# ---- block 1 ----
**src/rtl/trap_unit_pkg.sv**
```systemverilog
// trap_unit_pkg: stage indices, op encodings, CSR addresses and cause codes for the trap unit
package trap_unit_pkg;
  localparam int NUM_STAGES = 8;
  localparam int STAGE_CONTROL = 0;
  localparam int STAGE_WB = 6;
  localparam int STAGE_UPDATE_PC = 7;
  localparam int MSTATUS_MIE = 3;
  localparam int MSTATUS_MPIE = 7;
  localparam int MIE_MEIE = 11;
  localparam int MIE_MSIE = 3;
  typedef enum logic [1:0] {
    OP_TRAP    = 2'b00,
    OP_EXT_INT = 2'b01,
    OP_SW_INT  = 2'b10,
    OP_NORMAL  = 2'b11
  } ctrl_op_e;
  typedef enum logic [1:0] {
    CSR_NONE  = 2'b00,
    CSR_WRITE = 2'b01,
    CSR_SET   = 2'b10,
    CSR_CLEAR = 2'b11
  } csr_op_e;
  localparam logic [11:0] CSR_MSTATUS = 12'h300;
  localparam logic [11:0] CSR_MIE     = 12'h304;
  localparam logic [11:0] CSR_MTVEC   = 12'h305;
  localparam logic [11:0] CSR_MEPC    = 12'h341;
  localparam logic [11:0] CSR_MCAUSE  = 12'h342;
  localparam logic [11:0] CSR_MTVAL   = 12'h343;
  localparam logic [11:0] CSR_MIP     = 12'h344;
  localparam logic [3:0] CAUSE_M_EXT = 4'd11;
  localparam logic [3:0] CAUSE_M_SW  = 4'd3;
endpackage

```
**src/rtl/trap_unit_if.sv**
```systemverilog
// trap_unit_if: sequencer/datapath bundle between the core and the trap unit
interface trap_unit_if #(parameter int XLEN = 32);
  logic [trap_unit_pkg::NUM_STAGES-1:0] stage_active;
  logic [1:0]      control_op;
  logic [2:0]      fault_num;
  logic [XLEN-1:0] pc;
  logic [XLEN-1:0] fault_addr;
  logic [XLEN-1:0] instr;
  logic            mret;
  logic [1:0]      csr_op;
  logic [11:0]     csr_addr;
  logic [XLEN-1:0] csr_wdata;
  logic [XLEN-1:0] csr_rdata;
  logic            csr_illegal;
  logic            ext_int;
  logic            sw_int;
  logic            redirect_valid;
  logic [XLEN-1:0] redirect_pc;
  modport master (
    output stage_active, control_op, fault_num, pc, fault_addr, instr, mret, csr_op, csr_addr, csr_wdata,
    input  csr_rdata, csr_illegal, ext_int, sw_int, redirect_valid, redirect_pc
  );
  modport slave (
    input  stage_active, control_op, fault_num, pc, fault_addr, instr, mret, csr_op, csr_addr, csr_wdata,
    output csr_rdata, csr_illegal, ext_int, sw_int, redirect_valid, redirect_pc
  );
endinterface

```
**src/rtl/trap_unit_irq_sync.sv**
```systemverilog
// trap_unit_irq_sync: two-flop synchroniser for an asynchronous interrupt line
module trap_unit_irq_sync (
  input  logic clk,
  input  logic reset_n,
  input  logic d,
  output logic q
);
  logic [1:0] sync_q, sync_d;
  always_comb sync_d = {sync_q[0], d};
  always_ff @(posedge clk) sync_q <= reset_n ? sync_d : 2'b00;
  assign q = sync_q[1];
endmodule

```
**src/rtl/trap_unit.sv**
```systemverilog
// trap_unit: machine-mode CSR file, trap entry, mret and PC redirect for the multi-cycle core
module trap_unit
  import trap_unit_pkg::*;
#(
  parameter int XLEN     = 32,
  parameter bit SYNC_IRQ = 1'b1
) (
  input  logic        clk,
  input  logic        reset_n,
  input  logic        ext_irq,
  input  logic        sw_irq,
  trap_unit_if.slave  bus
);
  logic [NUM_STAGES-1:0] stage_q, stage_d, entry;
  logic            mstatus_mie_q, mstatus_mie_d;
  logic            mstatus_mpie_q, mstatus_mpie_d;
  logic [XLEN-1:0] mie_q, mie_d;
  logic [XLEN-1:0] mtvec_q, mtvec_d;
  logic [XLEN-1:0] mepc_q, mepc_d;
  logic [XLEN-1:0] mcause_q, mcause_d;
  logic [XLEN-1:0] mtval_q, mtval_d;
  logic            redirect_valid_q, redirect_valid_d;
  logic [XLEN-1:0] redirect_pc_q, redirect_pc_d;
  logic            ext_irq_s;
  logic            csr_hit, csr_we, trap, do_mret;
  logic [XLEN-1:0] csr_rd, csr_new, mstatus_rd, mip_rd, mie_wr, int_cause, trap_cause, trap_tval;
  localparam logic [XLEN-1:0] ALIGN4 = ~XLEN'(3);
  if (SYNC_IRQ) begin : g_sync
    trap_unit_irq_sync u_sync (.clk(clk), .reset_n(reset_n), .d(ext_irq), .q(ext_irq_s));
  end else begin : g_nosync
    assign ext_irq_s = ext_irq;
  end
  always_comb begin
    mstatus_rd = '0;
    mstatus_rd[MSTATUS_MIE] = mstatus_mie_q;
    mstatus_rd[MSTATUS_MPIE] = mstatus_mpie_q;
    mip_rd = '0;
    mip_rd[MIE_MEIE] = ext_irq_s;
    mip_rd[MIE_MSIE] = sw_irq;
    csr_hit = 1'b1;
    csr_rd = '0;
    case (bus.csr_addr)
      CSR_MSTATUS: csr_rd = mstatus_rd;
      CSR_MIE:     csr_rd = mie_q;
      CSR_MTVEC:   csr_rd = mtvec_q;
      CSR_MEPC:    csr_rd = mepc_q;
      CSR_MCAUSE:  csr_rd = mcause_q;
      CSR_MTVAL:   csr_rd = mtval_q;
      CSR_MIP:     csr_rd = mip_rd;
      default:     csr_hit = 1'b0;
    endcase
    csr_new = bus.csr_op == CSR_WRITE ? bus.csr_wdata :
              bus.csr_op == CSR_SET   ? csr_rd | bus.csr_wdata : csr_rd & ~bus.csr_wdata;
    mie_wr = '0;
    mie_wr[MIE_MEIE] = csr_new[MIE_MEIE];
    mie_wr[MIE_MSIE] = csr_new[MIE_MSIE];
    int_cause = '0;
    int_cause[XLEN-1] = 1'b1;
    int_cause[3:0] = bus.control_op == OP_EXT_INT ? CAUSE_M_EXT : CAUSE_M_SW;
    trap_cause = bus.control_op == OP_TRAP ? XLEN'(bus.fault_num) : int_cause;
    trap_tval = bus.fault_num == 3'b010 ? bus.instr : bus.fault_num == 3'b011 ? '0 : bus.fault_addr;
  end
  // entries are single-cycle events; gating with reset_n keeps a reset cycle from committing anything
  always_comb begin
    stage_d = bus.stage_active;
    entry = bus.stage_active & ~stage_q & {NUM_STAGES{reset_n}};
    trap = entry[STAGE_CONTROL] && bus.control_op != OP_NORMAL;
    do_mret = entry[STAGE_UPDATE_PC] && bus.mret;
    csr_we = entry[STAGE_WB] && bus.csr_op != CSR_NONE && csr_hit;
    mstatus_mie_d = mstatus_mie_q;
    mstatus_mpie_d = mstatus_mpie_q;
    mie_d = mie_q;
    mtvec_d = mtvec_q;
    mepc_d = mepc_q;
    mcause_d = mcause_q;
    mtval_d = mtval_q;
    redirect_valid_d = trap || do_mret;
    redirect_pc_d = trap ? mtvec_q : do_mret ? mepc_q : redirect_pc_q;
    if (csr_we) begin
      case (bus.csr_addr)
        CSR_MSTATUS: begin
          mstatus_mie_d = csr_new[MSTATUS_MIE];
          mstatus_mpie_d = csr_new[MSTATUS_MPIE];
        end
        CSR_MIE:    mie_d = mie_wr;
        CSR_MTVEC:  mtvec_d = csr_new & ALIGN4;
        CSR_MEPC:   mepc_d = csr_new & ALIGN4;
        CSR_MCAUSE: mcause_d = csr_new;
        CSR_MTVAL:  mtval_d = csr_new;
        default: ;
      endcase
    end
    if (trap) begin
      mepc_d = bus.pc & ALIGN4;
      mstatus_mpie_d = mstatus_mie_q;
      mstatus_mie_d = 1'b0;
      mcause_d = trap_cause;
      mtval_d = trap_tval;
    end
    if (do_mret) begin
      mstatus_mie_d = mstatus_mpie_q;
      mstatus_mpie_d = 1'b1;
    end
  end
  always_ff @(posedge clk) begin
    if (!reset_n) begin
      stage_q <= '0;
      mstatus_mie_q <= 1'b0;
      mstatus_mpie_q <= 1'b0;
      mie_q <= '0;
      mtvec_q <= '0;
      mepc_q <= '0;
      mcause_q <= '0;
      mtval_q <= '0;
      redirect_valid_q <= 1'b0;
      redirect_pc_q <= '0;
    end else begin
      stage_q <= stage_d;
      mstatus_mie_q <= mstatus_mie_d;
      mstatus_mpie_q <= mstatus_mpie_d;
      mie_q <= mie_d;
      mtvec_q <= mtvec_d;
      mepc_q <= mepc_d;
      mcause_q <= mcause_d;
      mtval_q <= mtval_d;
      redirect_valid_q <= redirect_valid_d;
      redirect_pc_q <= redirect_pc_d;
    end
  end
  assign bus.csr_rdata = csr_rd;
  assign bus.csr_illegal = bus.csr_op != CSR_NONE && !csr_hit;
  assign bus.ext_int = mstatus_mie_q & mie_q[MIE_MEIE] & ext_irq_s;
  assign bus.sw_int = mstatus_mie_q & mie_q[MIE_MSIE] & sw_irq;
  assign bus.redirect_valid = redirect_valid_q;
  assign bus.redirect_pc = redirect_pc_q;
endmodule

```
**src/flat_wrapper.sv**
```systemverilog
// flat-port wrapper written by rule: the top's interface ports become plain ports
module trap_unit_flat import trap_unit_pkg::*;
#(
  parameter int XLEN     = 32,
  parameter bit SYNC_IRQ = 1'b1
)
  (clk, reset_n, ext_irq, sw_irq, bus_stage_active, bus_control_op, bus_fault_num, bus_pc, bus_fault_addr, bus_instr, bus_mret, bus_csr_op, bus_csr_addr, bus_csr_wdata, bus_csr_rdata, bus_csr_illegal, bus_ext_int, bus_sw_int, bus_redirect_valid, bus_redirect_pc);
  trap_unit_if #(.XLEN(XLEN)) bus_i ();
  input  logic clk;
  input  logic reset_n;
  input  logic ext_irq;
  input  logic sw_irq;
  input wire logic [$bits(bus_i.stage_active)-1:0] bus_stage_active;
  input wire logic [$bits(bus_i.control_op)-1:0] bus_control_op;
  input wire logic [$bits(bus_i.fault_num)-1:0] bus_fault_num;
  input wire logic [$bits(bus_i.pc)-1:0] bus_pc;
  input wire logic [$bits(bus_i.fault_addr)-1:0] bus_fault_addr;
  input wire logic [$bits(bus_i.instr)-1:0] bus_instr;
  input wire logic [$bits(bus_i.mret)-1:0] bus_mret;
  input wire logic [$bits(bus_i.csr_op)-1:0] bus_csr_op;
  input wire logic [$bits(bus_i.csr_addr)-1:0] bus_csr_addr;
  input wire logic [$bits(bus_i.csr_wdata)-1:0] bus_csr_wdata;
  output wire logic [$bits(bus_i.csr_rdata)-1:0] bus_csr_rdata;
  output wire logic [$bits(bus_i.csr_illegal)-1:0] bus_csr_illegal;
  output wire logic [$bits(bus_i.ext_int)-1:0] bus_ext_int;
  output wire logic [$bits(bus_i.sw_int)-1:0] bus_sw_int;
  output wire logic [$bits(bus_i.redirect_valid)-1:0] bus_redirect_valid;
  output wire logic [$bits(bus_i.redirect_pc)-1:0] bus_redirect_pc;
  assign bus_i.stage_active = bus_stage_active;
  assign bus_i.control_op = bus_control_op;
  assign bus_i.fault_num = bus_fault_num;
  assign bus_i.pc = bus_pc;
  assign bus_i.fault_addr = bus_fault_addr;
  assign bus_i.instr = bus_instr;
  assign bus_i.mret = bus_mret;
  assign bus_i.csr_op = bus_csr_op;
  assign bus_i.csr_addr = bus_csr_addr;
  assign bus_i.csr_wdata = bus_csr_wdata;
  assign bus_csr_rdata = bus_i.csr_rdata;
  assign bus_csr_illegal = bus_i.csr_illegal;
  assign bus_ext_int = bus_i.ext_int;
  assign bus_sw_int = bus_i.sw_int;
  assign bus_redirect_valid = bus_i.redirect_valid;
  assign bus_redirect_pc = bus_i.redirect_pc;
  trap_unit #(.XLEN(XLEN), .SYNC_IRQ(SYNC_IRQ)) u_core (.clk(clk), .reset_n(reset_n), .ext_irq(ext_irq), .sw_irq(sw_irq), .bus(bus_i));
endmodule
```
**config.mk**
```make
export PLATFORM = sky130hd
export DESIGN_NAME = trap_unit_flat
export DESIGN_NICKNAME = d
export VERILOG_FILES = /design/src/rtl/trap_unit_pkg.sv /design/src/rtl/trap_unit_if.sv /design/src/rtl/trap_unit_irq_sync.sv /design/src/rtl/trap_unit.sv /design/src/flat_wrapper.sv
export SDC_FILE = /design/constraint.sdc
export NUM_CORES = 1
export LEC_CHECK = 0
export CORE_MARGIN = 5
export CORE_UTILIZATION = 56
export CTS_BUF_LIST = sky130_fd_sc_hd__clkbuf_4 sky130_fd_sc_hd__clkbuf_8
export DETAILED_ROUTE_END_ITERATION = 12
export PLACE_DENSITY = 0.93
export SETUP_SLACK_MARGIN = 0.1
export SLEW_MARGIN = 0
export SYNTH_ARGS = -nofsm -noshare
export SYNTH_HDL_FRONTEND = slang
export SYNTH_HIERARCHICAL = 1
export SYNTH_SLANG_ARGS = --single-unit
```
**constraint.sdc**
```tcl
create_clock -name clk -period 3.6 [get_ports clk]
set_input_delay 0.72 -clock clk [delete_from_list [all_inputs] [get_ports clk]]
set_output_delay 0.72 -clock clk [all_outputs]
set_load 0.05 [all_outputs]
```
# ---- block 2 ----
$ cat src/rtl/vector_load_controller.sv
// Streams job elements from element memory to the vector constructor, one vector at a time,
// and launches the multiplier once per completed vector.
module vector_load_controller #(
  parameter int ELEMENT_WIDTH    = 24,
  parameter int ADDR_WIDTH       = 3,
  parameter int VECTOR_DIMENSION = 3
) (
  input  logic                     clk,
  input  logic                     reset,
  input  logic                     start,
  input  logic [ADDR_WIDTH:0]      element_count,
  output logic [ADDR_WIDTH-1:0]    mem_addr,
  output logic                     mem_rd_en,
  input  logic [ELEMENT_WIDTH-1:0] mem_data,
  output logic [ELEMENT_WIDTH-1:0] element_out,
  output logic                     element_valid,
  input  logic                     vector_ready,
  output logic                     mult_start,
  input  logic                     mult_busy,
  output logic                     busy,
  output logic                     done,
  output logic                     error
);

  typedef enum logic [2:0] {IDLE, FETCH, WAIT_VEC, ISSUE, WAIT_MULT, DONE} state_t;

  localparam int CW = ADDR_WIDTH + 1;
  localparam logic [CW-1:0] VEC_DIM   = CW'(VECTOR_DIMENSION);
  localparam logic [CW-1:0] BEAT_LAST = VEC_DIM - 1'b1;
  localparam logic [CW-1:0] MAX_COUNT = CW'(1 << ADDR_WIDTH);
  localparam logic [3:0]    TIMEOUT_LAST = 4'd15;

  state_t                   state_reg, state_next;
  logic [ADDR_WIDTH-1:0]    addr_reg;
  logic [CW-1:0]            left_reg;
  logic [CW-1:0]            beat_reg;
  logic [3:0]               timer_reg;
  logic                     wm_armed_reg;
  logic                     valid_reg;
  logic                     error_reg;
  logic [ELEMENT_WIDTH-1:0] hold_reg;

  logic count_ok;
  logic fetch_last;
  logic timeout;
  logic job_error;

  assign count_ok   = (element_count != '0) && ((element_count % VEC_DIM) == '0) &&
                      (element_count <= MAX_COUNT);
  assign fetch_last = (beat_reg == BEAT_LAST);
  assign timeout    = (state_reg == WAIT_VEC) && !vector_ready && (timer_reg == TIMEOUT_LAST);
  assign job_error  = ((state_reg == IDLE) && start && !count_ok) || timeout;

  always_ff @(posedge clk) begin
    if (reset) state_reg <= IDLE;
    else       state_reg <= state_next;
  end

  always_comb begin
    state_next = state_reg;
    case (state_reg)
      IDLE:      if (start && count_ok) state_next = FETCH;
      FETCH:     if (fetch_last) state_next = WAIT_VEC;
      WAIT_VEC:  if (vector_ready) state_next = ISSUE;
                 else if (timeout) state_next = IDLE;
      ISSUE:     if (!mult_busy) state_next = WAIT_MULT;
      // The multiplier's busy flag lags mult_start by a cycle, so the first cycle is not trusted.
      WAIT_MULT: if (wm_armed_reg && !mult_busy) state_next = (left_reg != '0) ? FETCH : DONE;
      DONE:      state_next = IDLE;
      default:   state_next = IDLE;
    endcase
  end

  always_comb begin
    mem_rd_en     = (state_reg == FETCH);
    mult_start    = (state_reg == ISSUE) && !mult_busy;
    busy          = (state_reg != IDLE);
    done          = (state_reg == DONE);
    error         = error_reg;
    mem_addr      = addr_reg;
    element_valid = valid_reg;
    element_out   = valid_reg ? mem_data : hold_reg;
  end

  always_ff @(posedge clk) begin
    if (reset) begin
      addr_reg     <= '0;
      left_reg     <= '0;
      beat_reg     <= '0;
      timer_reg    <= '0;
      wm_armed_reg <= 1'b0;
      valid_reg    <= 1'b0;
      error_reg    <= 1'b0;
      hold_reg     <= '0;
    end else begin
      valid_reg    <= (state_reg == FETCH);
      error_reg    <= job_error;
      wm_armed_reg <= (state_reg == WAIT_MULT);
      timer_reg    <= (state_reg == WAIT_VEC) ? timer_reg + 1'b1 : '0;
      if (valid_reg) hold_reg <= mem_data;
      case (state_reg)
        IDLE: begin
          if (start && count_ok) begin
            addr_reg <= '0;
            left_reg <= element_count;
            beat_reg <= '0;
          end
        end
        FETCH: begin
          addr_reg <= addr_reg + 1'b1;
          left_reg <= left_reg - 1'b1;
          beat_reg <= fetch_last ? '0 : beat_reg + 1'b1;
        end
        default: ;
      endcase
    end
  end

endmodule

$ cat config.mk
export PLATFORM = sky130hd
export DESIGN_NAME = vector_load_controller
export DESIGN_NICKNAME = d
export VERILOG_FILES = /design/src/rtl/vector_load_controller.sv
export SDC_FILE = /design/constraint.sdc
export NUM_CORES = 1
export LEC_CHECK = 0
export CORE_ASPECT_RATIO = 0.8
export CORE_MARGIN = 1
export CORE_UTILIZATION = 35
export CTS_CLUSTER_DIAMETER = 100
export DETAILED_ROUTE_END_ITERATION = 8
export PLACE_DENSITY = 0.6
export REMOVE_ABC_BUFFERS = 1
export SETUP_SLACK_MARGIN = 0.1
export SYNTH_ARGS = -nofsm -noshare
export SYNTH_HDL_FRONTEND = slang
export SYNTH_SLANG_ARGS = --single-unit
$ cat constraint.sdc
create_clock -name clk -period 3.3 [get_ports clk]
set_input_delay 0.495 -clock clk [delete_from_list [all_inputs] [get_ports clk]]
set_output_delay 0.495 -clock clk [all_outputs]
set_load 0.02 [all_outputs]
# ---- block 3 ----
--- config.mk ---
export PLATFORM = sky130hd
export DESIGN_NAME = reorder_buffer
export DESIGN_NICKNAME = d
export VERILOG_FILES = /design/src/rtl/reorder_buffer.sv
export SDC_FILE = /design/constraint.sdc
export NUM_CORES = 1
export LEC_CHECK = 0
export CAP_MARGIN = 0
export CORE_MARGIN = 1
export CORE_UTILIZATION = 45
export CTS_CLUSTER_SIZE = 10
export DETAILED_ROUTE_END_ITERATION = 6
export PLACE_DENSITY = 0.59
export SYNTH_ARGS = -nofsm -noshare
export SYNTH_HDL_FRONTEND = slang
export SYNTH_SLANG_ARGS = --single-unit
--- constraint.sdc ---
create_clock -name clk -period 5.63 [get_ports clk]
set_input_delay 1.126 -clock clk [delete_from_list [all_inputs] [get_ports clk]]
set_output_delay 1.126 -clock clk [all_outputs]
set_load 0.02 [all_outputs]
--- src/rtl/reorder_buffer.sv ---
`default_nettype none
// ============================================================================
// Module   : reorder_buffer
// Purpose  : Circular ROB; in-order retire clears busy bits and frees old regs.
//            Optional QU_ROB_PERF_EN adds retire / full-cycle counters.
// Revision : 1.0 - initial release
// ============================================================================
module reorder_buffer #(
    parameter int ROB_DEPTH         = 16,
    parameter int PHY_RF_ADDR_WIDTH = 6,
    parameter int ROB_ADDR_WIDTH    = $clog2(ROB_DEPTH)
) (
    input  logic                         clk,
    input  logic                         rst,
    input  logic                         flush,
    input  logic                         rob_incr_tail_ptr,
    input  logic                         alloc_rd_valid,
    input  logic [PHY_RF_ADDR_WIDTH-1:0] alloc_phy_rd,
    input  logic [PHY_RF_ADDR_WIDTH-1:0] alloc_old_phy_rd,
    output logic [ROB_ADDR_WIDTH-1:0]    rob_tail_ptr,
    output logic [ROB_ADDR_WIDTH-1:0]    rob_head_ptr,
    output logic                         rob_full,
    output logic                         rob_empty,
    input  logic                         cdb_valid,
    input  logic [ROB_ADDR_WIDTH-1:0]    cdb_rob_addr,
    output logic                         retire_valid,
    output logic                         busy_table_wr_en,
    output logic [PHY_RF_ADDR_WIDTH-1:0] busy_table_wr_addr,
    output logic                         busy_table_wr_data,
    output logic                         free_en,
    output logic [PHY_RF_ADDR_WIDTH-1:0] free_phy_addr
`ifdef QU_ROB_PERF_EN
    ,
    output logic [31:0]                  perf_retired,
    output logic [31:0]                  perf_full_cycles
`endif
);

    localparam int                      c_COUNT_W = ROB_ADDR_WIDTH + 1;
    localparam logic [c_COUNT_W-1:0]    c_DEPTH   = c_COUNT_W'(ROB_DEPTH);
    localparam logic [c_COUNT_W-1:0]    c_CNT_ONE = c_COUNT_W'(1);
    localparam logic [ROB_ADDR_WIDTH-1:0] c_PTR_ONE = ROB_ADDR_WIDTH'(1);

    logic [ROB_ADDR_WIDTH-1:0]    r_head;
    logic [ROB_ADDR_WIDTH-1:0]    r_tail;
    logic [c_COUNT_W-1:0]         r_count;
    logic [ROB_DEPTH-1:0]         r_valid;
    logic [ROB_DEPTH-1:0]         r_done;
    logic [ROB_DEPTH-1:0]         r_rd_valid;
    logic [PHY_RF_ADDR_WIDTH-1:0] r_phy_rd     [ROB_DEPTH];
    logic [PHY_RF_ADDR_WIDTH-1:0] r_old_phy_rd [ROB_DEPTH];

    logic                         r_retire_valid;
    logic                         r_busy_wr_en;
    logic [PHY_RF_ADDR_WIDTH-1:0] r_busy_wr_addr;
    logic                         r_free_en;
    logic [PHY_RF_ADDR_WIDTH-1:0] r_free_addr;

    logic w_alloc;
    logic w_retire;
    logic w_complete;

    assign rob_full     = (r_count == c_DEPTH);
    assign rob_empty    = (r_count == '0);
    assign rob_tail_ptr = r_tail;
    assign rob_head_ptr = r_head;

    assign w_alloc    = rob_incr_tail_ptr && !rob_full;
    assign w_retire   = r_valid[r_head] && r_done[r_head];
    // A completion aimed at the slot being allocated this cycle belongs to a stale uop.
    assign w_complete = cdb_valid && r_valid[cdb_rob_addr]
                        && !(w_alloc && (cdb_rob_addr == r_tail));

    always_ff @(posedge clk) begin
        if (rst || flush) begin
            r_head         <= '0;
            r_tail         <= '0;
            r_count        <= '0;
            r_valid        <= '0;
            r_done         <= '0;
            r_retire_valid <= 1'b0;
            r_busy_wr_en   <= 1'b0;
            r_busy_wr_addr <= '0;
            r_free_en      <= 1'b0;
            r_free_addr    <= '0;
        end else begin
            r_retire_valid <= w_retire;
            r_busy_wr_en   <= w_retire && r_rd_valid[r_head];
            r_free_en      <= w_retire && r_rd_valid[r_head];
            r_busy_wr_addr <= w_retire ? r_phy_rd[r_head]     : '0;
            r_free_addr    <= w_retire ? r_old_phy_rd[r_head] : '0;

            if (w_complete) begin
                r_done[cdb_rob_addr] <= 1'b1;
            end
            if (w_retire) begin
                r_valid[r_head] <= 1'b0;
                r_done[r_head]  <= 1'b0;
                r_head          <= r_head + c_PTR_ONE;
            end
            if (w_alloc) begin
                r_valid[r_tail] <= 1'b1;
                r_done[r_tail]  <= 1'b0;
                r_tail          <= r_tail + c_PTR_ONE;
            end

            case ({w_alloc, w_retire})
                2'b10:   r_count <= r_count + c_CNT_ONE;
                2'b01:   r_count <= r_count - c_CNT_ONE;
                default: r_count <= r_count;
            endcase
        end
    end

    // Payload needs no reset: it is only observed behind a valid bit.
    always_ff @(posedge clk) begin
        if (w_alloc) begin
            r_rd_valid[r_tail]   <= alloc_rd_valid;
            r_phy_rd[r_tail]     <= alloc_phy_rd;
            r_old_phy_rd[r_tail] <= alloc_old_phy_rd;
        end
    end

    assign retire_valid       = r_retire_valid;
    assign busy_table_wr_en   = r_busy_wr_en;
    assign busy_table_wr_addr = r_busy_wr_addr;
    assign busy_table_wr_data = 1'b0;
    assign free_en            = r_free_en;
    assign free_phy_addr      = r_free_addr;

`ifdef QU_ROB_PERF_EN
    logic [31:0] r_perf_retired;
    logic [31:0] r_perf_full_cycles;

    // Counters survive flush so they measure the whole run.
    always_ff @(posedge clk) begin
        if (rst) begin
            r_perf_retired     <= '0;
            r_perf_full_cycles <= '0;
        end else begin
            if (r_retire_valid) r_perf_retired     <= r_perf_retired + 32'd1;
            if (rob_full)       r_perf_full_cycles <= r_perf_full_cycles + 32'd1;
        end
    end

    assign perf_retired     = r_perf_retired;
    assign perf_full_cycles = r_perf_full_cycles;
`endif

endmodule
`default_nettype wire

block_1/final_congestion.png
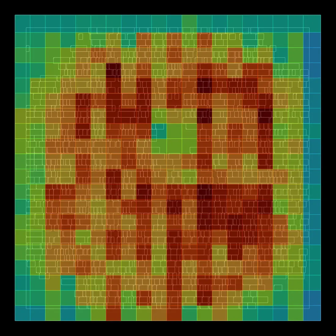
gr busiest metal: met2
GR Util met3: 7.59%
met1 GRT Util: 40.6%
routing usage on met2: 54.7%
final core utilization: 76.2%

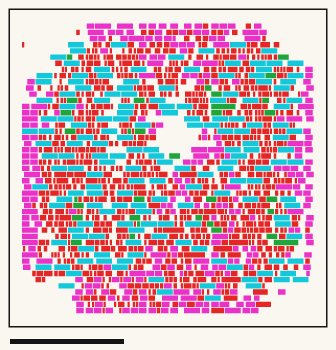
block_1/cell_classes.png
The bar under the picture is 50 µm long.
legend:
  all other logic:
    colour: red
    cells: 909
  clock drivers and dummy loads:
    colour: green
    cells: 32
  flip-flops:
    colour: cyan
    cells: 164
  other buffers and delay cells:
    colour: magenta
    cells: 274
core area: 16500 µm²
flop share of the area: 26.2%
Rows: 47

==> run_results.csv, block 1 <==
group,metric,value,unit
setup_path,worst-path-stages,6,
floorplanning,die_x,139,µm
sta,max-slew-margin-rel,17.0,%
cts,cts_tree,"built",
sta,tightestPinTransition,1.25,ns
detailed_routing,first_iter_violations,1480,
cells_and_area,finalNetCount,1526,
cells_and_area,layout.cells.non_filler,1601,
power_and_ir_drop,seq-power,1.93,mW
synth,ys_ff,164,
run_status,status,"finished, final reports clean",
detailed_routing,first_pass_iters,6,
setup_path,path_cells,"clkdlybuf4s50_1, nor3b_4, nand4_1, buf_4, o221ai_1, buf_12",
power_and_ir_drop,power_frac_seq,46.8,%
sta,max_freq,288,MHz
detailed_routing,drt-total-wl,34000,µm
==> block 1: kinds of logic after synthesis <==
family                 share of synthesized area (%)
other                                         0.0402
AND/OR/NAND/NOR                                 21.5
XOR/XNOR                                        3.01
multiplexers                                    3.95
flip-flops                                      35.2
buffers and inverters                           7.93
AND-OR/OR-AND                                   28.4
==> block 1: sequential cells by signal, indices dropped and copies added (netlist names) <==
name,cells
u_core/g_sync.u_sync/sync_q,2
u_core/mtvec_q,30
u_core/stage_q,3
u_core/bus.redirect_pc,30
u_core/mtval_q,32
u_core/bus.redirect_valid,1
u_core/mie_q,2
u_core/mcause_q,32
u_core/mepc_q,30
u_core/mstatus_mpie_q,1
u_core/mstatus_mie_q,1
==> block 1: area by class of cell <==
| type | instances | area, µm² | share of cell area, % |
|---|---|---|---|
| inverters | 59 | 221 | 1.76 |
| well taps | 220 | 275 | 2.19 |
| repair buffers | 274 | 2990 | 23.8 |
| clock inverters | 11 | 126 | 1.01 |
| clock buffers | 21 | 283 | 2.25 |
| flip-flops and latches | 164 | 3280 | 26.2 |
| multi-input cells | 850 | 5370 | 42.8 |
| diodes | 2 | 5.00 | 0.0399 |
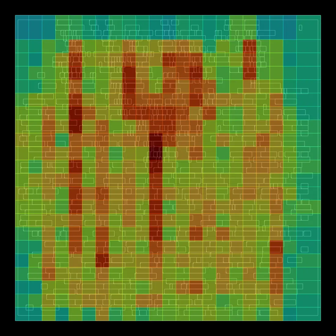
block_3/final_congestion.png
GR Util met3: 3.47%
routing usage on met2: 35.4%
gr busiest metal: met2
DR WL/cell: 24.1 µm

==> run_results.csv, block 3 <==
group,metric,value,unit
cells_and_area,finalNetCount,734,
sta,rsz0062_at_grt,"no",
sta,hold_viol,0,
cts,cts.sink_count,267,
power_and_ir_drop,p_clk_share,44.7,%
setup_path,crit_type,"reg2reg",
floorplanning,die.size.y,157,µm
placement,pre_cts_ws,1.84,ns
setup_path,worst-path-stages,13,
placement,placedInstanceArea,11700,µm²
sta,max-slew-margin-rel,12.9,%
sta,max_freq,265,MHz
power_and_ir_drop,maxPowerGroup,"registers",
run_status,status,"finished, final reports clean",
sta,tightestPinTransition,1.31,ns
floorplanning,core_area,23500,µm²
synth,ys_sh_aoi,4.31,%
setup_path,cp-start-kind,"flop",
min_path,hold_start,"r_valid[3]",
sta,finClkSkew,0.0132,ns
grt,grt_max_degree,49,
synth,synthSimpleGateAreaFrac,6.34,%
setup_path,cpPeakStageDelay,0.70,ns
placement,io_buffers,46,
power_and_ir_drop,power,4.04,mW
block 3: final cells by class:
type | count | area share, %
Clock buffer | 56 | 6.96
Tap cell | 319 | 3.16
Clock inverter | 2 | 0.228
Timing Repair Buffer | 66 | 4.83
Sequential cell | 267 | 58.8
Multi-Input combinational cell | 320 | 25.6
Inverter | 14 | 0.416
block 3: logic make-up after synthesis:
family,count (synthesis)
simple gates,137
flops,267
xor+xnor,13
compound gates,69
fa+ha+maj,12
buf+inv,54
mux,88
other cells,1
block 3: sequential cells by signal, indices dropped and copies added, names as in the netlist:
register and count:
r_count 5, r_valid 16, rob_head_ptr 4, free_en 1
retire_valid 1, r_old_phy_rd 96, free_phy_addr 6, rob_tail_ptr 4
r_phy_rd 96, busy_table_wr_addr 6, r_done 16, r_rd_valid 16
block 3: metal layers:
metal / global-route usage, % / wire, µm / up-vias
met4: 6.70 / 566 / 0
met5: 0 / 0 / -
met3: 3.47 / 1510 / 49
li1: - / - / 2650
met1: 29.0 / 10700 / 3071
met2: 35.4 / 12400 / 188
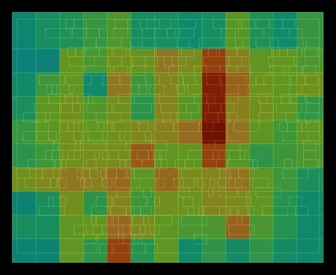
block_2/final_congestion.png
routing usage on met2: 23.8%
GR Util met3: 2.92%

==> run_results.csv, block 2 <==
group,metric,value,unit
power_and_ir_drop,p_clk_share,23.4,%
cells_and_area,dominant_cells,"multi-input combinational cells",
setup_path,worst-path-stages,13,
sta,min_period,2.97,ns
detailed_routing,first_iter_violations,49,
placement,pre_cts_ws,0.00454,ns
power_and_ir_drop,seq-power,0.687,mW
cells_and_area,fin_area,3040,µm²
power_and_ir_drop,p_comb,0.730,mW
setup_path,cp-end-kind,"flop",
floorplanning,row_count,25,
placement,io_buffers,65,
setup_path,critical_path_peak_fanout,6,
detailed_routing,drc,0,
detailed_routing,num_vias,1801,
setup_path,r2r_slack,1.38,ns
cts,postCtsSetupBuffers,0,
placement,hpwl,3400,µm
placement,place.gp.congestion,0.840,
cts,clk_latency,0.30,ns
sta,finalSetupViolCount,0,
detailed_routing,drt-vias-per-instance,4.83,
min_path,holdPathEnd,"timer_reg[0]",
cells_and_area,buf_share,22.9,%
synth,ys_ff,45,
grt,grt_max_degree,29,
run_status,status,"finished, final reports clean",
floorplanning,die_x,90.4,µm
floorplanning,num_io_pins,66,
floorplanning,core_util_floorplan,36.6,%
==> block 2: per-layer routing <==
metal  track usage [%]  up-vias  part of all wire, %
li1                  -      927                    -
met1              19.4      835                   49
met2              23.8       34                   46
met3              2.92        5                  3.6
met4              6.45        0                  1.5
met5                 0        -                    0
==> block 2: cells in the mapped netlist, types with 2 or more instances <==
cell type	count	area, µm²
a311oi_1	2	17.5
o21a_1	2	15.0
inv_1	9	33.8
a21oi_1	12	60.1
nor3_1	4	20.0
clkbuf_1	4	15.0
ha_1	8	100
nand2b_1	3	18.8
xor2_1	3	26.3
mux2_2	24	270
or3_1	4	25.0
nand3_1	3	15.0
o31ai_1	3	22.5
nand2_1	13	48.8
xnor2_1	3	26.3
a31oi_1	2	12.5
dfxtp_1	45	901
o21ai_0	5	25.0
and2_1	25	156
buf_2	4	20.0
nor2_1	13	48.8
o32ai_1	2	17.5
a211oi_1	3	22.5
buf_6	2	22.5
==> block 2: worst register-to-register path: stages (launching register included) <==
cell and delay (ns):
dfxtp_1 0.51, or3b_4 0.52, inv_2 0.21, o21ai_0 0.19, or3_1 0.34, o31ai_1 0.07

==> notes/layouts.md <==
Pictures saved along the way, in no particular order.

Routed metal per tile.
shot_01.png
The bar under the picture is 20 µm long. 18 x 15 tiles, from dark purple (low) to yellow (high), scaled to the fullest tile. Values are wire area over tile area, all layers added.
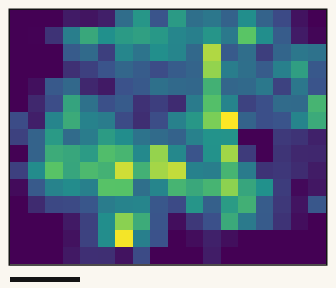
shot_02.png
The bar under the picture is 50 µm long. 31 x 31 tiles, from dark purple (low) to yellow (high), scaled to the fullest tile. Values are wire area over tile area, all layers added.
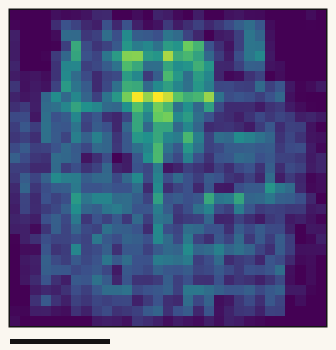
shot_03.png
The bar under the picture is 50 µm long. 28 x 28 tiles, from dark purple (low) to yellow (high), scaled to the fullest tile. Values are wire area over tile area, all layers added.
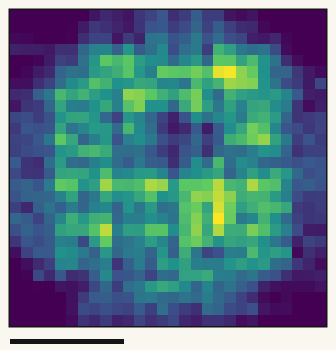
Block 3 is shot_02.png.
Block 2 is shot_01.png.
Block 1 is shot_03.png.
Of these, smallest die: shot_01.png


# ---- block 4 ----
block_4/port_nets.png
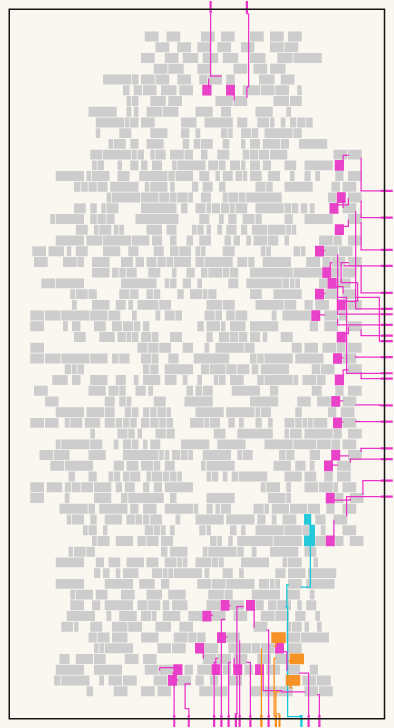

File: src/rtl/init_seq_num_ctrl.sv
// rtl/init_seq_num_ctrl.sv - ISN memory write-port controller: clear sweep, open arbitration, ISN generation
module init_seq_num_ctrl #(
    parameter int width_p    = 32,
    parameter int els_p      = 8,
    parameter int addr_w     = (els_p > 1) ? $clog2(els_p) : 1,
    parameter int tick_div_p = 4
) (
    input  logic               clk,
    input  logic               rst,

    input  logic               open0_req_val,
    input  logic [addr_w-1:0]  open0_req_flowid,
    input  logic [width_p-1:0] open0_req_salt,
    output logic               open0_req_rdy,

    input  logic               open1_req_val,
    input  logic [addr_w-1:0]  open1_req_flowid,
    input  logic [width_p-1:0] open1_req_salt,
    output logic               open1_req_rdy,

    output logic               done_val,
    output logic               done_src,
    output logic [addr_w-1:0]  done_flowid,
    output logic [width_p-1:0] done_isn,
    input  logic               done_rdy,

    output logic               isn_wr_req_val,
    output logic [addr_w-1:0]  isn_wr_req_addr,
    output logic [width_p-1:0] isn_wr_req_num,
    input  logic               isn_wr_req_rdy,

    output logic               init_done
);

    localparam int presc_w = (tick_div_p > 1) ? $clog2(tick_div_p) : 1;
    localparam logic [presc_w-1:0] presc_max = presc_w'(tick_div_p - 1);
    localparam logic [addr_w-1:0]  last_idx  = addr_w'(els_p - 1);

    typedef enum logic [1:0] {
        S_CLEAR = 2'd0,
        S_IDLE  = 2'd1,
        S_WRITE = 2'd2,
        S_DONE  = 2'd3
    } state_e;

    state_e               state_q, state_d;
    logic [addr_w-1:0]    clr_idx_q, clr_idx_d;
    logic [width_p-1:0]   isn_clk_q, isn_clk_d;
    logic [presc_w-1:0]   presc_q, presc_d;
    logic                 ptr_q, ptr_d;
    logic                 src_q, src_d;
    logic [addr_w-1:0]    flowid_q, flowid_d;
    logic [width_p-1:0]   isn_q, isn_d;

    logic                 any_req;
    logic                 win_src;
    logic                 grant;

    // Round-robin pick: the pointer only matters when both sources ask at once
    always_comb begin
        any_req = open0_req_val | open1_req_val;
        if (open0_req_val && open1_req_val) begin
            win_src = ptr_q;
        end else begin
            win_src = open1_req_val;
        end
        grant = (state_q == S_IDLE) && any_req;
    end

    // Free-running ISN clock: prescaler wraps at tick_div_p-1 and bumps the counter
    always_comb begin
        if (presc_q == presc_max) begin
            presc_d   = '0;
            isn_clk_d = isn_clk_q + width_p'(1);
        end else begin
            presc_d   = presc_q + presc_w'(1);
            isn_clk_d = isn_clk_q;
        end
    end

    // ISN clock registers run in every state
    always_ff @(posedge clk) begin
        if (rst) begin
            presc_q   <= '0;
            isn_clk_q <= '0;
        end else begin
            presc_q   <= presc_d;
            isn_clk_q <= isn_clk_d;
        end
    end

    // State register
    always_ff @(posedge clk) begin
        if (rst) begin
            state_q <= S_CLEAR;
        end else begin
            state_q <= state_d;
        end
    end

    // Sweep index, arbitration pointer and latched open request
    always_ff @(posedge clk) begin
        if (rst) begin
            clr_idx_q <= '0;
            ptr_q     <= 1'b0;
            src_q     <= 1'b0;
            flowid_q  <= '0;
            isn_q     <= '0;
        end else begin
            clr_idx_q <= clr_idx_d;
            ptr_q     <= ptr_d;
            src_q     <= src_d;
            flowid_q  <= flowid_d;
            isn_q     <= isn_d;
        end
    end

    // Next-state logic; the ISN is the clock value seen in the grant cycle plus the salt
    always_comb begin
        state_d   = state_q;
        clr_idx_d = clr_idx_q;
        ptr_d     = ptr_q;
        src_d     = src_q;
        flowid_d  = flowid_q;
        isn_d     = isn_q;
        case (state_q)
            S_CLEAR: begin
                if (isn_wr_req_rdy) begin
                    if (clr_idx_q == last_idx) begin
                        state_d = S_IDLE;
                    end else begin
                        clr_idx_d = clr_idx_q + addr_w'(1);
                    end
                end
            end
            S_IDLE: begin
                if (grant) begin
                    src_d    = win_src;
                    flowid_d = win_src ? open1_req_flowid : open0_req_flowid;
                    isn_d    = isn_clk_q + (win_src ? open1_req_salt : open0_req_salt);
                    ptr_d    = ~win_src;
                    state_d  = S_WRITE;
                end
            end
            S_WRITE: begin
                if (isn_wr_req_rdy) begin
                    state_d = S_DONE;
                end
            end
            S_DONE: begin
                if (done_rdy) begin
                    state_d = S_IDLE;
                end
            end
            default: begin
                state_d = S_CLEAR;
            end
        endcase
    end

    // Outputs, all forced low while reset is held
    always_comb begin
        open0_req_rdy   = 1'b0;
        open1_req_rdy   = 1'b0;
        done_val        = 1'b0;
        done_src        = 1'b0;
        done_flowid     = '0;
        done_isn        = '0;
        isn_wr_req_val  = 1'b0;
        isn_wr_req_addr = '0;
        isn_wr_req_num  = '0;
        init_done       = 1'b0;
        if (!rst) begin
            case (state_q)
                S_CLEAR: begin
                    isn_wr_req_val  = 1'b1;
                    isn_wr_req_addr = clr_idx_q;
                end
                S_IDLE: begin
                    init_done     = 1'b1;
                    open0_req_rdy = open0_req_val && !win_src;
                    open1_req_rdy = open1_req_val && win_src;
                end
                S_WRITE: begin
                    init_done       = 1'b1;
                    isn_wr_req_val  = 1'b1;
                    isn_wr_req_addr = flowid_q;
                    isn_wr_req_num  = isn_q;
                end
                S_DONE: begin
                    init_done   = 1'b1;
                    done_val    = 1'b1;
                    done_src    = src_q;
                    done_flowid = flowid_q;
                    done_isn    = isn_q;
                end
                default: begin
                    init_done = 1'b0;
                end
            endcase
        end
    end

endmodule

File: config.mk
export PLATFORM = sky130hd
export DESIGN_NAME = init_seq_num_ctrl
export DESIGN_NICKNAME = d
export VERILOG_FILES = /design/src/rtl/init_seq_num_ctrl.sv
export SDC_FILE = /design/constraint.sdc
export NUM_CORES = 1
export LEC_CHECK = 0
export CORE_ASPECT_RATIO = 2
export CORE_MARGIN = 5
export CORE_UTILIZATION = 40
export DETAILED_ROUTE_END_ITERATION = 10
export PLACE_DENSITY = 0.68
export REMOVE_ABC_BUFFERS = 1
export SYNTH_ARGS = -nofsm -noshare
export SYNTH_HDL_FRONTEND = slang
export SYNTH_SLANG_ARGS = --single-unit
export TNS_END_PERCENT = 100
File: constraint.sdc
create_clock -name clk -period 4.99 [get_ports clk]
set_input_delay 0.998 -clock clk [delete_from_list [all_inputs] [get_ports clk]]
set_output_delay 0.998 -clock clk [all_outputs]
set_load 0.01 [all_outputs]
# ---- block 5 ----
$ cat config.mk
export PLATFORM = sky130hd
export DESIGN_NAME = modulo_conversor_bin_bcd_7_bits
export DESIGN_NICKNAME = d
export VERILOG_FILES = /design/src/rtl/modulo_conversor_bin_bcd_7_bits_pkg.sv /design/src/rtl/modulo_conversor_bin_bcd_7_bits_ajuste_bcd.sv /design/src/rtl/modulo_conversor_bin_bcd_7_bits.sv
export SDC_FILE = /design/constraint.sdc
export NUM_CORES = 1
export LEC_CHECK = 0
export CORE_ASPECT_RATIO = 0.6
export CORE_MARGIN = 8
export CORE_UTILIZATION = 35
export CTS_CLUSTER_DIAMETER = 150
export DETAILED_ROUTE_END_ITERATION = 16
export SKIP_LAST_GASP = 1
export SLEW_MARGIN = 20
export SYNTH_ARGS = -nofsm -noshare
export SYNTH_HDL_FRONTEND = slang
export SYNTH_HIERARCHICAL = 1
export SYNTH_SLANG_ARGS = --single-unit
$ cat constraint.sdc
create_clock -name clk -period 2.45 [get_ports clk]
set_input_delay 0.245 -clock clk [delete_from_list [all_inputs] [get_ports clk]]
set_output_delay 0.245 -clock clk [all_outputs]
set_load 0.01 [all_outputs]
$ cat src/rtl/modulo_conversor_bin_bcd_7_bits_pkg.sv
// Shared constants for the 7-bit binary-to-BCD converter: widths, FSM encoding
// and the shift-and-add-3 correction constants.
package modulo_conversor_bin_bcd_7_bits_pkg;

  localparam int LARGURA   = 7;
  localparam int ITERACOES = 7;
  localparam int LARG_BCD  = 12;

  typedef enum logic {
    OCIOSO   = 1'b0,
    CONVERTE = 1'b1
  } estado_t;

  localparam logic [3:0] LIMIAR_BCD = 4'd5;
  localparam logic [3:0] AJUSTE_BCD = 4'd3;

endpackage

$ cat src/rtl/modulo_conversor_bin_bcd_7_bits_ajuste_bcd.sv
// Combinational "if >= 5 add 3" correction cell for one BCD nibble.
module modulo_ajuste_bcd
  import modulo_conversor_bin_bcd_7_bits_pkg::*;
(
  input  logic [3:0] nibble,
  output logic [3:0] ajustado
);

  // Correct nibble before the shift; inputs 5..9 never exceed 12, so 4 bits suffice
  always_comb begin
    ajustado = nibble;
    if (nibble >= LIMIAR_BCD) begin
      ajustado = nibble + AJUSTE_BCD;
    end else begin
      ajustado = nibble;
    end
  end

endmodule

$ cat src/rtl/modulo_conversor_bin_bcd_7_bits.sv
// Sequential shift-and-add-3 converter: samples a 7-bit count on iniciar and
// delivers hundreds/tens/units after 7 cycles, holding the result until the next one.
module modulo_conversor_bin_bcd_7_bits
  import modulo_conversor_bin_bcd_7_bits_pkg::*;
(
  input  logic               clk,
  input  logic               clr,
  input  logic               iniciar,
  input  logic [LARGURA-1:0] bin_in,
  output logic               ocupado,
  output logic               pronto,
  output logic [3:0]         centena,
  output logic [3:0]         dezena,
  output logic [3:0]         unidade
);

  localparam int LARG_REG = LARG_BCD + LARGURA;

  estado_t             estado_r;
  logic [LARG_REG-1:0] desloc_r;
  logic [2:0]          iter_r;
  logic [3:0]          cen_aj_s;
  logic [3:0]          dez_aj_s;
  logic [3:0]          uni_aj_s;
  logic [LARG_REG-1:0] corrigido_s;
  logic [LARG_REG-1:0] proximo_s;

  modulo_ajuste_bcd u_ajuste_centena (.nibble(desloc_r[LARG_REG-1 -: 4]),     .ajustado(cen_aj_s));
  modulo_ajuste_bcd u_ajuste_dezena  (.nibble(desloc_r[LARGURA+7 -: 4]),      .ajustado(dez_aj_s));
  modulo_ajuste_bcd u_ajuste_unidade (.nibble(desloc_r[LARGURA+3 -: 4]),      .ajustado(uni_aj_s));

  assign corrigido_s = {cen_aj_s, dez_aj_s, uni_aj_s, desloc_r[LARGURA-1:0]};
  assign proximo_s   = {corrigido_s[LARG_REG-2:0], 1'b0};

  // Conversion FSM: one correct-then-shift iteration per clock, outputs updated on the last
  always_ff @(posedge clk or posedge clr) begin
    if (clr) begin
      estado_r <= OCIOSO;
      desloc_r <= '0;
      iter_r   <= 3'd0;
      ocupado  <= 1'b0;
      pronto   <= 1'b0;
      centena  <= 4'd0;
      dezena   <= 4'd0;
      unidade  <= 4'd0;
    end else begin
      case (estado_r)
        OCIOSO: begin
          pronto <= 1'b0;
          if (iniciar) begin
            desloc_r <= {{LARG_BCD{1'b0}}, bin_in};
            iter_r   <= 3'd0;
            ocupado  <= 1'b1;
            estado_r <= CONVERTE;
          end else begin
            ocupado  <= 1'b0;
            estado_r <= OCIOSO;
          end
        end
        CONVERTE: begin
          desloc_r <= proximo_s;
          iter_r   <= iter_r + 3'd1;
          if (iter_r == 3'(ITERACOES - 1)) begin
            centena  <= proximo_s[LARG_REG-1 -: 4];
            dezena   <= proximo_s[LARGURA+7 -: 4];
            unidade  <= proximo_s[LARGURA+3 -: 4];
            pronto   <= 1'b1;
            ocupado  <= 1'b0;
            estado_r <= OCIOSO;
          end else begin
            pronto   <= 1'b0;
            ocupado  <= 1'b1;
            estado_r <= CONVERTE;
          end
        end
        default: begin
          estado_r <= OCIOSO;
          ocupado  <= 1'b0;
          pronto   <= 1'b0;
        end
      endcase
    end
  end

endmodule
# ---- block 6 ----
## config.mk

```make
export PLATFORM = sky130hd
export DESIGN_NAME = pipe_alu
export DESIGN_NICKNAME = d
export VERILOG_FILES = /design/src/rtl/alu_pkg.sv /design/src/rtl/cla.sv /design/src/rtl/pipe_alu.sv
export SDC_FILE = /design/constraint.sdc
export NUM_CORES = 1
export LEC_CHECK = 0
export CAP_MARGIN = 20
export CORE_MARGIN = 5
export CORE_UTILIZATION = 45
export CTS_CLUSTER_SIZE = 24
export DETAILED_ROUTE_END_ITERATION = 8
export DONT_BUFFER_PORTS = 1
export SLEW_MARGIN = 20
export SYNTH_ARGS = -nofsm -noshare
export SYNTH_HDL_FRONTEND = slang
export SYNTH_HIERARCHICAL = 1
export SYNTH_SLANG_ARGS = --single-unit
```

## constraint.sdc

```tcl
create_clock -name CLK -period 5.3 [get_ports CLK]
set_clock_uncertainty 0.1 [all_clocks]
set_input_delay 1.325 -clock CLK [delete_from_list [all_inputs] [get_ports CLK]]
set_output_delay 1.325 -clock CLK [all_outputs]
set_load 0.01 [all_outputs]
```

## src/rtl/alu_pkg.sv

```systemverilog
// Shared opcode encodings and parameter checks for the pipelined ALU.
package alu_pkg;

    typedef enum logic [2:0] {
        OpAdd  = 3'b000,
        OpSub  = 3'b001,
        OpAnd  = 3'b010,
        OpOr   = 3'b011,
        OpXor  = 3'b100,
        OpSlt  = 3'b101,
        OpSltu = 3'b110,
        OpRsvd = 3'b111
    } alu_op_e;

    localparam int unsigned SliceWidth = 4;

    function automatic bit width_legal(int unsigned w);
        return (w >= 8) && (w <= 64) && ((w % 8) == 0);
    endfunction

    // Opcodes that run the adder as A + ~B + 1.
    function automatic logic op_is_sub(alu_op_e op);
        return (op == OpSub) || (op == OpSlt) || (op == OpSltu);
    endfunction

endpackage

```

## src/rtl/cla.sv

```systemverilog
// 4-bit carry-lookahead adder slice; slices are rippled to build wider adders.
module cla (
    input  logic [3:0] a,
    input  logic [3:0] b,
    input  logic       cin,
    output logic [3:0] sum,
    output logic       cout
);

    logic [3:0] g;
    logic [3:0] p;
    logic [4:0] c;

    always_comb begin
        g    = a & b;
        p    = a ^ b;
        c[0] = cin;
        c[1] = g[0] | (p[0] & cin);
        c[2] = g[1] | (p[1] & g[0]) | (p[1] & p[0] & cin);
        c[3] = g[2] | (p[2] & g[1]) | (p[2] & p[1] & g[0]) | (p[2] & p[1] & p[0] & cin);
        c[4] = g[3] | (p[3] & g[2]) | (p[3] & p[2] & g[1]) | (p[3] & p[2] & p[1] & g[0])
             | (p[3] & p[2] & p[1] & p[0] & cin);
        sum  = p ^ c[3:0];
        cout = c[4];
    end

endmodule

```

## src/rtl/pipe_alu.sv

```systemverilog
// Two-stage valid/ready ALU: stage 1 adds the lower half, stage 2 the upper half plus flags.
module pipe_alu
    import alu_pkg::*;
#(
    parameter int unsigned WIDTH = 32
) (
    input  logic             CLK,
    input  logic             RST_N,
    input  logic             IN_VALID,
    output logic             IN_READY,
    input  logic [WIDTH-1:0] A,
    input  logic [WIDTH-1:0] B,
    input  logic [2:0]       CTRL,
    output logic             OUT_VALID,
    input  logic             OUT_READY,
    output logic [WIDTH-1:0] RESULT,
    output logic             ZEROFLAG,
    output logic             NEGATIVEFLAG,
    output logic             CARRYFLAG,
    output logic             OVERFLOWFLAG,
    output logic             ILLEGAL
);

    localparam int unsigned Half   = WIDTH / 2;
    localparam int unsigned NSlice = Half / SliceWidth;

    if (!width_legal(WIDTH)) begin : g_bad_width
        $error("pipe_alu: WIDTH must be a multiple of 8 in 8..64");
    end

    // ---------------- Stage 1: lower half ----------------
    alu_op_e              op_in;
    logic                 sub_in;
    logic [Half-1:0]      b_lo_eff;
    logic [Half-1:0]      sum_lo;
    logic [NSlice:0]      c_lo;
    logic [Half-1:0]      lo_res;

    assign op_in    = alu_op_e'(CTRL);
    assign sub_in   = op_is_sub(op_in);
    assign b_lo_eff = sub_in ? ~B[Half-1:0] : B[Half-1:0];
    assign c_lo[0]  = sub_in;

    for (genvar i = 0; i < NSlice; i++) begin : g_lo
        cla u_cla (
            .a   (A[SliceWidth*i +: SliceWidth]),
            .b   (b_lo_eff[SliceWidth*i +: SliceWidth]),
            .cin (c_lo[i]),
            .sum (sum_lo[SliceWidth*i +: SliceWidth]),
            .cout(c_lo[i+1])
        );
    end

    always_comb begin
        lo_res = sum_lo;
        case (op_in)
            OpAnd:   lo_res = A[Half-1:0] & B[Half-1:0];
            OpOr:    lo_res = A[Half-1:0] | B[Half-1:0];
            OpXor:   lo_res = A[Half-1:0] ^ B[Half-1:0];
            default: lo_res = sum_lo;
        endcase
    end

    logic            s1_valid;
    alu_op_e         s1_op;
    logic [Half-1:0] s1_lo_res;
    logic            s1_carry;
    logic [Half-1:0] s1_a_hi;
    logic [Half-1:0] s1_b_hi;
    logic            s2_valid;
    logic            s2_adv;
    logic            in_fire;

    assign s2_adv   = !s2_valid || OUT_READY;
    assign IN_READY = !s1_valid || s2_adv;
    assign in_fire  = IN_VALID && IN_READY;

    always_ff @(posedge CLK or negedge RST_N) begin
        if (!RST_N) begin
            s1_valid  <= 1'b0;
            s1_op     <= OpAdd;
            s1_lo_res <= '0;
            s1_carry  <= 1'b0;
            s1_a_hi   <= '0;
            s1_b_hi   <= '0;
        end else begin
            if (IN_READY) begin
                s1_valid <= IN_VALID;
            end
            if (in_fire) begin
                s1_op     <= op_in;
                s1_lo_res <= lo_res;
                s1_carry  <= c_lo[NSlice];
                s1_a_hi   <= A[WIDTH-1:Half];
                s1_b_hi   <= B[WIDTH-1:Half];
            end
        end
    end

    // ---------------- Stage 2: upper half and flags ----------------
    logic            sub_s1;
    logic [Half-1:0] b_hi_eff;
    logic [Half-1:0] sum_hi;
    logic [NSlice:0] c_hi;
    logic            add_ovf;

    assign sub_s1   = op_is_sub(s1_op);
    assign b_hi_eff = sub_s1 ? ~s1_b_hi : s1_b_hi;
    assign c_hi[0]  = s1_carry;

    for (genvar i = 0; i < NSlice; i++) begin : g_hi
        cla u_cla (
            .a   (s1_a_hi[SliceWidth*i +: SliceWidth]),
            .b   (b_hi_eff[SliceWidth*i +: SliceWidth]),
            .cin (c_hi[i]),
            .sum (sum_hi[SliceWidth*i +: SliceWidth]),
            .cout(c_hi[i+1])
        );
    end

    assign add_ovf = (s1_a_hi[Half-1] == b_hi_eff[Half-1]) && (sum_hi[Half-1] != s1_a_hi[Half-1]);

    logic [WIDTH-1:0] res_d;
    logic             carry_d;
    logic             ovf_d;
    logic             ill_d;

    always_comb begin
        res_d   = '0;
        carry_d = 1'b0;
        ovf_d   = 1'b0;
        ill_d   = 1'b0;
        case (s1_op)
            OpAdd, OpSub: begin
                res_d   = {sum_hi, s1_lo_res};
                carry_d = c_hi[NSlice];
                ovf_d   = add_ovf;
            end
            OpAnd:   res_d = {s1_a_hi & s1_b_hi, s1_lo_res};
            OpOr:    res_d = {s1_a_hi | s1_b_hi, s1_lo_res};
            OpXor:   res_d = {s1_a_hi ^ s1_b_hi, s1_lo_res};
            OpSlt:   res_d = {{(WIDTH-1){1'b0}}, sum_hi[Half-1] ^ add_ovf};
            OpSltu:  res_d = {{(WIDTH-1){1'b0}}, !c_hi[NSlice]};
            default: ill_d = 1'b1;
        endcase
    end

    always_ff @(posedge CLK or negedge RST_N) begin
        if (!RST_N) begin
            s2_valid     <= 1'b0;
            RESULT       <= '0;
            ZEROFLAG     <= 1'b0;
            NEGATIVEFLAG <= 1'b0;
            CARRYFLAG    <= 1'b0;
            OVERFLOWFLAG <= 1'b0;
            ILLEGAL      <= 1'b0;
        end else if (s2_adv) begin
            s2_valid <= s1_valid;
            // Output registers only change when a new beat moves in, so a stall holds them.
            if (s1_valid) begin
                RESULT       <= res_d;
                ZEROFLAG     <= (res_d == '0);
                NEGATIVEFLAG <= res_d[WIDTH-1];
                CARRYFLAG    <= carry_d;
                OVERFLOWFLAG <= ovf_d;
                ILLEGAL      <= ill_d;
            end
        end
    end

    assign OUT_VALID = s2_valid;

endmodule

```

# ---- block 7 ----
<file path="src/rtl/tx_rx_link.sv">
// tx_rx_link: RX strobe into a FWFT FIFO, valid/ready TX side, and a divided
// wave generator that runs only while TX holds data.
// Ports: clk, rst (sync, active-high), en_rx/in_data/in_ready (RX),
// out_data/out_valid/out_ready (TX), div_ratio/wave (synth),
// level (occupancy), overflow (sticky drop flag).
// Optional macro TX_RX_LINK_PARITY_EN stores even parity per word and adds
// the out_parity output.
module tx_rx_link #(
  parameter int DATA_W = 8,
  parameter int DEPTH  = 4,
  parameter int DIV_W  = 4
) (
  input  logic                   clk,
  input  logic                   rst,
  input  logic                   en_rx,
  input  logic [DATA_W-1:0]      in_data,
  output logic                   in_ready,
  output logic [DATA_W-1:0]      out_data,
  output logic                   out_valid,
  input  logic                   out_ready,
  input  logic [DIV_W-1:0]       div_ratio,
  output logic                   wave,
  output logic [$clog2(DEPTH):0] level,
  output logic                   overflow
`ifdef TX_RX_LINK_PARITY_EN
  ,
  output logic                   out_parity
`endif
);

  localparam int AW = $clog2(DEPTH);
  localparam int LW = AW + 1;
`ifdef TX_RX_LINK_PARITY_EN
  localparam int MW = DATA_W + 1;
`else
  localparam int MW = DATA_W;
`endif

  typedef enum logic {
    IDLE,
    RUN
  } state_t;

  logic [MW-1:0]    mem [DEPTH];
  logic [MW-1:0]    wr_word;
  logic [MW-1:0]    head;
  logic [AW-1:0]    wr_ptr;
  logic [AW-1:0]    rd_ptr;
  logic [LW-1:0]    count;
  logic             push;
  logic             pop;
  state_t           state;
  logic [DIV_W-1:0] div_cnt;

`ifdef TX_RX_LINK_PARITY_EN
  assign wr_word = {^in_data, in_data};
`else
  assign wr_word = in_data;
`endif

  assign in_ready  = (count != LW'(DEPTH));
  assign out_valid = (count != '0);
  assign push      = en_rx & in_ready;
  assign pop       = out_valid & out_ready;
  assign level     = count;
  assign head      = mem[rd_ptr];

  // Gate the head word so an empty FIFO never shows stale or unknown data.
  assign out_data = out_valid ? head[DATA_W-1:0] : '0;
`ifdef TX_RX_LINK_PARITY_EN
  assign out_parity = out_valid & head[DATA_W];
`endif

  always_ff @(posedge clk) begin
    if (!rst && push) begin
      mem[wr_ptr] <= wr_word;
    end
  end

  always_ff @(posedge clk) begin
    if (rst) begin
      wr_ptr   <= '0;
      rd_ptr   <= '0;
      count    <= '0;
      overflow <= 1'b0;
    end else begin
      if (push) wr_ptr <= wr_ptr + AW'(1);
      if (pop)  rd_ptr <= rd_ptr + AW'(1);
      unique case ({push, pop})
        2'b10:   count <= count + LW'(1);
        2'b01:   count <= count - LW'(1);
        default: count <= count;
      endcase
      // Full means no accept, even when the head leaves this cycle.
      if (en_rx && !in_ready) overflow <= 1'b1;
    end
  end

  always_ff @(posedge clk) begin
    if (rst) begin
      state   <= IDLE;
      div_cnt <= '0;
      wave    <= 1'b0;
    end else begin
      unique case (state)
        IDLE: begin
          div_cnt <= '0;
          wave    <= 1'b0;
          if (out_valid) state <= RUN;
        end
        RUN: begin
          if (!out_valid) begin
            state   <= IDLE;
            div_cnt <= '0;
            wave    <= 1'b0;
          end else if (div_cnt >= div_ratio) begin
            // >= so a lowered div_ratio takes effect at once.
            div_cnt <= '0;
            wave    <= ~wave;
          end else begin
            div_cnt <= div_cnt + DIV_W'(1);
          end
        end
        default: state <= IDLE;
      endcase
    end
  end

endmodule

</file>
<file path="config.mk">
export PLATFORM = sky130hd
export DESIGN_NAME = tx_rx_link
export DESIGN_NICKNAME = d
export VERILOG_FILES = /design/src/rtl/tx_rx_link.sv
export SDC_FILE = /design/constraint.sdc
export NUM_CORES = 1
export LEC_CHECK = 0
export CAP_MARGIN = 15
export CORE_MARGIN = 2
export CORE_UTILIZATION = 48
export CTS_CLUSTER_SIZE = 8
export DETAILED_ROUTE_END_ITERATION = 8
export MAX_ROUTING_LAYER = met4
export PLACE_DENSITY = 0.77
export SYNTH_ARGS = -nofsm -noshare
export SYNTH_HDL_FRONTEND = slang
export SYNTH_SLANG_ARGS = --single-unit
</file>
<file path="constraint.sdc">
create_clock -name clk -period 2.2 [get_ports clk]
set_input_delay 0.22 -clock clk [delete_from_list [all_inputs] [get_ports clk]]
set_output_delay 0.22 -clock clk [all_outputs]
set_load 0.005 [all_outputs]
</file>
# ---- block 8 ----
`config.mk`:
```
export PLATFORM = sky130hd
export DESIGN_NAME = rst_seq_ctrl
export DESIGN_NICKNAME = d
export VERILOG_FILES = /design/src/rtl/rst_seq_ctrl.sv
export SDC_FILE = /design/constraint.sdc
export NUM_CORES = 1
export LEC_CHECK = 0
export CAP_MARGIN = 30
export CORE_ASPECT_RATIO = 0.8
export CORE_MARGIN = 1.5
export CORE_UTILIZATION = 50
export CTS_CLUSTER_SIZE = 30
export DETAILED_ROUTE_END_ITERATION = 8
export PLACE_DENSITY_LB_ADDON = 0.3
export SYNTH_ARGS = -nofsm -noshare
export SYNTH_HDL_FRONTEND = slang
export SYNTH_SLANG_ARGS = --single-unit
```
`constraint.sdc`:
```
create_clock -name clk -period 6.8 [get_ports clk]
set_clock_uncertainty 0.05 [all_clocks]
set_input_delay 0.68 -clock clk [delete_from_list [all_inputs] [get_ports clk]]
set_output_delay 0.68 -clock clk [all_outputs]
set_load 0.005 [all_outputs]
```
`src/rtl/rst_seq_ctrl.sv`:
```
// Avalon-MM reset sequencer: collects POR/SW/EXT/WDT requests and drives a
// staggered periph/CPU reset pair. Registers are cleared only by system rst.
`timescale 1ns/1ps
module rst_seq_ctrl #(
    parameter int HOLD_W   = 16,
    parameter int DEF_HOLD = 16,
    parameter int STAGGER  = 4
) (
    input  logic        clk,
    input  logic        rst,
    input  logic [1:0]  address,
    input  logic [31:0] writedata,
    output logic [31:0] readdata,
    input  logic        write,
    input  logic        chipselect,
    input  logic        ext_req,
    output logic        cpu_reset,
    output logic        periph_reset,
    output logic        busy
);
    localparam int SC_W = $clog2(STAGGER + 1);

    typedef enum logic [1:0] {
        ST_RUN,
        ST_ASSERT,
        ST_STAG
    } state_e;

    state_e            state_q, state_d;
    logic [HOLD_W-1:0] hold_cnt_q, hold_cnt_d;
    logic [SC_W-1:0]   stag_cnt_q, stag_cnt_d;
    logic [HOLD_W-1:0] hold_q, hold_d;
    logic              wdt_en_q, wdt_en_d;
    logic [31:0]       wdt_load_q, wdt_load_d;
    logic [31:0]       wdt_cnt_q, wdt_cnt_d;
    logic [1:0]        cause_q, cause_d;
    logic [2:0]        sync_q, sync_d;

    logic wr_en, wr_ctrl, wr_hold, wr_wdt;
    logic trig_sw, trig_ext, trig_wdt;

    assign wr_en    = chipselect & write;
    assign wr_ctrl  = wr_en && (address == 2'd0);
    assign wr_hold  = wr_en && (address == 2'd1);
    assign wr_wdt   = wr_en && (address == 2'd2);
    assign trig_sw  = wr_ctrl & writedata[0];
    assign trig_ext = sync_q[1] & ~sync_q[2];
    assign trig_wdt = wdt_en_q && (wdt_cnt_q == 32'd0);

    always_comb begin
        state_d    = state_q;
        hold_cnt_d = hold_cnt_q;
        stag_cnt_d = stag_cnt_q;
        hold_d     = hold_q;
        wdt_en_d   = wdt_en_q;
        wdt_load_d = wdt_load_q;
        wdt_cnt_d  = wdt_cnt_q;
        cause_d    = cause_q;
        sync_d     = {sync_q[1:0], ext_req};

        if (wr_ctrl) wdt_en_d = writedata[1];
        if (wr_hold) begin
            hold_d = (writedata[HOLD_W-1:0] == '0) ?
                     HOLD_W'(1) : writedata[HOLD_W-1:0];
        end
        if (wr_wdt) wdt_load_d = writedata;
        if (state_q == ST_RUN && wdt_en_q && wdt_cnt_q != 32'd0)
            wdt_cnt_d = wdt_cnt_q - 32'd1;

        unique case (state_q)
            ST_RUN: begin
                if (trig_wdt || trig_ext || trig_sw) begin
                    state_d    = ST_ASSERT;
                    hold_cnt_d = hold_q;
                    wdt_en_d   = 1'b0;
                    cause_d    = trig_wdt ? 2'd3 :
                                 trig_ext ? 2'd2 : 2'd1;
                end
            end
            ST_ASSERT: begin
                if (hold_cnt_q <= HOLD_W'(1)) begin
                    state_d    = ST_STAG;
                    stag_cnt_d = SC_W'(STAGGER);
                end else begin
                    hold_cnt_d = hold_cnt_q - HOLD_W'(1);
                end
            end
            ST_STAG: begin
                if (stag_cnt_q <= SC_W'(1)) begin
                    state_d   = ST_RUN;
                    wdt_cnt_d = wdt_load_q;
                end else begin
                    stag_cnt_d = stag_cnt_q - SC_W'(1);
                end
            end
            default: state_d = ST_ASSERT;
        endcase

        // A kick lands on the counter even over the end-of-sequence reload
        if (wr_wdt) wdt_cnt_d = writedata;
    end

    always_ff @(posedge clk) begin
        if (rst) begin
            state_q    <= ST_ASSERT;
            hold_cnt_q <= HOLD_W'(DEF_HOLD);
            stag_cnt_q <= '0;
            hold_q     <= HOLD_W'(DEF_HOLD);
            wdt_en_q   <= 1'b0;
            wdt_load_q <= '1;
            wdt_cnt_q  <= '1;
            cause_q    <= 2'd0;
            sync_q     <= '0;
        end else begin
            state_q    <= state_d;
            hold_cnt_q <= hold_cnt_d;
            stag_cnt_q <= stag_cnt_d;
            hold_q     <= hold_d;
            wdt_en_q   <= wdt_en_d;
            wdt_load_q <= wdt_load_d;
            wdt_cnt_q  <= wdt_cnt_d;
            cause_q    <= cause_d;
            sync_q     <= sync_d;
        end
    end

    assign busy         = (state_q != ST_RUN);
    assign cpu_reset    = (state_q != ST_RUN);
    assign periph_reset = (state_q == ST_ASSERT);

    always_comb begin
        readdata = '0;
        unique case (address)
            2'd0: readdata = {30'd0, wdt_en_q, 1'b0};
            2'd1: readdata = 32'(hold_q);
            2'd2: readdata = wdt_cnt_q;
            2'd3: readdata = {29'd0, busy, cause_q};
            default: readdata = '0;
        endcase
    end
endmodule

```
block_8/cell_classes.png
The bar under the picture is 20 µm long.
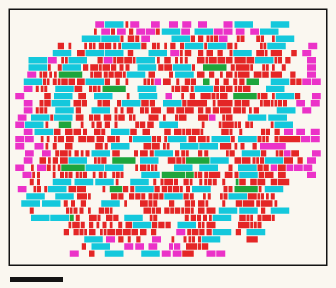
legend:
  clock drivers and dummy loads:
    colour: green
    cells: 16
  flip-flops:
    colour: cyan
    cells: 107
  all other logic:
    colour: red
    cells: 538
  other buffers and delay cells:
    colour: magenta
    cells: 81
Rows: 33
final core utilization: 63.0%
post-route cell area: 6580 µm²
core area: 10400 µm²

==> run_results.csv, block 8 <==
group,metric,value,unit
cts,postCtsSetupBuffers,0,
job,warnings,31,
detailed_routing,drt-vias-per-instance,6.32,
setup_path,critPathLaunch,"address[0]",
sta,maxSlewViolCount,0,
sta,rsz0062_at_grt,"no",
run_status,status,"finished, final reports clean",
min_path,hold_start,"wdt_load_q[23]",
sta,final.period_utilization,48.5,%
grt,grt_pass1_vias,5164,
setup_path,cp-end-kind,"output pin",
detailed_routing,first_pass_iters,5,
synth,common_cells,"nand2_1, dfxtp_1, a21oi_1, nor2_1, clkbuf_1",
power_and_ir_drop,vdd_drop_max,0.149,mV
synth,syn_avg_cell_area,7.99,µm²
cts,cts.sink_count,107,
setup_path,r2r-start,"wdt_cnt_q[5]",
setup_path,crit_type,"in2out",
detailed_routing,wire_per_inst,18.2,µm
synth,yosysWarnings,0,
cts,cts_root_buffer,"clkbuf_16",
grt,grt_busiest_layer,"met1",
sta,finalSetupTns,0,ns
sta,max-slew-margin-rel,43.7,%
setup_path,crit_slowest_cell,"clkdlybuf4s50_1",
detailed_routing,wl_met1,7250,µm
synth,synth_top_cell_by_count,"nand2_1",
-- block 8: area by class of cell --
cell class | count | area share [%]
tap | 140 | 2.66
clock buffer | 13 | 4.11
multi-input combinational | 523 | 47.3
sequential | 107 | 32.5
inverter | 15 | 0.855
clock inverter | 3 | 0.323
timing repair buffer | 81 | 12.2
-- block 8: where the power goes --
group / internal (mW) / switching (mW) / leakage (nW)
logic: 0.228 / 0.318 / 1.44
clock network: 0.279 / 0.228 / 0.142
registers: 0.694 / 0.0739 / 0.873
total: 1.20 / 0.619 / 2.45
-- block 8: worst max-delay path, delay by kind of cell --
kind / cells / cell delay, ns
AND/OR/NAND/NOR: 1 / 0.26
AND-OR/OR-AND: 1 / 0.22
buffers and inverters: 3 / 1.39
-- block 8: stage by stage --
step / utilization (%) / instance area, µm² / hold WS, ns / setup slack (ns)
after floorplan: - / 5480 / 0.364 / 4.09
after detailed placement: 60.2 / 6290 / 0.386 / 3.20
after CTS: 63.0 / 6580 / 0.397 / 3.52
final: 63.0 / 6580 / 0.396 / 3.50
after global placement: 60.0 / 6260 / 0.376 / 3.34
after global routing: 63.0 / 6580 / 0.411 / 3.25
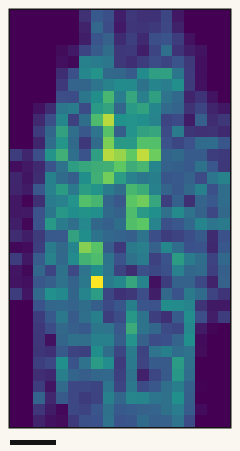
block_4/wire_density.png
The bar under the picture is 20 µm long. 19 x 36 tiles, from dark purple (low) to yellow (high), scaled to the fullest tile. Values are wire area over tile area, all layers added.
fullest tile: 0.62
mean over tiles: 0.17
emptiest ninth of the die: top left
tiles over half the peak: 11%
densest ninth of the die: middle
nearly empty tiles: 17%
final wirelength: 17900 µm
via count: 5789
DR WL/cell: 16.5 µm

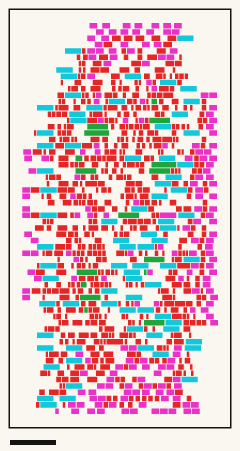
block_4/cell_classes.png
The bar under the picture is 20 µm long.
legend:
  clock drivers and dummy loads:
    colour: green
    cells: 16
  flip-flops:
    colour: cyan
    cells: 76
  all other logic:
    colour: red
    cells: 613
  other buffers and delay cells:
    colour: magenta
    cells: 185
post-route cell area: 7950 µm²
Rows: 62

## Picture notes: block_4/port_nets.png
legend:
  done_isn:
    colour: magenta
    bits: 32
    direction: output
    edge: 19 right, 11 bottom, 2 top
    end_cells: 32
    buffers: 32
    wire: 581 µm
  open0_req_flowid:
    colour: orange
    bits: 3
    direction: input
    edge: bottom
    end_cells: 3
    buffers: 3
    wire: 46.4 µm
  isn_wr_req_rdy:
    colour: cyan
    bits: 1
    direction: input
    edge: bottom
    end_cells: 3
    buffers: 1
    wire: 57.4 µm
PortBufs: 151
Ports: 152

==> run_results.csv, block 4 <==
group,metric,value,unit
power_and_ir_drop,maxPowerGroup,"registers",
detailed_routing,first_pass_iters,5,
synth,yosysWarnings,0,
setup_path,cp-end-kind,"flop",
synth,ys_ff,76,
power_and_ir_drop,p_comb,0.458,mW
power_and_ir_drop,power_density,238,nW/µm²
cts,cts_root_buffer,"clkbuf_16",
cts,postCtsSetupBuffers,0,
sta,whs,0.434,ns
detailed_routing,top_layer,"met4",
grt,grt_pass1_wl,28500,µm
floorplanning,die.size.y,179,µm
cts,clk_latency,0.34,ns
run_status,status,"finished, final reports clean",
power_and_ir_drop,pg_clk,0.709,mW
cells_and_area,layout.cells.non_filler,1082,
synth,synth_top_flop_cell,"dfxtp_1",
sta,hold_viol,0,
placement,dp_cells,1066,
synth,syn_avg_cell_area,7.92,µm²
placement,placedInstanceArea,7630,µm²
power_and_ir_drop,power_frac_seq,38.3,%
power_and_ir_drop,p_switching,0.558,mW
[block 4: cell families (layout without fill, tap and decap cells)]
group,Yosys count,after routing,synth area share (%)
compound gates,168,168,19.0
xor+xnor,40,40,6.10
fa+ha+maj,44,44,9.72
buf+inv,52,217,3.57
flops,76,76,26.5
mux,39,39,7.47
simple gates,306,306,27.6
[block 4: metal layers]
metal | track usage [%] | vias to the layer above
met5 | 0 | -
met4 | 8.16 | 0
met3 | 2.68 | 39
met2 | 40.8 | 162
met1 | 22.5 | 2678
li1 | - | 2910
[block 4: layout make-up]
cell class | count | area (µm²) | area share, %
Multi-Input combinational cell | 597 | 4030 | 50.7
Timing Repair Buffer | 185 | 1770 | 22.3
Sequential cell | 76 | 1520 | 19.1
Tap cell | 192 | 240 | 3.02
Clock buffer | 10 | 229 | 2.88
Clock inverter | 6 | 88.8 | 1.12
Inverter | 16 | 60.1 | 0.756
[block 4: state kept, by name, indices dropped and copies added (netlist names)]
signal	cells
clr_idx_q	3
flowid_q	3
isn_clk_q	32
isn_q	32
presc_q	2
ptr_q	1
src_q	1
state_q	2
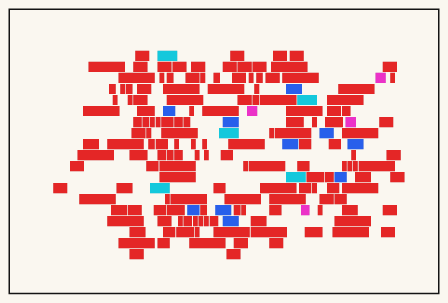
block_5/drive_strength.png
legend:
  drive 1 or less:
    colour: red
    cells: 153
    share: 89%
  drive 3 to 4:
    colour: magenta
    cells: 4
    share: 2.3%
  drive 6 and up:
    colour: cyan
    cells: 5
    share: 2.9%
  drive 2:
    colour: blue
    cells: 10
    share: 5.8%
post-route cell area: 2070 µm²
final worst slack: 0.532 ns
area growth from synthesis to layout: 22.2%
Non-clk bufs: 26

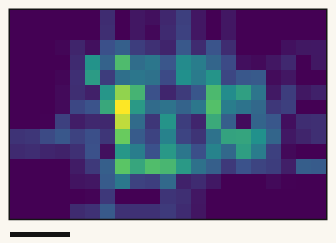
block_5/wire_density.png
The bar under the picture is 20 µm long. 21 x 14 tiles, from dark purple (low) to yellow (high), scaled to the fullest tile. Values are wire area over tile area, all layers added.
nearly empty tiles: 35%
fullest tile: 0.40
tiles over half the peak: 9.5%
DR WL/cell: 13.7 µm
GR Util All Layers: 9.46%

==> run_results.csv, block 5 <==
group,metric,value,unit
run_status,status,"finished, final reports clean",
synth,syn_avg_cell_area,11.6,µm²
cells_and_area,logic_gate_count,96,
grt,grt_max_degree,37,
sta,rsz0062_at_grt,"no",
cells_and_area,seq_share,43.6,%
cts,cts.path.max_buffers,2,
job,warnings,30,
cells_and_area,nFillCells,450,
cts,cts_tree,"built",
setup_path,path_cells,"clkdlybuf4s50_1",
sta,max-slew-margin-rel,41.5,%
placement,place.gp.congestion,0.770,
cts,postCtsSetupBuffers,0,
cts,cts_resized,0,
setup_path,r2r-start,"estado_r",
floorplanning,core_util_floorplan,36.7,%
cells_and_area,buf_share,12.2,%
sta,final.period_utilization,78.3,%
sta,finClkSkew,0.00511,ns
cells_and_area,nClkBuffers,5,
power_and_ir_drop,power_frac_seq,40.9,%
cells_and_area,final_layout_size_suffix_gt1_share,11.0,%
==> block 5: metrics by stage <==
stage / cell area (µm²) / total power [mW]
3_3_place_gp: 2000 / 2.20
2_1_floorplan: 1690 / 1.84
6_report: 2070 / 2.60
3_5_place_dp: 2000 / 2.25
4_1_cts: 2070 / 2.64
5_1_grt: 2070 / 2.82
==> block 5: power by group through the flow <==
stage	clock network [mW]	registers, mW	logic [mW]
after floorplan	0	1.07	0.776
after global placement	0	1.06	1.14
after detailed placement	0	1.08	1.17
after CTS	0.388	1.07	1.18
after global routing	0.409	1.11	1.30
final	0.369	1.06	1.17
==> block 5: sequential cells by signal, summed over array words and instances (netlist names) <==
register	cells
pronto	1
iter_r	3
dezena	4
estado_r	1
desloc_r	19
unidade	4
centena	4
==> block 5: cell usage in the layout, fill, tap and decap left out <==
cell / instances
dfrtp_1: 36
clkdlybuf4s50_1: 23
nand2_1: 19
mux2i_1: 11
a22o_1: 11
o21ai_0: 9
nand2b_1: 8
inv_1: 8
ha_1: 8
mux2_1: 7
nor2_1: 6
mux2_2: 6
clkbuf_8: 5
o21ai_1: 3
buf_4: 3
a21oi_2: 3
xnor2_1: 3
nand3_2: 1
inv_4: 1
xor2_1: 1
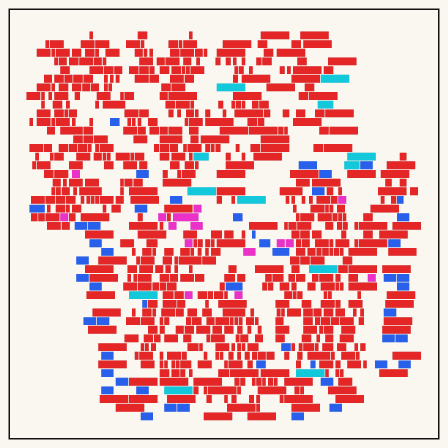
block_6/drive_strength.png
legend:
  drive 2:
    colour: blue
    cells: 49
    share: 6.9%
  drive 1 or less:
    colour: red
    cells: 631
    share: 89%
  drive 3 to 4:
    colour: magenta
    cells: 15
    share: 2.1%
  drive 6 and up:
    colour: cyan
    cells: 12
    share: 1.7%
area growth from synthesis to layout: 5.87%
final worst slack: 0.255 ns
post-route cell area: 7380 µm²

==> run_results.csv, block 6 <==
group,metric,value,unit
power_and_ir_drop,power_frac_seq,37.1,%
synth,logic_family,"adder cells",
sta,min_period,5.05,ns
detailed_routing,first_pass_iters,6,
cts,cts_resized,0,
floorplanning,core_area,15200,µm²
cells_and_area,seq_area,2250,µm²
setup_path,crit_required,5.49,ns
setup_path,critPathBufInv,0,
detailed_routing,dr_wl_met3,1270,µm
synth,common_cells,"inv_1, ha_1, dfrtp_1, xnor2_1, nand2_1",
cts,cts_buffers,9,
power_and_ir_drop,p_comb_share,41.3,%
power_and_ir_drop,swShare,38.0,%
power_and_ir_drop,maxPowerGroup,"combinational logic",
grt,grt_busiest_layer,"met2",
floorplanning,num_io_pins,110,
synth,ys_seq_share,32.3,%
setup_path,crit_type,"reg2reg",
setup_path,cp-start-kind,"flop",
power_and_ir_drop,p_comb,1.17,mW
cts,htreeDepth,3,
power_and_ir_drop,p_switching,1.08,mW
run_status,status,"finished, final reports clean",
cells_and_area,comb_area,4150,µm²
==> block 6: cell type report <==
cell class,count,share of cell area (%)
multi-input combinational,490,56.2
sequential,90,30.5
inverter,99,5.03
clock buffer,14,3.71
tap,188,3.19
timing repair buffer,12,1.22
clock inverter,2,0.136
==> block 6: worst max path at each step <==
stage                     startpoint       endpoint  cells after the start
final                       s1_op[1]       ZEROFLAG                     21
after global routing        s1_op[1]       ZEROFLAG                     21
after CTS                   s1_op[1]       ZEROFLAG                     21
after detailed placement     CTRL[2]  s1_lo_res[15]                     18
after global placement       CTRL[2]  s1_lo_res[15]                     18
after floorplan              CTRL[0]  s1_lo_res[13]                     18
==> block 6: layout by cell type, fill, tap and decap left out, types with 3 or more instances in the layout <==
cell / instances
a221oi_1: 16
a32oi_1: 5
a21oi_1: 21
nor4_1: 5
nand2_1: 41
a31o_1: 8
a22oi_1: 4
inv_1: 98
mux2_2: 36
a21o_1: 24
xnor2_1: 46
nor2_1: 33
nand2b_1: 6
o31ai_1: 3
mux2i_1: 8
xor2_1: 10
clkbuf_8: 3
dfrtp_1: 90
ha_1: 96
a22o_1: 22
buf_4: 12
fa_1: 8
clkbuf_16: 9
a211oi_1: 19
o21ai_0: 41
o22ai_1: 3
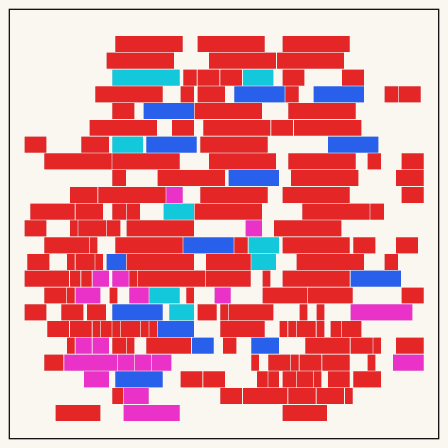
block_7/drive_strength.png
legend:
  drive 6 and up:
    colour: cyan
    cells: 8
    share: 4.4%
  drive 1 or less:
    colour: red
    cells: 142
    share: 78%
  drive 3 to 4:
    colour: magenta
    cells: 18
    share: 9.9%
  drive 2:
    colour: blue
    cells: 14
    share: 7.7%
final worst slack: 0.0823 ns
post-route cell area: 2620 µm²
area growth from synthesis to layout: 27.6%
Non-clk bufs: 41

==> run_results.csv, block 7 <==
group,metric,value,unit
setup_path,crit_end,"out_data[4]",
floorplanning,die_x,69.4,µm
floorplanning,row_count,23,
run_status,status,"finished, final reports clean",
synth,ys_sh_mux,8.76,%
synth,syn_area,2060,µm²
synth,synthAdderAreaFrac,7.06,%
sta,hold_viol,0,
setup_path,path_cells,"buf_4, or3_4, buf_6, and2_1, clkdlybuf4s50_1",
sta,whs,0.445,ns
cells_and_area,lay_top_cells,"edfxtp_1, clkdlybuf4s50_1, nor2_1, dfxtp_1, and2_1",
floorplanning,die.size.y,69.4,µm
detailed_routing,ant_nets,0,
setup_path,critical_path_peak_fanout,11,
sta,finClkSkew,0.00331,ns
detailed_routing,first_pass_iters,4,
power_and_ir_drop,leakage,0.969,nW
setup_path,cpPeakStageDelay,0.45,ns
setup_path,critPathBufInv,3,
placement,pre_cts_ws,-0.0466,ns
synth,yosys.area.top_type_share,46.7,%
synth,edf_count,32,
detailed_routing,wire_per_inst,14.5,µm
synth,common_cells,"edfxtp_1, dfxtp_1, nor2_1, and2_1",
setup_path,crit_required,1.98,ns
sta,min_period,2.12,ns
[block 7: cell families after synthesis]
kind of cell               count (synthesis)
adders and majority gates                 11
and+or+nand+nor                           39
xor gates and xnor gates                   7
buffers and inverters                     14
AOI/OAI and AO/OA                         10
DFF                                       48
muxes                                      8
[block 7: routing by layer]
layer	up-vias	share of wire [%]	GRT usage, %
met2	28	52	26.3
met4	0	2.1	7.41
met1	556	42	15.8
met3	8	3.7	3.78
met5	-	0	-
li1	574	-	-
[block 7: where the power goes]
part           switching (mW)  leakage (nW)  total [mW]  internal, mW
registers              0.0555         0.422        1.12          1.07
logic                   0.429         0.491        1.09         0.665
clock network           0.279        0.0558       0.615         0.336
[block 7: flip-flops by register name, indices dropped and copies added (netlist names), named ones only]
name and flops:
mem 32, div_cnt 4, level 3, rd_ptr 2, wr_ptr 2, overflow 1
state 1, wave 1
[block 7: final cells by class]
type	instances	area share [%]
clock buffers	5	2.62
clock inverters	3	1.62
inverters	10	1.43
multi-input cells	75	27.8
flip-flops and latches	48	49.0
well taps	50	2.39
repair buffers	41	15.1

==> layout pictures side by side <==
Port wiring.
Plate I
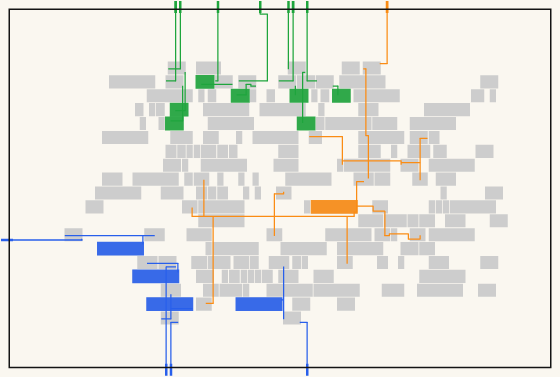
Plate II
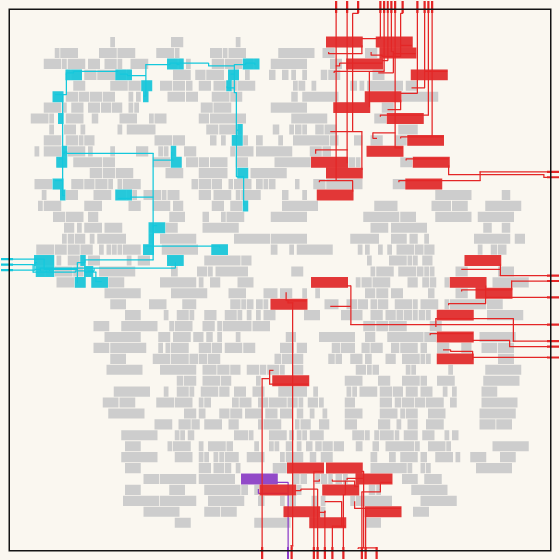
Plate III
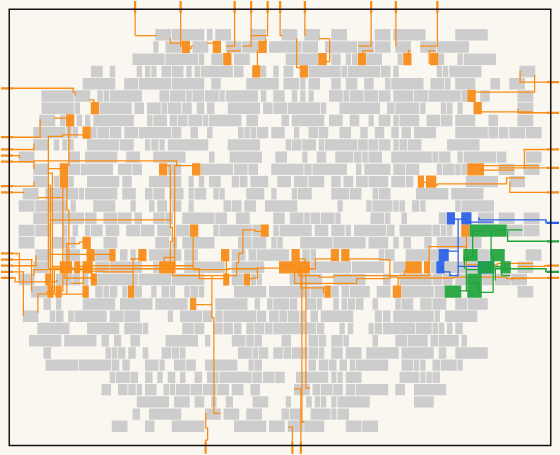
Plate IV
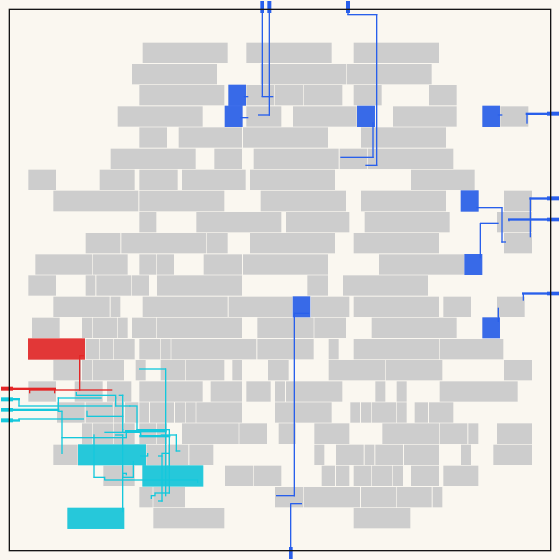
- Plate IV = block 7
- Plate II = block 6
- Plate III = block 8
- Plate I = block 5

Key to Plate I:
legend:
  dezena:
    colour: blue
    bits: 4
    direction: output
    edge: 3 bottom, 1 left
    end_cells: 4
    buffers: 4
    wire: 103 µm
  bin_in:
    colour: green
    bits: 7
    direction: input
    edge: top
    end_cells: 7
    buffers: 7
    wire: 152 µm
  ocupado:
    colour: orange
    bits: 1
    direction: output
    edge: top
    end_cells: 1
    buffers: 1
    wire: 179 µm


# ---- block 9 ----
block_9/final_congestion.png
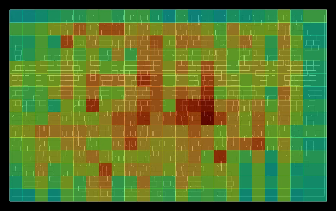

--- src/rtl/decode_pipe_if.sv ---
// decode_pipe_pkg + decode_pipe_if
//
// Shared enums for the decode stage and the interface that bundles the
// fetch-side and execute-side handshakes plus the decoded payload.
//
// Handshake rule (both sides): a transfer happens on a rising clk edge
// where valid and ready are both 1. Valid never depends on ready.
// Once raised, the stage's out_valid_o stays up with a stable payload
// until out_ready_i takes it, unless flush or reset clears it.
//
// Modports:
//   slave  - the decode stage itself (consumes instr/pc, produces payload)
//   master - the environment (fetch + execute) around the stage
package decode_pipe_pkg;
   typedef enum logic [3:0] {
      ALU_ADD, ALU_SUB, ALU_SLL, ALU_SLT, ALU_SLTU,
      ALU_XOR, ALU_SRL, ALU_SRA, ALU_OR, ALU_AND
   } alu_op_e;

   typedef enum logic [2:0] {
      SRC_RS1, SRC_RS2, SRC_PC, SRC_ZERO, SRC_IMM
   } alu_src_e;

   // UNDEF is encoded as 0 so that a cleared register reads UNDEF.
   typedef enum logic [2:0] {
      UNDEF, BYTE_S, BYTE_U, HALF_S, HALF_U, WORD
   } data_size_e;
endpackage

interface decode_pipe_if #(
   parameter int PC_WIDTH = 32
);
   import decode_pipe_pkg::*;

   logic                in_valid_i;
   logic                in_ready_o;
   logic [31:0]         instr_i;
   logic [PC_WIDTH-1:0] pc_i;
   logic                flush_i;
   logic                out_ready_i;
   logic                out_valid_o;
   logic [PC_WIDTH-1:0] pc_o;
   logic [4:0]          sel_rs1_o;
   logic [4:0]          sel_rs2_o;
   logic [4:0]          sel_rd_o;
   alu_op_e             alu_op_o;
   alu_src_e            alu_src1_o;
   alu_src_e            alu_src2_o;
   logic                mem_re_o;
   logic                mem_we_o;
   data_size_e          mem_size_o;
   logic [31:0]         imm_o;
   logic                branch_o;
   logic [2:0]          br_cond_o;
   logic                jump_o;
   logic                illegal_o;

   modport slave (
      input  in_valid_i, instr_i, pc_i, flush_i, out_ready_i,
      output in_ready_o, out_valid_o, pc_o, sel_rs1_o, sel_rs2_o, sel_rd_o,
             alu_op_o, alu_src1_o, alu_src2_o, mem_re_o, mem_we_o,
             mem_size_o, imm_o, branch_o, br_cond_o, jump_o, illegal_o
   );

   modport master (
      output in_valid_i, instr_i, pc_i, flush_i, out_ready_i,
      input  in_ready_o, out_valid_o, pc_o, sel_rs1_o, sel_rs2_o, sel_rd_o,
             alu_op_o, alu_src1_o, alu_src2_o, mem_re_o, mem_we_o,
             mem_size_o, imm_o, branch_o, br_cond_o, jump_o, illegal_o
   );
endinterface

--- src/rtl/decode_pipe.sv ---
// decode_pipe
//
// RV32I / RV32E instruction decode stage with a valid/ready handshake on
// both sides, load-use interlock, flush and illegal-instruction flagging.
//
// Ports:
//   clk  - clock
//   rst  - synchronous active-high reset
//   bus  - decode_pipe_if.slave: fetch side (in_valid_i/in_ready_o/instr_i/
//          pc_i), flush_i, execute side (out_valid_o/out_ready_i) and the
//          registered decode payload. sel_rs1_o/sel_rs2_o are combinational
//          from instr_i so the register file can be read in parallel.
module decode_pipe
   import decode_pipe_pkg::*;
#(
   parameter int PC_WIDTH           = 32,
   parameter int NUM_REGS           = 32,
   parameter bit LOAD_USE_INTERLOCK = 1'b1
) (
   input logic          clk,
   input logic          rst,
   decode_pipe_if.slave bus
);

   localparam logic [5:0] REG_LIMIT = 6'(NUM_REGS);

   logic [6:0]  opcode, funct7;
   logic [2:0]  funct3;
   logic [4:0]  rs1_f, rs2_f, rd_f;
   logic [31:0] imm_i, imm_s, imm_b, imm_u, imm_j;

   assign opcode = bus.instr_i[6:0];
   assign funct3 = bus.instr_i[14:12];
   assign funct7 = bus.instr_i[31:25];
   assign rs1_f  = bus.instr_i[19:15];
   assign rs2_f  = bus.instr_i[24:20];
   assign rd_f   = bus.instr_i[11:7];

   assign imm_i = {{20{bus.instr_i[31]}}, bus.instr_i[31:20]};
   assign imm_s = {{20{bus.instr_i[31]}}, bus.instr_i[31:25], bus.instr_i[11:7]};
   assign imm_b = {{19{bus.instr_i[31]}}, bus.instr_i[31], bus.instr_i[7],
                   bus.instr_i[30:25], bus.instr_i[11:8], 1'b0};
   assign imm_u = {bus.instr_i[31:12], 12'b0};
   assign imm_j = {{11{bus.instr_i[31]}}, bus.instr_i[31], bus.instr_i[19:12],
                   bus.instr_i[20], bus.instr_i[30:21], 1'b0};

   // Integer ALU op from funct3; alt selects SUB/SRA (funct7 = 0100000).
   function automatic alu_op_e int_op(input logic [2:0] f3, input logic alt_op);
      alu_op_e op;
      case (f3)
         3'b000:  op = alt_op ? ALU_SUB : ALU_ADD;
         3'b001:  op = ALU_SLL;
         3'b010:  op = ALU_SLT;
         3'b011:  op = ALU_SLTU;
         3'b100:  op = ALU_XOR;
         3'b101:  op = alt_op ? ALU_SRA : ALU_SRL;
         3'b110:  op = ALU_OR;
         default: op = ALU_AND;
      endcase
      return op;
   endfunction

   // Load/store width from funct3; UNDEF marks an encoding that is not legal.
   function automatic data_size_e size_of(input logic [2:0] f3);
      data_size_e sz;
      case (f3)
         3'b000:  sz = BYTE_S;
         3'b001:  sz = HALF_S;
         3'b010:  sz = WORD;
         3'b100:  sz = BYTE_U;
         3'b101:  sz = HALF_U;
         default: sz = UNDEF;
      endcase
      return sz;
   endfunction

   logic       use_rs1, use_rs2, use_rd, bad_enc, alt;
   alu_op_e    d_op;
   alu_src_e   d_src1, d_src2;
   data_size_e d_size;
   logic       d_re, d_we, d_br, d_jmp, d_ill;
   logic [31:0] d_imm;
   logic [4:0] d_rs1, d_rs2, d_rd;
   logic [2:0] d_cond;

   always_comb begin
      use_rs1 = 1'b0;
      use_rs2 = 1'b0;
      use_rd  = 1'b0;
      bad_enc = 1'b0;
      d_op    = ALU_ADD;
      d_src1  = SRC_RS1;
      d_src2  = SRC_RS2;
      d_size  = UNDEF;
      d_re    = 1'b0;
      d_we    = 1'b0;
      d_br    = 1'b0;
      d_jmp   = 1'b0;
      d_imm   = '0;
      d_cond  = '0;
      alt     = (funct7 == 7'b0100000);
      case (opcode)
         7'b0110011: begin // OP
            use_rs1 = 1'b1; use_rs2 = 1'b1; use_rd = 1'b1;
            d_op    = int_op(funct3, alt);
            bad_enc = !((funct7 == 7'b0) || (alt && (funct3 == 3'b000 || funct3 == 3'b101)));
         end
         7'b0010011: begin // OP-IMM
            use_rs1 = 1'b1; use_rd = 1'b1;
            d_src2  = SRC_IMM;
            if (funct3 == 3'b001 || funct3 == 3'b101) begin
               // Shifts: imm is the 5-bit shamt; funct7 selects SRAI only.
               d_imm   = {27'b0, rs2_f};
               d_op    = int_op(funct3, alt && funct3 == 3'b101);
               bad_enc = !((funct7 == 7'b0) || (alt && funct3 == 3'b101));
            end else begin
               d_imm = imm_i;
               d_op  = int_op(funct3, 1'b0);
            end
         end
         7'b0000011: begin // LOAD
            use_rs1 = 1'b1; use_rd = 1'b1;
            d_src2  = SRC_IMM;
            d_imm   = imm_i;
            d_re    = 1'b1;
            d_size  = size_of(funct3);
            bad_enc = (d_size == UNDEF);
         end
         7'b0100011: begin // STORE
            use_rs1 = 1'b1; use_rs2 = 1'b1;
            d_src2  = SRC_IMM;
            d_imm   = imm_s;
            d_we    = 1'b1;
            d_size  = size_of(funct3);
            bad_enc = funct3[2] || (funct3 == 3'b011);
         end
         7'b1100011: begin // BRANCH
            use_rs1 = 1'b1; use_rs2 = 1'b1;
            d_br    = 1'b1;
            d_cond  = funct3;
            d_imm   = imm_b;
            d_op    = !funct3[2] ? ALU_SUB : (funct3[1] ? ALU_SLTU : ALU_SLT);
            bad_enc = (funct3[2:1] == 2'b01);
         end
         7'b0110111: begin // LUI
            use_rd = 1'b1; d_src1 = SRC_ZERO; d_src2 = SRC_IMM; d_imm = imm_u;
         end
         7'b0010111: begin // AUIPC
            use_rd = 1'b1; d_src1 = SRC_PC; d_src2 = SRC_IMM; d_imm = imm_u;
         end
         7'b1101111: begin // JAL
            use_rd = 1'b1; d_src1 = SRC_PC; d_src2 = SRC_IMM; d_imm = imm_j;
            d_jmp  = 1'b1;
         end
         7'b1100111: begin // JALR
            use_rs1 = 1'b1; use_rd = 1'b1; d_src2 = SRC_IMM; d_imm = imm_i;
            d_jmp   = 1'b1;
            bad_enc = (funct3 != 3'b000);
         end
         default: bad_enc = 1'b1;
      endcase

      d_ill = bad_enc
            || (use_rs1 && ({1'b0, rs1_f} >= REG_LIMIT))
            || (use_rs2 && ({1'b0, rs2_f} >= REG_LIMIT))
            || (use_rd  && ({1'b0, rd_f}  >= REG_LIMIT));

      // Illegal instructions read and write no registers, so they can never
      // cause or suffer a load-use hazard.
      d_rs1 = (use_rs1 && !d_ill) ? rs1_f : 5'd0;
      d_rs2 = (use_rs2 && !d_ill) ? rs2_f : 5'd0;
      d_rd  = (use_rd  && !d_ill) ? rd_f  : 5'd0;

      if (d_ill) begin
         d_op   = ALU_ADD;
         d_src1 = SRC_RS1;
         d_src2 = SRC_RS2;
         d_size = UNDEF;
         d_re   = 1'b0;
         d_we   = 1'b0;
         d_br   = 1'b0;
         d_jmp  = 1'b0;
         d_imm  = '0;
         d_cond = '0;
      end
   end

   assign bus.sel_rs1_o = d_rs1;
   assign bus.sel_rs2_o = d_rs2;

   // Unused selects are 0 and sel_rd_o is nonzero here, so a plain index
   // compare only ever matches a register the new instruction really reads.
   logic hazard, accept;
   assign hazard = LOAD_USE_INTERLOCK && bus.out_valid_o && bus.mem_re_o
                && (bus.sel_rd_o != 5'd0) && bus.in_valid_i
                && ((d_rs1 == bus.sel_rd_o) || (d_rs2 == bus.sel_rd_o));
   assign bus.in_ready_o = (!bus.out_valid_o || bus.out_ready_i) && !hazard && !bus.flush_i;
   assign accept = bus.in_valid_i && bus.in_ready_o;

   always_ff @(posedge clk) begin
      if (rst) begin
         bus.out_valid_o <= 1'b0;
         bus.pc_o        <= {PC_WIDTH{1'b0}};
         bus.sel_rd_o    <= '0;
         bus.alu_op_o    <= ALU_ADD;
         bus.alu_src1_o  <= SRC_RS1;
         bus.alu_src2_o  <= SRC_RS1;
         bus.mem_re_o    <= 1'b0;
         bus.mem_we_o    <= 1'b0;
         bus.mem_size_o  <= UNDEF;
         bus.imm_o       <= '0;
         bus.branch_o    <= 1'b0;
         bus.br_cond_o   <= '0;
         bus.jump_o      <= 1'b0;
         bus.illegal_o   <= 1'b0;
      end else if (bus.flush_i) begin
         bus.out_valid_o <= 1'b0;
      end else if (accept) begin
         bus.out_valid_o <= 1'b1;
         bus.pc_o        <= bus.pc_i;
         bus.sel_rd_o    <= d_rd;
         bus.alu_op_o    <= d_op;
         bus.alu_src1_o  <= d_src1;
         bus.alu_src2_o  <= d_src2;
         bus.mem_re_o    <= d_re;
         bus.mem_we_o    <= d_we;
         bus.mem_size_o  <= d_size;
         bus.imm_o       <= d_imm;
         bus.branch_o    <= d_br;
         bus.br_cond_o   <= d_cond;
         bus.jump_o      <= d_jmp;
         bus.illegal_o   <= d_ill;
      end else if (bus.out_ready_i) begin
         // Drain: execute took the payload (or the stage was already empty).
         bus.out_valid_o <= 1'b0;
      end
   end

endmodule

--- src/flat_wrapper.sv ---
// flat-port wrapper written by rule: the top's interface ports become plain ports
module decode_pipe_flat import decode_pipe_pkg::*;
#(
   parameter int PC_WIDTH           = 32,
   parameter int NUM_REGS           = 32,
   parameter bit LOAD_USE_INTERLOCK = 1'b1
)
  (clk, rst, bus_in_valid_i, bus_instr_i, bus_pc_i, bus_flush_i, bus_out_ready_i, bus_in_ready_o, bus_out_valid_o, bus_pc_o, bus_sel_rs1_o, bus_sel_rs2_o, bus_sel_rd_o, bus_alu_op_o, bus_alu_src1_o, bus_alu_src2_o, bus_mem_re_o, bus_mem_we_o, bus_mem_size_o, bus_imm_o, bus_branch_o, bus_br_cond_o, bus_jump_o, bus_illegal_o);
  decode_pipe_if #(.PC_WIDTH(PC_WIDTH)) bus_i ();
  input logic clk;
  input logic rst;
  input wire logic [$bits(bus_i.in_valid_i)-1:0] bus_in_valid_i;
  input wire logic [$bits(bus_i.instr_i)-1:0] bus_instr_i;
  input wire logic [$bits(bus_i.pc_i)-1:0] bus_pc_i;
  input wire logic [$bits(bus_i.flush_i)-1:0] bus_flush_i;
  input wire logic [$bits(bus_i.out_ready_i)-1:0] bus_out_ready_i;
  output wire logic [$bits(bus_i.in_ready_o)-1:0] bus_in_ready_o;
  output wire logic [$bits(bus_i.out_valid_o)-1:0] bus_out_valid_o;
  output wire logic [$bits(bus_i.pc_o)-1:0] bus_pc_o;
  output wire logic [$bits(bus_i.sel_rs1_o)-1:0] bus_sel_rs1_o;
  output wire logic [$bits(bus_i.sel_rs2_o)-1:0] bus_sel_rs2_o;
  output wire logic [$bits(bus_i.sel_rd_o)-1:0] bus_sel_rd_o;
  output wire logic [$bits(bus_i.alu_op_o)-1:0] bus_alu_op_o;
  output wire logic [$bits(bus_i.alu_src1_o)-1:0] bus_alu_src1_o;
  output wire logic [$bits(bus_i.alu_src2_o)-1:0] bus_alu_src2_o;
  output wire logic [$bits(bus_i.mem_re_o)-1:0] bus_mem_re_o;
  output wire logic [$bits(bus_i.mem_we_o)-1:0] bus_mem_we_o;
  output wire logic [$bits(bus_i.mem_size_o)-1:0] bus_mem_size_o;
  output wire logic [$bits(bus_i.imm_o)-1:0] bus_imm_o;
  output wire logic [$bits(bus_i.branch_o)-1:0] bus_branch_o;
  output wire logic [$bits(bus_i.br_cond_o)-1:0] bus_br_cond_o;
  output wire logic [$bits(bus_i.jump_o)-1:0] bus_jump_o;
  output wire logic [$bits(bus_i.illegal_o)-1:0] bus_illegal_o;
  assign bus_i.in_valid_i = bus_in_valid_i;
  assign bus_i.instr_i = bus_instr_i;
  assign bus_i.pc_i = bus_pc_i;
  assign bus_i.flush_i = bus_flush_i;
  assign bus_i.out_ready_i = bus_out_ready_i;
  assign bus_in_ready_o = bus_i.in_ready_o;
  assign bus_out_valid_o = bus_i.out_valid_o;
  assign bus_pc_o = bus_i.pc_o;
  assign bus_sel_rs1_o = bus_i.sel_rs1_o;
  assign bus_sel_rs2_o = bus_i.sel_rs2_o;
  assign bus_sel_rd_o = bus_i.sel_rd_o;
  assign bus_alu_op_o = bus_i.alu_op_o;
  assign bus_alu_src1_o = bus_i.alu_src1_o;
  assign bus_alu_src2_o = bus_i.alu_src2_o;
  assign bus_mem_re_o = bus_i.mem_re_o;
  assign bus_mem_we_o = bus_i.mem_we_o;
  assign bus_mem_size_o = bus_i.mem_size_o;
  assign bus_imm_o = bus_i.imm_o;
  assign bus_branch_o = bus_i.branch_o;
  assign bus_br_cond_o = bus_i.br_cond_o;
  assign bus_jump_o = bus_i.jump_o;
  assign bus_illegal_o = bus_i.illegal_o;
  decode_pipe #(.PC_WIDTH(PC_WIDTH), .NUM_REGS(NUM_REGS), .LOAD_USE_INTERLOCK(LOAD_USE_INTERLOCK)) u_core (.clk(clk), .rst(rst), .bus(bus_i));
endmodule
--- config.mk ---
export PLATFORM = sky130hd
export DESIGN_NAME = decode_pipe_flat
export DESIGN_NICKNAME = d
export VERILOG_FILES = /design/src/rtl/decode_pipe_if.sv /design/src/rtl/decode_pipe.sv /design/src/flat_wrapper.sv
export SDC_FILE = /design/constraint.sdc
export NUM_CORES = 1
export LEC_CHECK = 0
export ABC_AREA = 0
export CORE_ASPECT_RATIO = 0.6
export CORE_UTILIZATION = 28
export CTS_BUF_LIST = sky130_fd_sc_hd__clkbuf_4
export DETAILED_ROUTE_END_ITERATION = 10
export GPL_TIMING_DRIVEN = 0
export PLACE_DENSITY = 0.5
export SETUP_SLACK_MARGIN = 0.1
export SYNTH_ARGS = -nofsm -noshare
export SYNTH_HDL_FRONTEND = slang
export SYNTH_SLANG_ARGS = --single-unit
--- constraint.sdc ---
create_clock -name clk -period 4 [get_ports clk]
set_clock_uncertainty 0.15 [all_clocks]
set_input_delay 0.8 -clock clk [delete_from_list [all_inputs] [get_ports clk]]
set_output_delay 0.8 -clock clk [all_outputs]
set_load 0.1 [all_outputs]
# ---- block 10 ----
==> config.mk <==
export PLATFORM = sky130hd
export DESIGN_NAME = guess_evaluator
export DESIGN_NICKNAME = d
export VERILOG_FILES = /design/src/rtl/guess_evaluator.sv
export SDC_FILE = /design/constraint.sdc
export NUM_CORES = 1
export LEC_CHECK = 0
export ABC_AREA = 1
export CAP_MARGIN = 0
export CORE_UTILIZATION = 40
export DETAILED_ROUTE_END_ITERATION = 10
export SYNTH_ARGS = -nofsm -noshare
export SYNTH_HDL_FRONTEND = slang
export SYNTH_SLANG_ARGS = --single-unit
==> constraint.sdc <==
create_clock -name clk -period 6 [get_ports clk]
set_input_delay 0.9 -clock clk [delete_from_list [all_inputs] [get_ports clk]]
set_output_delay 0.9 -clock clk [all_outputs]
set_load 0.05 [all_outputs]
==> src/rtl/guess_evaluator.sv <==
// Mastermind turn evaluator: scores a guess
// against the secret and issues a turn command.
module guess_evaluator #(
  parameter int COLOR_W    = 3,
  parameter int NUM_COLORS = 6
) (
  input  logic                 clk,
  input  logic                 reset,
  input  logic                 submit,
  input  logic [4*COLOR_W-1:0] guess,
  input  logic [4*COLOR_W-1:0] secret,
  input  logic                 secret_valid,
  input  logic [1:0]           game_over,
  output logic [1:0]           turn_cmd,
  output logic [2:0]           black,
  output logic [2:0]           white,
  output logic                 result_valid,
  output logic                 busy,
  output logic                 reject
);

  typedef enum logic [2:0] {
    IDLE, EXACT, COLOR, REPORT, HOLD
  } state_t;

  localparam logic [COLOR_W:0] NCOL =
    (COLOR_W+1)'(NUM_COLORS);
  localparam logic [COLOR_W-1:0] LAST =
    COLOR_W'(NUM_COLORS-1);

  state_t state, state_n;

  logic [4*COLOR_W-1:0] g_q, s_q;
  logic [1:0]           idx;
  logic [COLOR_W-1:0]   col;
  logic [2:0]           bacc, macc;
  logic [2:0]           cg, cs, mn, macc_n;
  logic                 legal, go, stop, hit;

  function automatic logic [2:0] cnt(
    input logic [4*COLOR_W-1:0] v,
    input logic [COLOR_W-1:0]   c
  );
    logic [2:0] n;
    n = '0;
    for (int i = 0; i < 4; i++)
      if (v[i*COLOR_W +: COLOR_W] == c)
        n = n + 3'd1;
    return n;
  endfunction

  // every guess peg must be a legal colour
  always_comb begin
    legal = 1'b1;
    for (int i = 0; i < 4; i++)
      if ({1'b0, guess[i*COLOR_W +: COLOR_W]}
          >= NCOL)
        legal = 1'b0;
  end

  assign go   = submit && secret_valid &&
                (game_over == 2'b00);
  assign stop = (game_over != 2'b00);
  assign hit  = (g_q[idx*COLOR_W +: COLOR_W] ==
                 s_q[idx*COLOR_W +: COLOR_W]);

  // per-colour overlap of guess and secret
  always_comb begin
    cg     = cnt(g_q, col);
    cs     = cnt(s_q, col);
    mn     = (cg < cs) ? cg : cs;
    macc_n = macc + mn;
  end

  // state register
  always_ff @(posedge clk or posedge reset) begin
    if (reset) state <= IDLE;
    else       state <= state_n;
  end

  // next state and Moore outputs
  always_comb begin
    state_n      = state;
    turn_cmd     = 2'b00;
    result_valid = 1'b0;
    busy         = 1'b0;
    unique case (state)
      IDLE: begin
        if (go)
          state_n = legal ? EXACT : HOLD;
      end
      EXACT: begin
        busy = 1'b1;
        if (stop)
          state_n = IDLE;
        else if (idx == 2'd3)
          state_n = COLOR;
      end
      COLOR: begin
        busy = 1'b1;
        if (stop)
          state_n = IDLE;
        else if (col == LAST)
          state_n = REPORT;
      end
      REPORT: begin
        busy         = 1'b1;
        result_valid = 1'b1;
        turn_cmd     = (bacc == 3'd4) ?
                       2'b10 : 2'b01;
        state_n      = HOLD;
      end
      HOLD: begin
        if (!submit)
          state_n = IDLE;
      end
      default: state_n = IDLE;
    endcase
  end

  // latches, accumulators and scored result
  always_ff @(posedge clk or posedge reset) begin
    if (reset) begin
      g_q    <= '0;
      s_q    <= '0;
      idx    <= '0;
      col    <= '0;
      bacc   <= '0;
      macc   <= '0;
      black  <= '0;
      white  <= '0;
      reject <= 1'b0;
    end else begin
      reject <= 1'b0;
      unique case (state)
        IDLE: begin
          if (go && legal) begin
            g_q  <= guess;
            s_q  <= secret;
            idx  <= '0;
            col  <= '0;
            bacc <= '0;
            macc <= '0;
          end else if (go) begin
            reject <= 1'b1;
          end
        end
        EXACT: begin
          if (!stop) begin
            if (hit) bacc <= bacc + 3'd1;
            idx <= idx + 2'd1;
          end
        end
        COLOR: begin
          if (!stop) begin
            macc <= macc_n;
            col  <= col + 1'b1;
            if (col == LAST) begin
              black <= bacc;
              white <= macc_n - bacc;
            end
          end
        end
        default: ;
      endcase
    end
  end

endmodule

# ---- block 11 ----
**src/rtl/fifo_pkg.sv**
```systemverilog
// rtl/fifo_pkg.sv - shared FIFO width helpers and depth check
package fifo_pkg;

  function automatic int ptr_w(input int depth);
    return (depth <= 2) ? 1 : $clog2(depth);
  endfunction

  // One extra bit so a full FIFO (level == DEPTH) is representable
  function automatic int level_w(input int depth);
    return ptr_w(depth) + 1;
  endfunction

  function automatic bit is_pow2(input int depth);
    return (depth >= 2) && ((depth & (depth - 1)) == 0);
  endfunction

endpackage

```
**src/rtl/fifo_mem_2p.sv**
```systemverilog
// rtl/fifo_mem_2p.sv - WIDTH x DEPTH storage, synchronous write, asynchronous read
module fifo_mem_2p
  import fifo_pkg::*;
#(
  parameter int WIDTH = 8,
  parameter int DEPTH = 16
) (
  input  logic                      clk,
  input  logic                      we,
  input  logic [ptr_w(DEPTH)-1:0]   waddr,
  input  logic [WIDTH-1:0]          wdata,
  input  logic [ptr_w(DEPTH)-1:0]   raddr,
  output logic [WIDTH-1:0]          rdata
);

  logic [WIDTH-1:0] mem [DEPTH];

  always_ff @(posedge clk) begin
    if (we) begin
      mem[waddr] <= wdata;
    end
  end

  assign rdata = mem[raddr];

endmodule

```
**src/rtl/sync_fifo_param.sv**
```systemverilog
// rtl/sync_fifo_param.sv - parametrised synchronous FIFO with thresholds, sticky errors, flush and FWFT
module sync_fifo_param
  import fifo_pkg::*;
#(
  parameter int WIDTH    = 8,
  parameter int DEPTH    = 16,
  parameter int AF_LEVEL = DEPTH - 2,
  parameter int AE_LEVEL = 2,
  parameter bit FWFT     = 1'b0
) (
  input  logic                      clk,
  input  logic                      reset,
  input  logic                      clear,
  input  logic                      wr_en,
  input  logic [WIDTH-1:0]          wr_data,
  input  logic                      rd_en,
  output logic [WIDTH-1:0]          rd_data,
  output logic                      rd_valid,
  output logic                      full,
  output logic                      empty,
  output logic                      almost_full,
  output logic                      almost_empty,
  output logic [level_w(DEPTH)-1:0] level,
  output logic                      overflow,
  output logic                      underflow
);

  localparam int PW = ptr_w(DEPTH);
  localparam int LW = level_w(DEPTH);

  if (!is_pow2(DEPTH)) begin : g_bad_depth
    $error("sync_fifo_param: DEPTH must be a power of two and at least 2");
  end

  logic [PW-1:0]    wr_ptr;
  logic [PW-1:0]    rd_ptr;
  logic [WIDTH-1:0] mem_rdata;
  logic             wr_acc;
  logic             rd_acc;

  assign full         = (level == LW'(DEPTH));
  assign empty        = (level == '0);
  assign almost_full  = (level >= LW'(AF_LEVEL));
  assign almost_empty = (level <= LW'(AE_LEVEL));

  // A flush cycle accepts nothing, so memory is not written either
  assign wr_acc = wr_en & ~full & ~clear;
  assign rd_acc = rd_en & ~empty & ~clear;

  fifo_mem_2p #(
    .WIDTH (WIDTH),
    .DEPTH (DEPTH)
  ) u_mem (
    .clk   (clk),
    .we    (wr_acc),
    .waddr (wr_ptr),
    .wdata (wr_data),
    .raddr (rd_ptr),
    .rdata (mem_rdata)
  );

  always_ff @(posedge clk or negedge reset) begin
    if (!reset) begin
      wr_ptr    <= '0;
      rd_ptr    <= '0;
      level     <= '0;
      overflow  <= 1'b0;
      underflow <= 1'b0;
    end else if (clear) begin
      wr_ptr    <= '0;
      rd_ptr    <= '0;
      level     <= '0;
      overflow  <= 1'b0;
      underflow <= 1'b0;
    end else begin
      if (wr_acc) wr_ptr <= wr_ptr + 1'b1;
      if (rd_acc) rd_ptr <= rd_ptr + 1'b1;
      case ({wr_acc, rd_acc})
        2'b10:   level <= level + 1'b1;
        2'b01:   level <= level - 1'b1;
        default: level <= level;
      endcase
      if (wr_en && full)  overflow  <= 1'b1;
      if (rd_en && empty) underflow <= 1'b1;
    end
  end

  if (FWFT) begin : g_fwft
    // Head word shown directly; zero while empty so stale memory never leaks out
    assign rd_valid = ~empty;
    assign rd_data  = empty ? '0 : mem_rdata;
  end else begin : g_reg_read
    always_ff @(posedge clk or negedge reset) begin
      if (!reset) begin
        rd_data  <= '0;
        rd_valid <= 1'b0;
      end else if (clear) begin
        rd_valid <= 1'b0;
      end else begin
        rd_valid <= rd_acc;
        if (rd_acc) rd_data <= mem_rdata;
      end
    end
  end

endmodule

```
**config.mk**
```make
export PLATFORM = sky130hd
export DESIGN_NAME = sync_fifo_param
export DESIGN_NICKNAME = d
export VERILOG_FILES = /design/src/rtl/fifo_pkg.sv /design/src/rtl/fifo_mem_2p.sv /design/src/rtl/sync_fifo_param.sv
export SDC_FILE = /design/constraint.sdc
export NUM_CORES = 1
export LEC_CHECK = 0
export CAP_MARGIN = 5
export CORE_AREA = 8 8 103 124
export DETAILED_ROUTE_END_ITERATION = 16
export DIE_AREA = 0 0 111 132
export PLACE_DENSITY_LB_ADDON = 0.1
export SKIP_LAST_GASP = 1
export SYNTH_ARGS = -nofsm -noshare
export SYNTH_HDL_FRONTEND = slang
export SYNTH_SLANG_ARGS = --single-unit
```
**constraint.sdc**
```tcl
create_clock -name clk -period 3.42 [get_ports clk]
set_clock_uncertainty 0.05 [all_clocks]
set_input_delay 0.855 -clock clk [delete_from_list [all_inputs] [get_ports clk]]
set_output_delay 0.855 -clock clk [all_outputs]
set_load 0.03 [all_outputs]
```

==> notes/layouts.md <==
Pictures saved along the way, in no particular order.

Port wiring.
picture 1
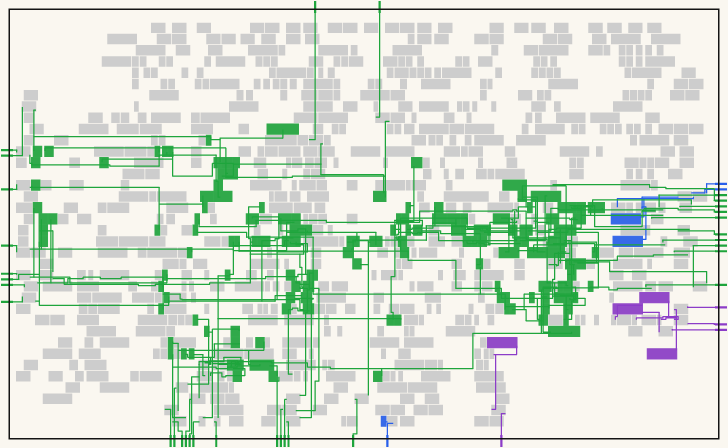
picture 2
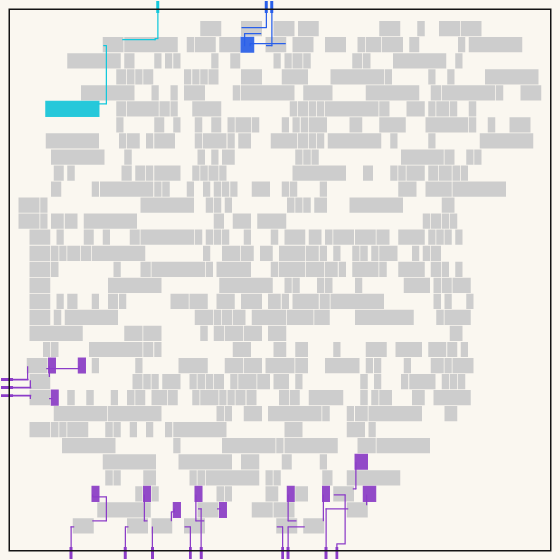
picture 3
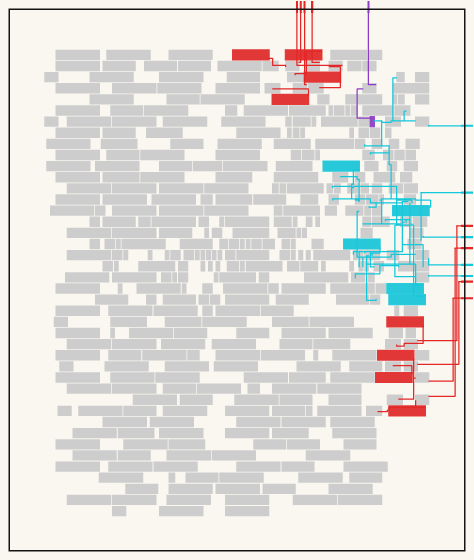
picture 3 -> block 11
picture 2 -> block 10
picture 1 -> block 9

Key to picture 2:
legend:
  reject:
    colour: cyan
    bits: 1
    direction: output
    edge: top
    end_cells: 1
    buffers: 1
    wire: 22.5 µm
  secret:
    colour: purple
    bits: 12
    direction: input
    edge: 9 bottom, 3 left
    end_cells: 12
    buffers: 12
    wire: 117 µm
  game_over:
    colour: blue
    bits: 2
    direction: input
    edge: top
    end_cells: 1
    buffers: 2
    wire: 24.8 µm

block_9/wire_density.png
The bar under the picture is 50 µm long. 34 x 21 tiles, from dark purple (low) to yellow (high), scaled to the fullest tile. Values are wire area over tile area, all layers added.
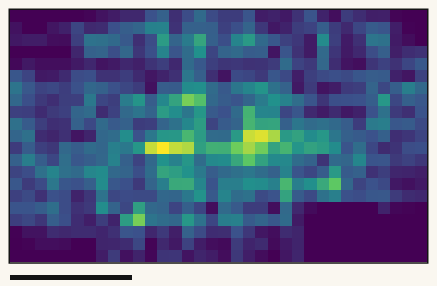
mean over tiles: 0.17
tiles over half the peak: 9.1%
emptiest ninth of the die: bottom right
fullest tile: 0.71
nearly empty tiles: 12%
densest ninth of the die: middle
GR Util All Layers: 21.5%
DR WL/cell: 18.9 µm

About block_9/final_congestion.png:
gr busiest metal: met1
final core utilization: 43.5%

==> run_results.csv, block 9 <==
group,metric,value,unit
sta,fin_ws,-0.0566,ns
sta,finalSetupViolCount,1,
floorplanning,core_area,16500,µm²
placement,placedInstanceArea,6790,µm²
run_status,violations,"setup timing",
setup_path,cpPeakStageDelay,0.53,ns
cells_and_area,antenna_cells,0,
sta,hold_viol,0,
grt,grt_antenna_before_repair,0,
setup_path,r2r_slack,1.07,ns
detailed_routing,route.met2.wl,7490,µm
synth,xor_share,1.09,%
sta,whs,0.321,ns
detailed_routing,wl_met1,9930,µm
cts,hold_buffers,0,
synth,top_area_cell,"dfxtp_1",
cts,cts_root_buffer,"clkbuf_4",
detailed_routing,top_layer,"met4",
run_status,status,"finished, violations left",
floorplanning,core_util_floorplan,29.1,%
synth,common_cells,"dfxtp_1, a21oi_1, nand2_1, o21ai_0, nand3_1",
floorplanning,num_io_pins,171,
setup_path,cpLargestDelayFamily,"AND-OR/OR-AND gates",
cells_and_area,finalNetCount,851,
## block 9: power by group through the flow
stage,logic [mW],registers [mW],clock network [mW]
6_report,0.478,0.913,0.530
5_1_grt,0.500,0.916,0.578
4_1_cts,0.469,0.913,0.555
3_5_place_dp,0.453,0.933,0
3_3_place_gp,0.451,0.932,0
2_1_floorplan,0.154,1.06,0
## block 9: how the worst max path moves through the flow
stage / startpoint / slack [ns] / to / cells past startpoint
2_1_floorplan: bus_instr_i[28] / -0.0003 / bus_in_ready_o / 8
3_3_place_gp: bus_instr_i[2] / -1.84 / bus_in_ready_o / 11
3_5_place_dp: bus_instr_i[2] / -1.83 / bus_in_ready_o / 11
4_1_cts: bus_instr_i[27] / -0.001 / bus_in_ready_o / 11
5_1_grt: bus_instr_i[27] / -0.07 / bus_in_ready_o / 11
6_report: bus_instr_i[27] / -0.06 / bus_in_ready_o / 11
## block 9: final cells by class
cell class | instances | share of cell area, %
inverter | 8 | 0.418
clock buffer | 10 | 1.04
timing repair buffer | 185 | 24.7
tap | 228 | 3.97
multi-input combinational | 435 | 40.2
buffer | 54 | 3.88
sequential | 89 | 24.8
clock inverter | 6 | 0.958
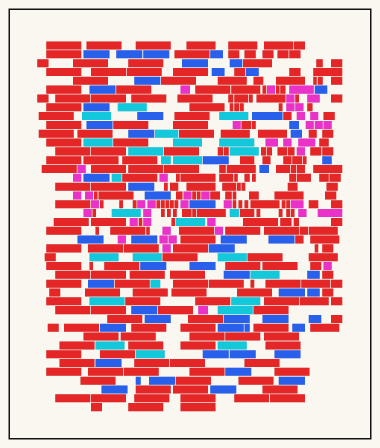
block_11/drive_strength.png
legend:
  drive 2:
    colour: blue
    cells: 56
    share: 14%
  drive 1 or less:
    colour: red
    cells: 278
    share: 69%
  drive 6 and up:
    colour: cyan
    cells: 26
    share: 6.4%
  drive 3 to 4:
    colour: magenta
    cells: 45
    share: 11%
post-route cell area: 7510 µm²
final worst slack: 0.165 ns

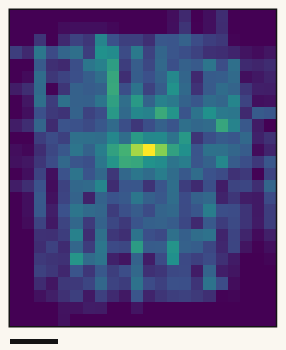
block_11/wire_density.png
The bar under the picture is 20 µm long. 22 x 26 tiles, from dark purple (low) to yellow (high), scaled to the fullest tile. Values are wire area over tile area, all layers added.
mean over tiles: 0.13
emptiest ninth of the die: bottom right
densest ninth of the die: middle
nearly empty tiles: 21%
fullest tile: 0.63
final wirelength: 11700 µm
DR WL/cell: 21.8 µm
GR Util All Layers: 16.7%
via count: 3104

==> run_results.csv, block 11 <==
group,metric,value,unit
sta,rsz0062_at_grt,"no",
min_path,holdPathStages,2,
cts,postCtsSetupBuffers,0,
grt,met2_usage,27.7,%
synth,synth_top_flop_cell,"edfxtp_1",
synth,synthSimpleGateAreaFrac,5.20,%
cells_and_area,finalNetCount,412,
floorplanning,die_x,111,µm
synth,logic_family,"multiplexers",
cts,clk_latency,0.41,ns
sta,whs,0.445,ns
setup_path,cp.arrival,2.35,ns
setup_path,crit_end,"empty",
run_status,status,"finished, final reports clean",
power_and_ir_drop,power_density,735,nW/µm²
-- block 11: through the flow --
stage / worst slack (ns) / instances / cell area, µm² / util [%]
floorplan: 0.200 / 320 / 6210 / -
global placement: 0.0567 / 505 / 6890 / 63.9
detailed placement: 0.0304 / 505 / 6890 / 63.9
CTS: 0.132 / 537 / 7510 / 69.7
global route: 0.101 / 537 / 7510 / 69.7
finish: 0.165 / 537 / 7510 / 69.7
-- block 11: synthesized netlist by cell type, types with 2 or more instances --
cell type / n
a21oi_1: 7
buf_1: 3
buf_6: 5
clkbuf_1: 7
dfrtp_1: 24
edfxtp_1: 128
ha_1: 7
inv_1: 2
mux2_2: 8
mux2i_1: 2
mux4_2: 40
nand2_1: 11
nand3_1: 4
nand3b_1: 3
nor2_1: 34
o21a_1: 2
o31ai_1: 2
or3_1: 2
or4_4: 2
xnor2_1: 2
xor2_1: 6
-- block 11: critical path, stage by stage (launching register included) --
cell,delay (ns)
dfrtp_1,0.48
or4_4,0.60
nor2_1,0.16
clkdlybuf4s50_1,0.70
-- block 11: state kept, by name (all words and copies together) (netlist names) --
signal and count:
wr_ptr 4, overflow 1, rd_data 8, level 5, rd_ptr 4, underflow 1
u_mem.mem 128, rd_valid 1
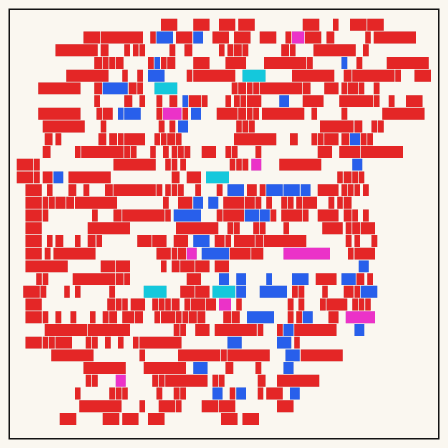
block_10/drive_strength.png
legend:
  drive 6 and up:
    colour: cyan
    cells: 5
    share: 1.1%
  drive 3 to 4:
    colour: magenta
    cells: 8
    share: 1.8%
  drive 1 or less:
    colour: red
    cells: 391
    share: 87%
  drive 2:
    colour: blue
    cells: 47
    share: 10%
final worst slack: 1.15 ns
area growth from synthesis to layout: 16.5%
Non-clk bufs: 41

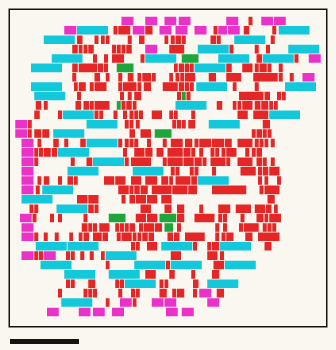
block_10/cell_classes.png
The bar under the picture is 20 µm long.
legend:
  all other logic:
    colour: red
    cells: 357
  other buffers and delay cells:
    colour: magenta
    cells: 41
  flip-flops:
    colour: cyan
    cells: 45
  clock drivers and dummy loads:
    colour: green
    cells: 8
post-route cell area: 3740 µm²
core area: 7730 µm²

==> run_results.csv, block 10 <==
group,metric,value,unit
run_status,status,"finished, final reports clean",
cells_and_area,nFillCells,764,
synth,synthTopCellsByArea,"dfrtp_1, nand2_1, ha_1, inv_1, xnor2_1",
detailed_routing,drt-total-wl,6530,µm
synth,ys_sh_aoi,8.50,%
cts,cts_tree,"built",
min_path,hold_start,"black[2]",
synth,logic_family,"simple AND/OR/NAND/NOR gates",
cts,cts.sink_count,45,
sta,maxSlewViolCount,0,
cts,cts_buffers,5,
synth,syn_area,3210,µm²
grt,grt_antenna_before_repair,0,
cts,clk_latency,0.30,ns
synth,synth_top_cell_by_count,"nand2_1",
min_path,holdPathStages,2,
sta,finalSetupTns,0,ns
synth,synth_cell_types,37,
sta,finClkSkew,0.00382,ns
power_and_ir_drop,vdd_drop_max,0.145,mV
setup_path,r2r-start,"col[0]",
power_and_ir_drop,power,1.68,mW
floorplanning,die_x,91.6,µm
cells_and_area,layout.cells.non_filler,553,
setup_path,r2r_slack,1.15,ns
floorplanning,die.size.y,91.6,µm
[block 10: final cells by class]
class	instances	area [µm²]	area share (%)
tap	102	128	3.41
clock buffer	7	76.3	2.04
multi-input combinational	300	1770	47.4
sequential	45	1130	30.1
inverter	57	221	5.93
clock inverter	1	7.51	0.201
timing repair buffer	41	408	10.9
[block 10: worst max-delay path, cell delays in order, from the launching register on]
cell and delay (ns):
dfrtp_1 0.80, xnor2_1 0.18, nand2_1 0.07, nor2_1 0.21, ha_1 0.32, inv_1 0.10
nand4_1 0.15, nand2_1 0.11, ha_1 0.14, inv_1 0.04, nor2_1 0.12, xor2_1 0.23
inv_1 0.07, ha_1 0.18, a21oi_1 0.25, nand2_2 0.09, nand2_1 0.06, nand2_1 0.05
ha_1 0.19, fa_1 0.48, fa_1 0.42, xor2_1 0.16, or2_1 0.23, nand3_1 0.07
nand2_1 0.05
[block 10: power by group]
part	total, mW	internal [mW]	switching (mW)
Clock	0.187	0.0826	0.105
Combinational	0.933	0.400	0.534
Sequential	0.559	0.392	0.167
Total	1.68	0.874	0.806
[block 10: layer usage]
layer	share of wire, %	track usage (%)
met5	0	0
met4	1.5	5.29
met3	2.4	2.85
met2	45	29.4
met1	51	24.4


==> gallery <==
Port wiring.
(a)
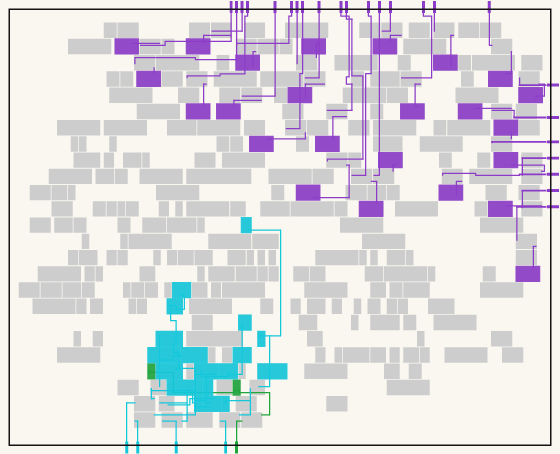
(b)
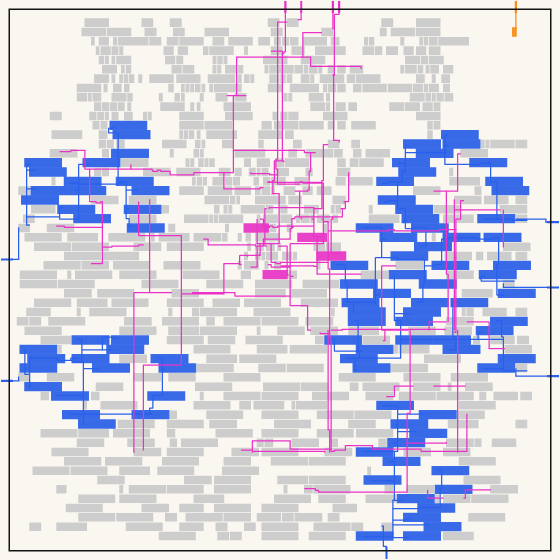
(c)
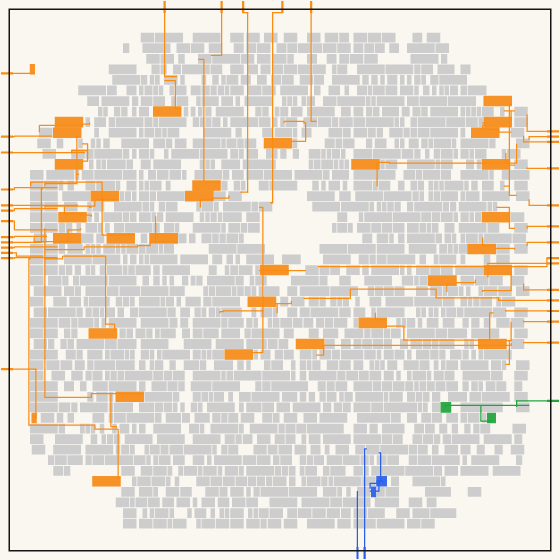
The one with the fewest cells is (a).
(b) comes from block 3.
(c) comes from block 1.
(a) comes from block 2.


==> layout pictures side by side <==
Placement by cell class.
panel A
The bar under the picture is 20 µm long.
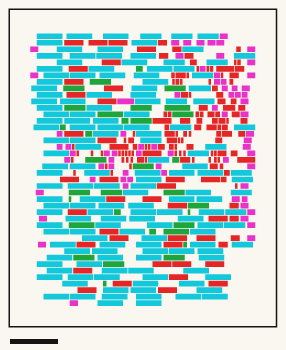
panel B
The bar under the picture is 20 µm long.
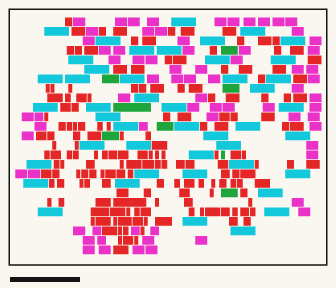
panel C
The bar under the picture is 50 µm long.
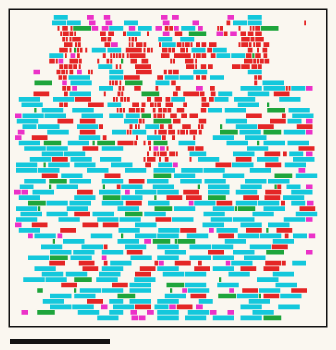
panel D
The bar under the picture is 20 µm long.
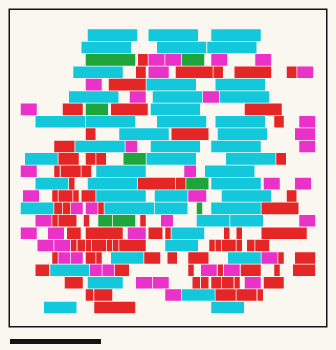
panel E
The bar under the picture is 50 µm long.
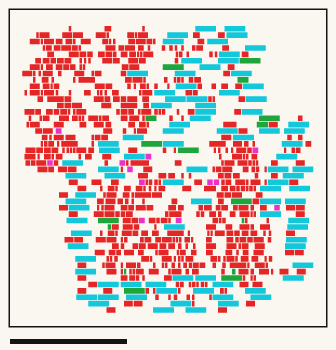
panel F
The bar under the picture is 20 µm long.
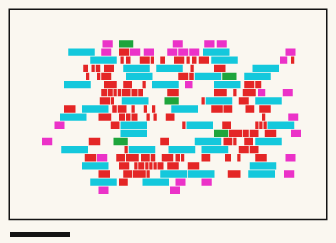
Panel B is block 2.
Panel C is block 3.
Panel D is block 7.
Panel F is block 5.
Panel E is block 6.
Panel A is block 11.
- largest die: panel C

Key to panel C:
legend:
  all other logic:
    colour: red
    cells: 334
  flip-flops:
    colour: cyan
    cells: 267
  other buffers and delay cells:
    colour: magenta
    cells: 66
  clock drivers and dummy loads:
    colour: green
    cells: 58

Power figures rest on the tool's default switching activity, not on a simulated workload.
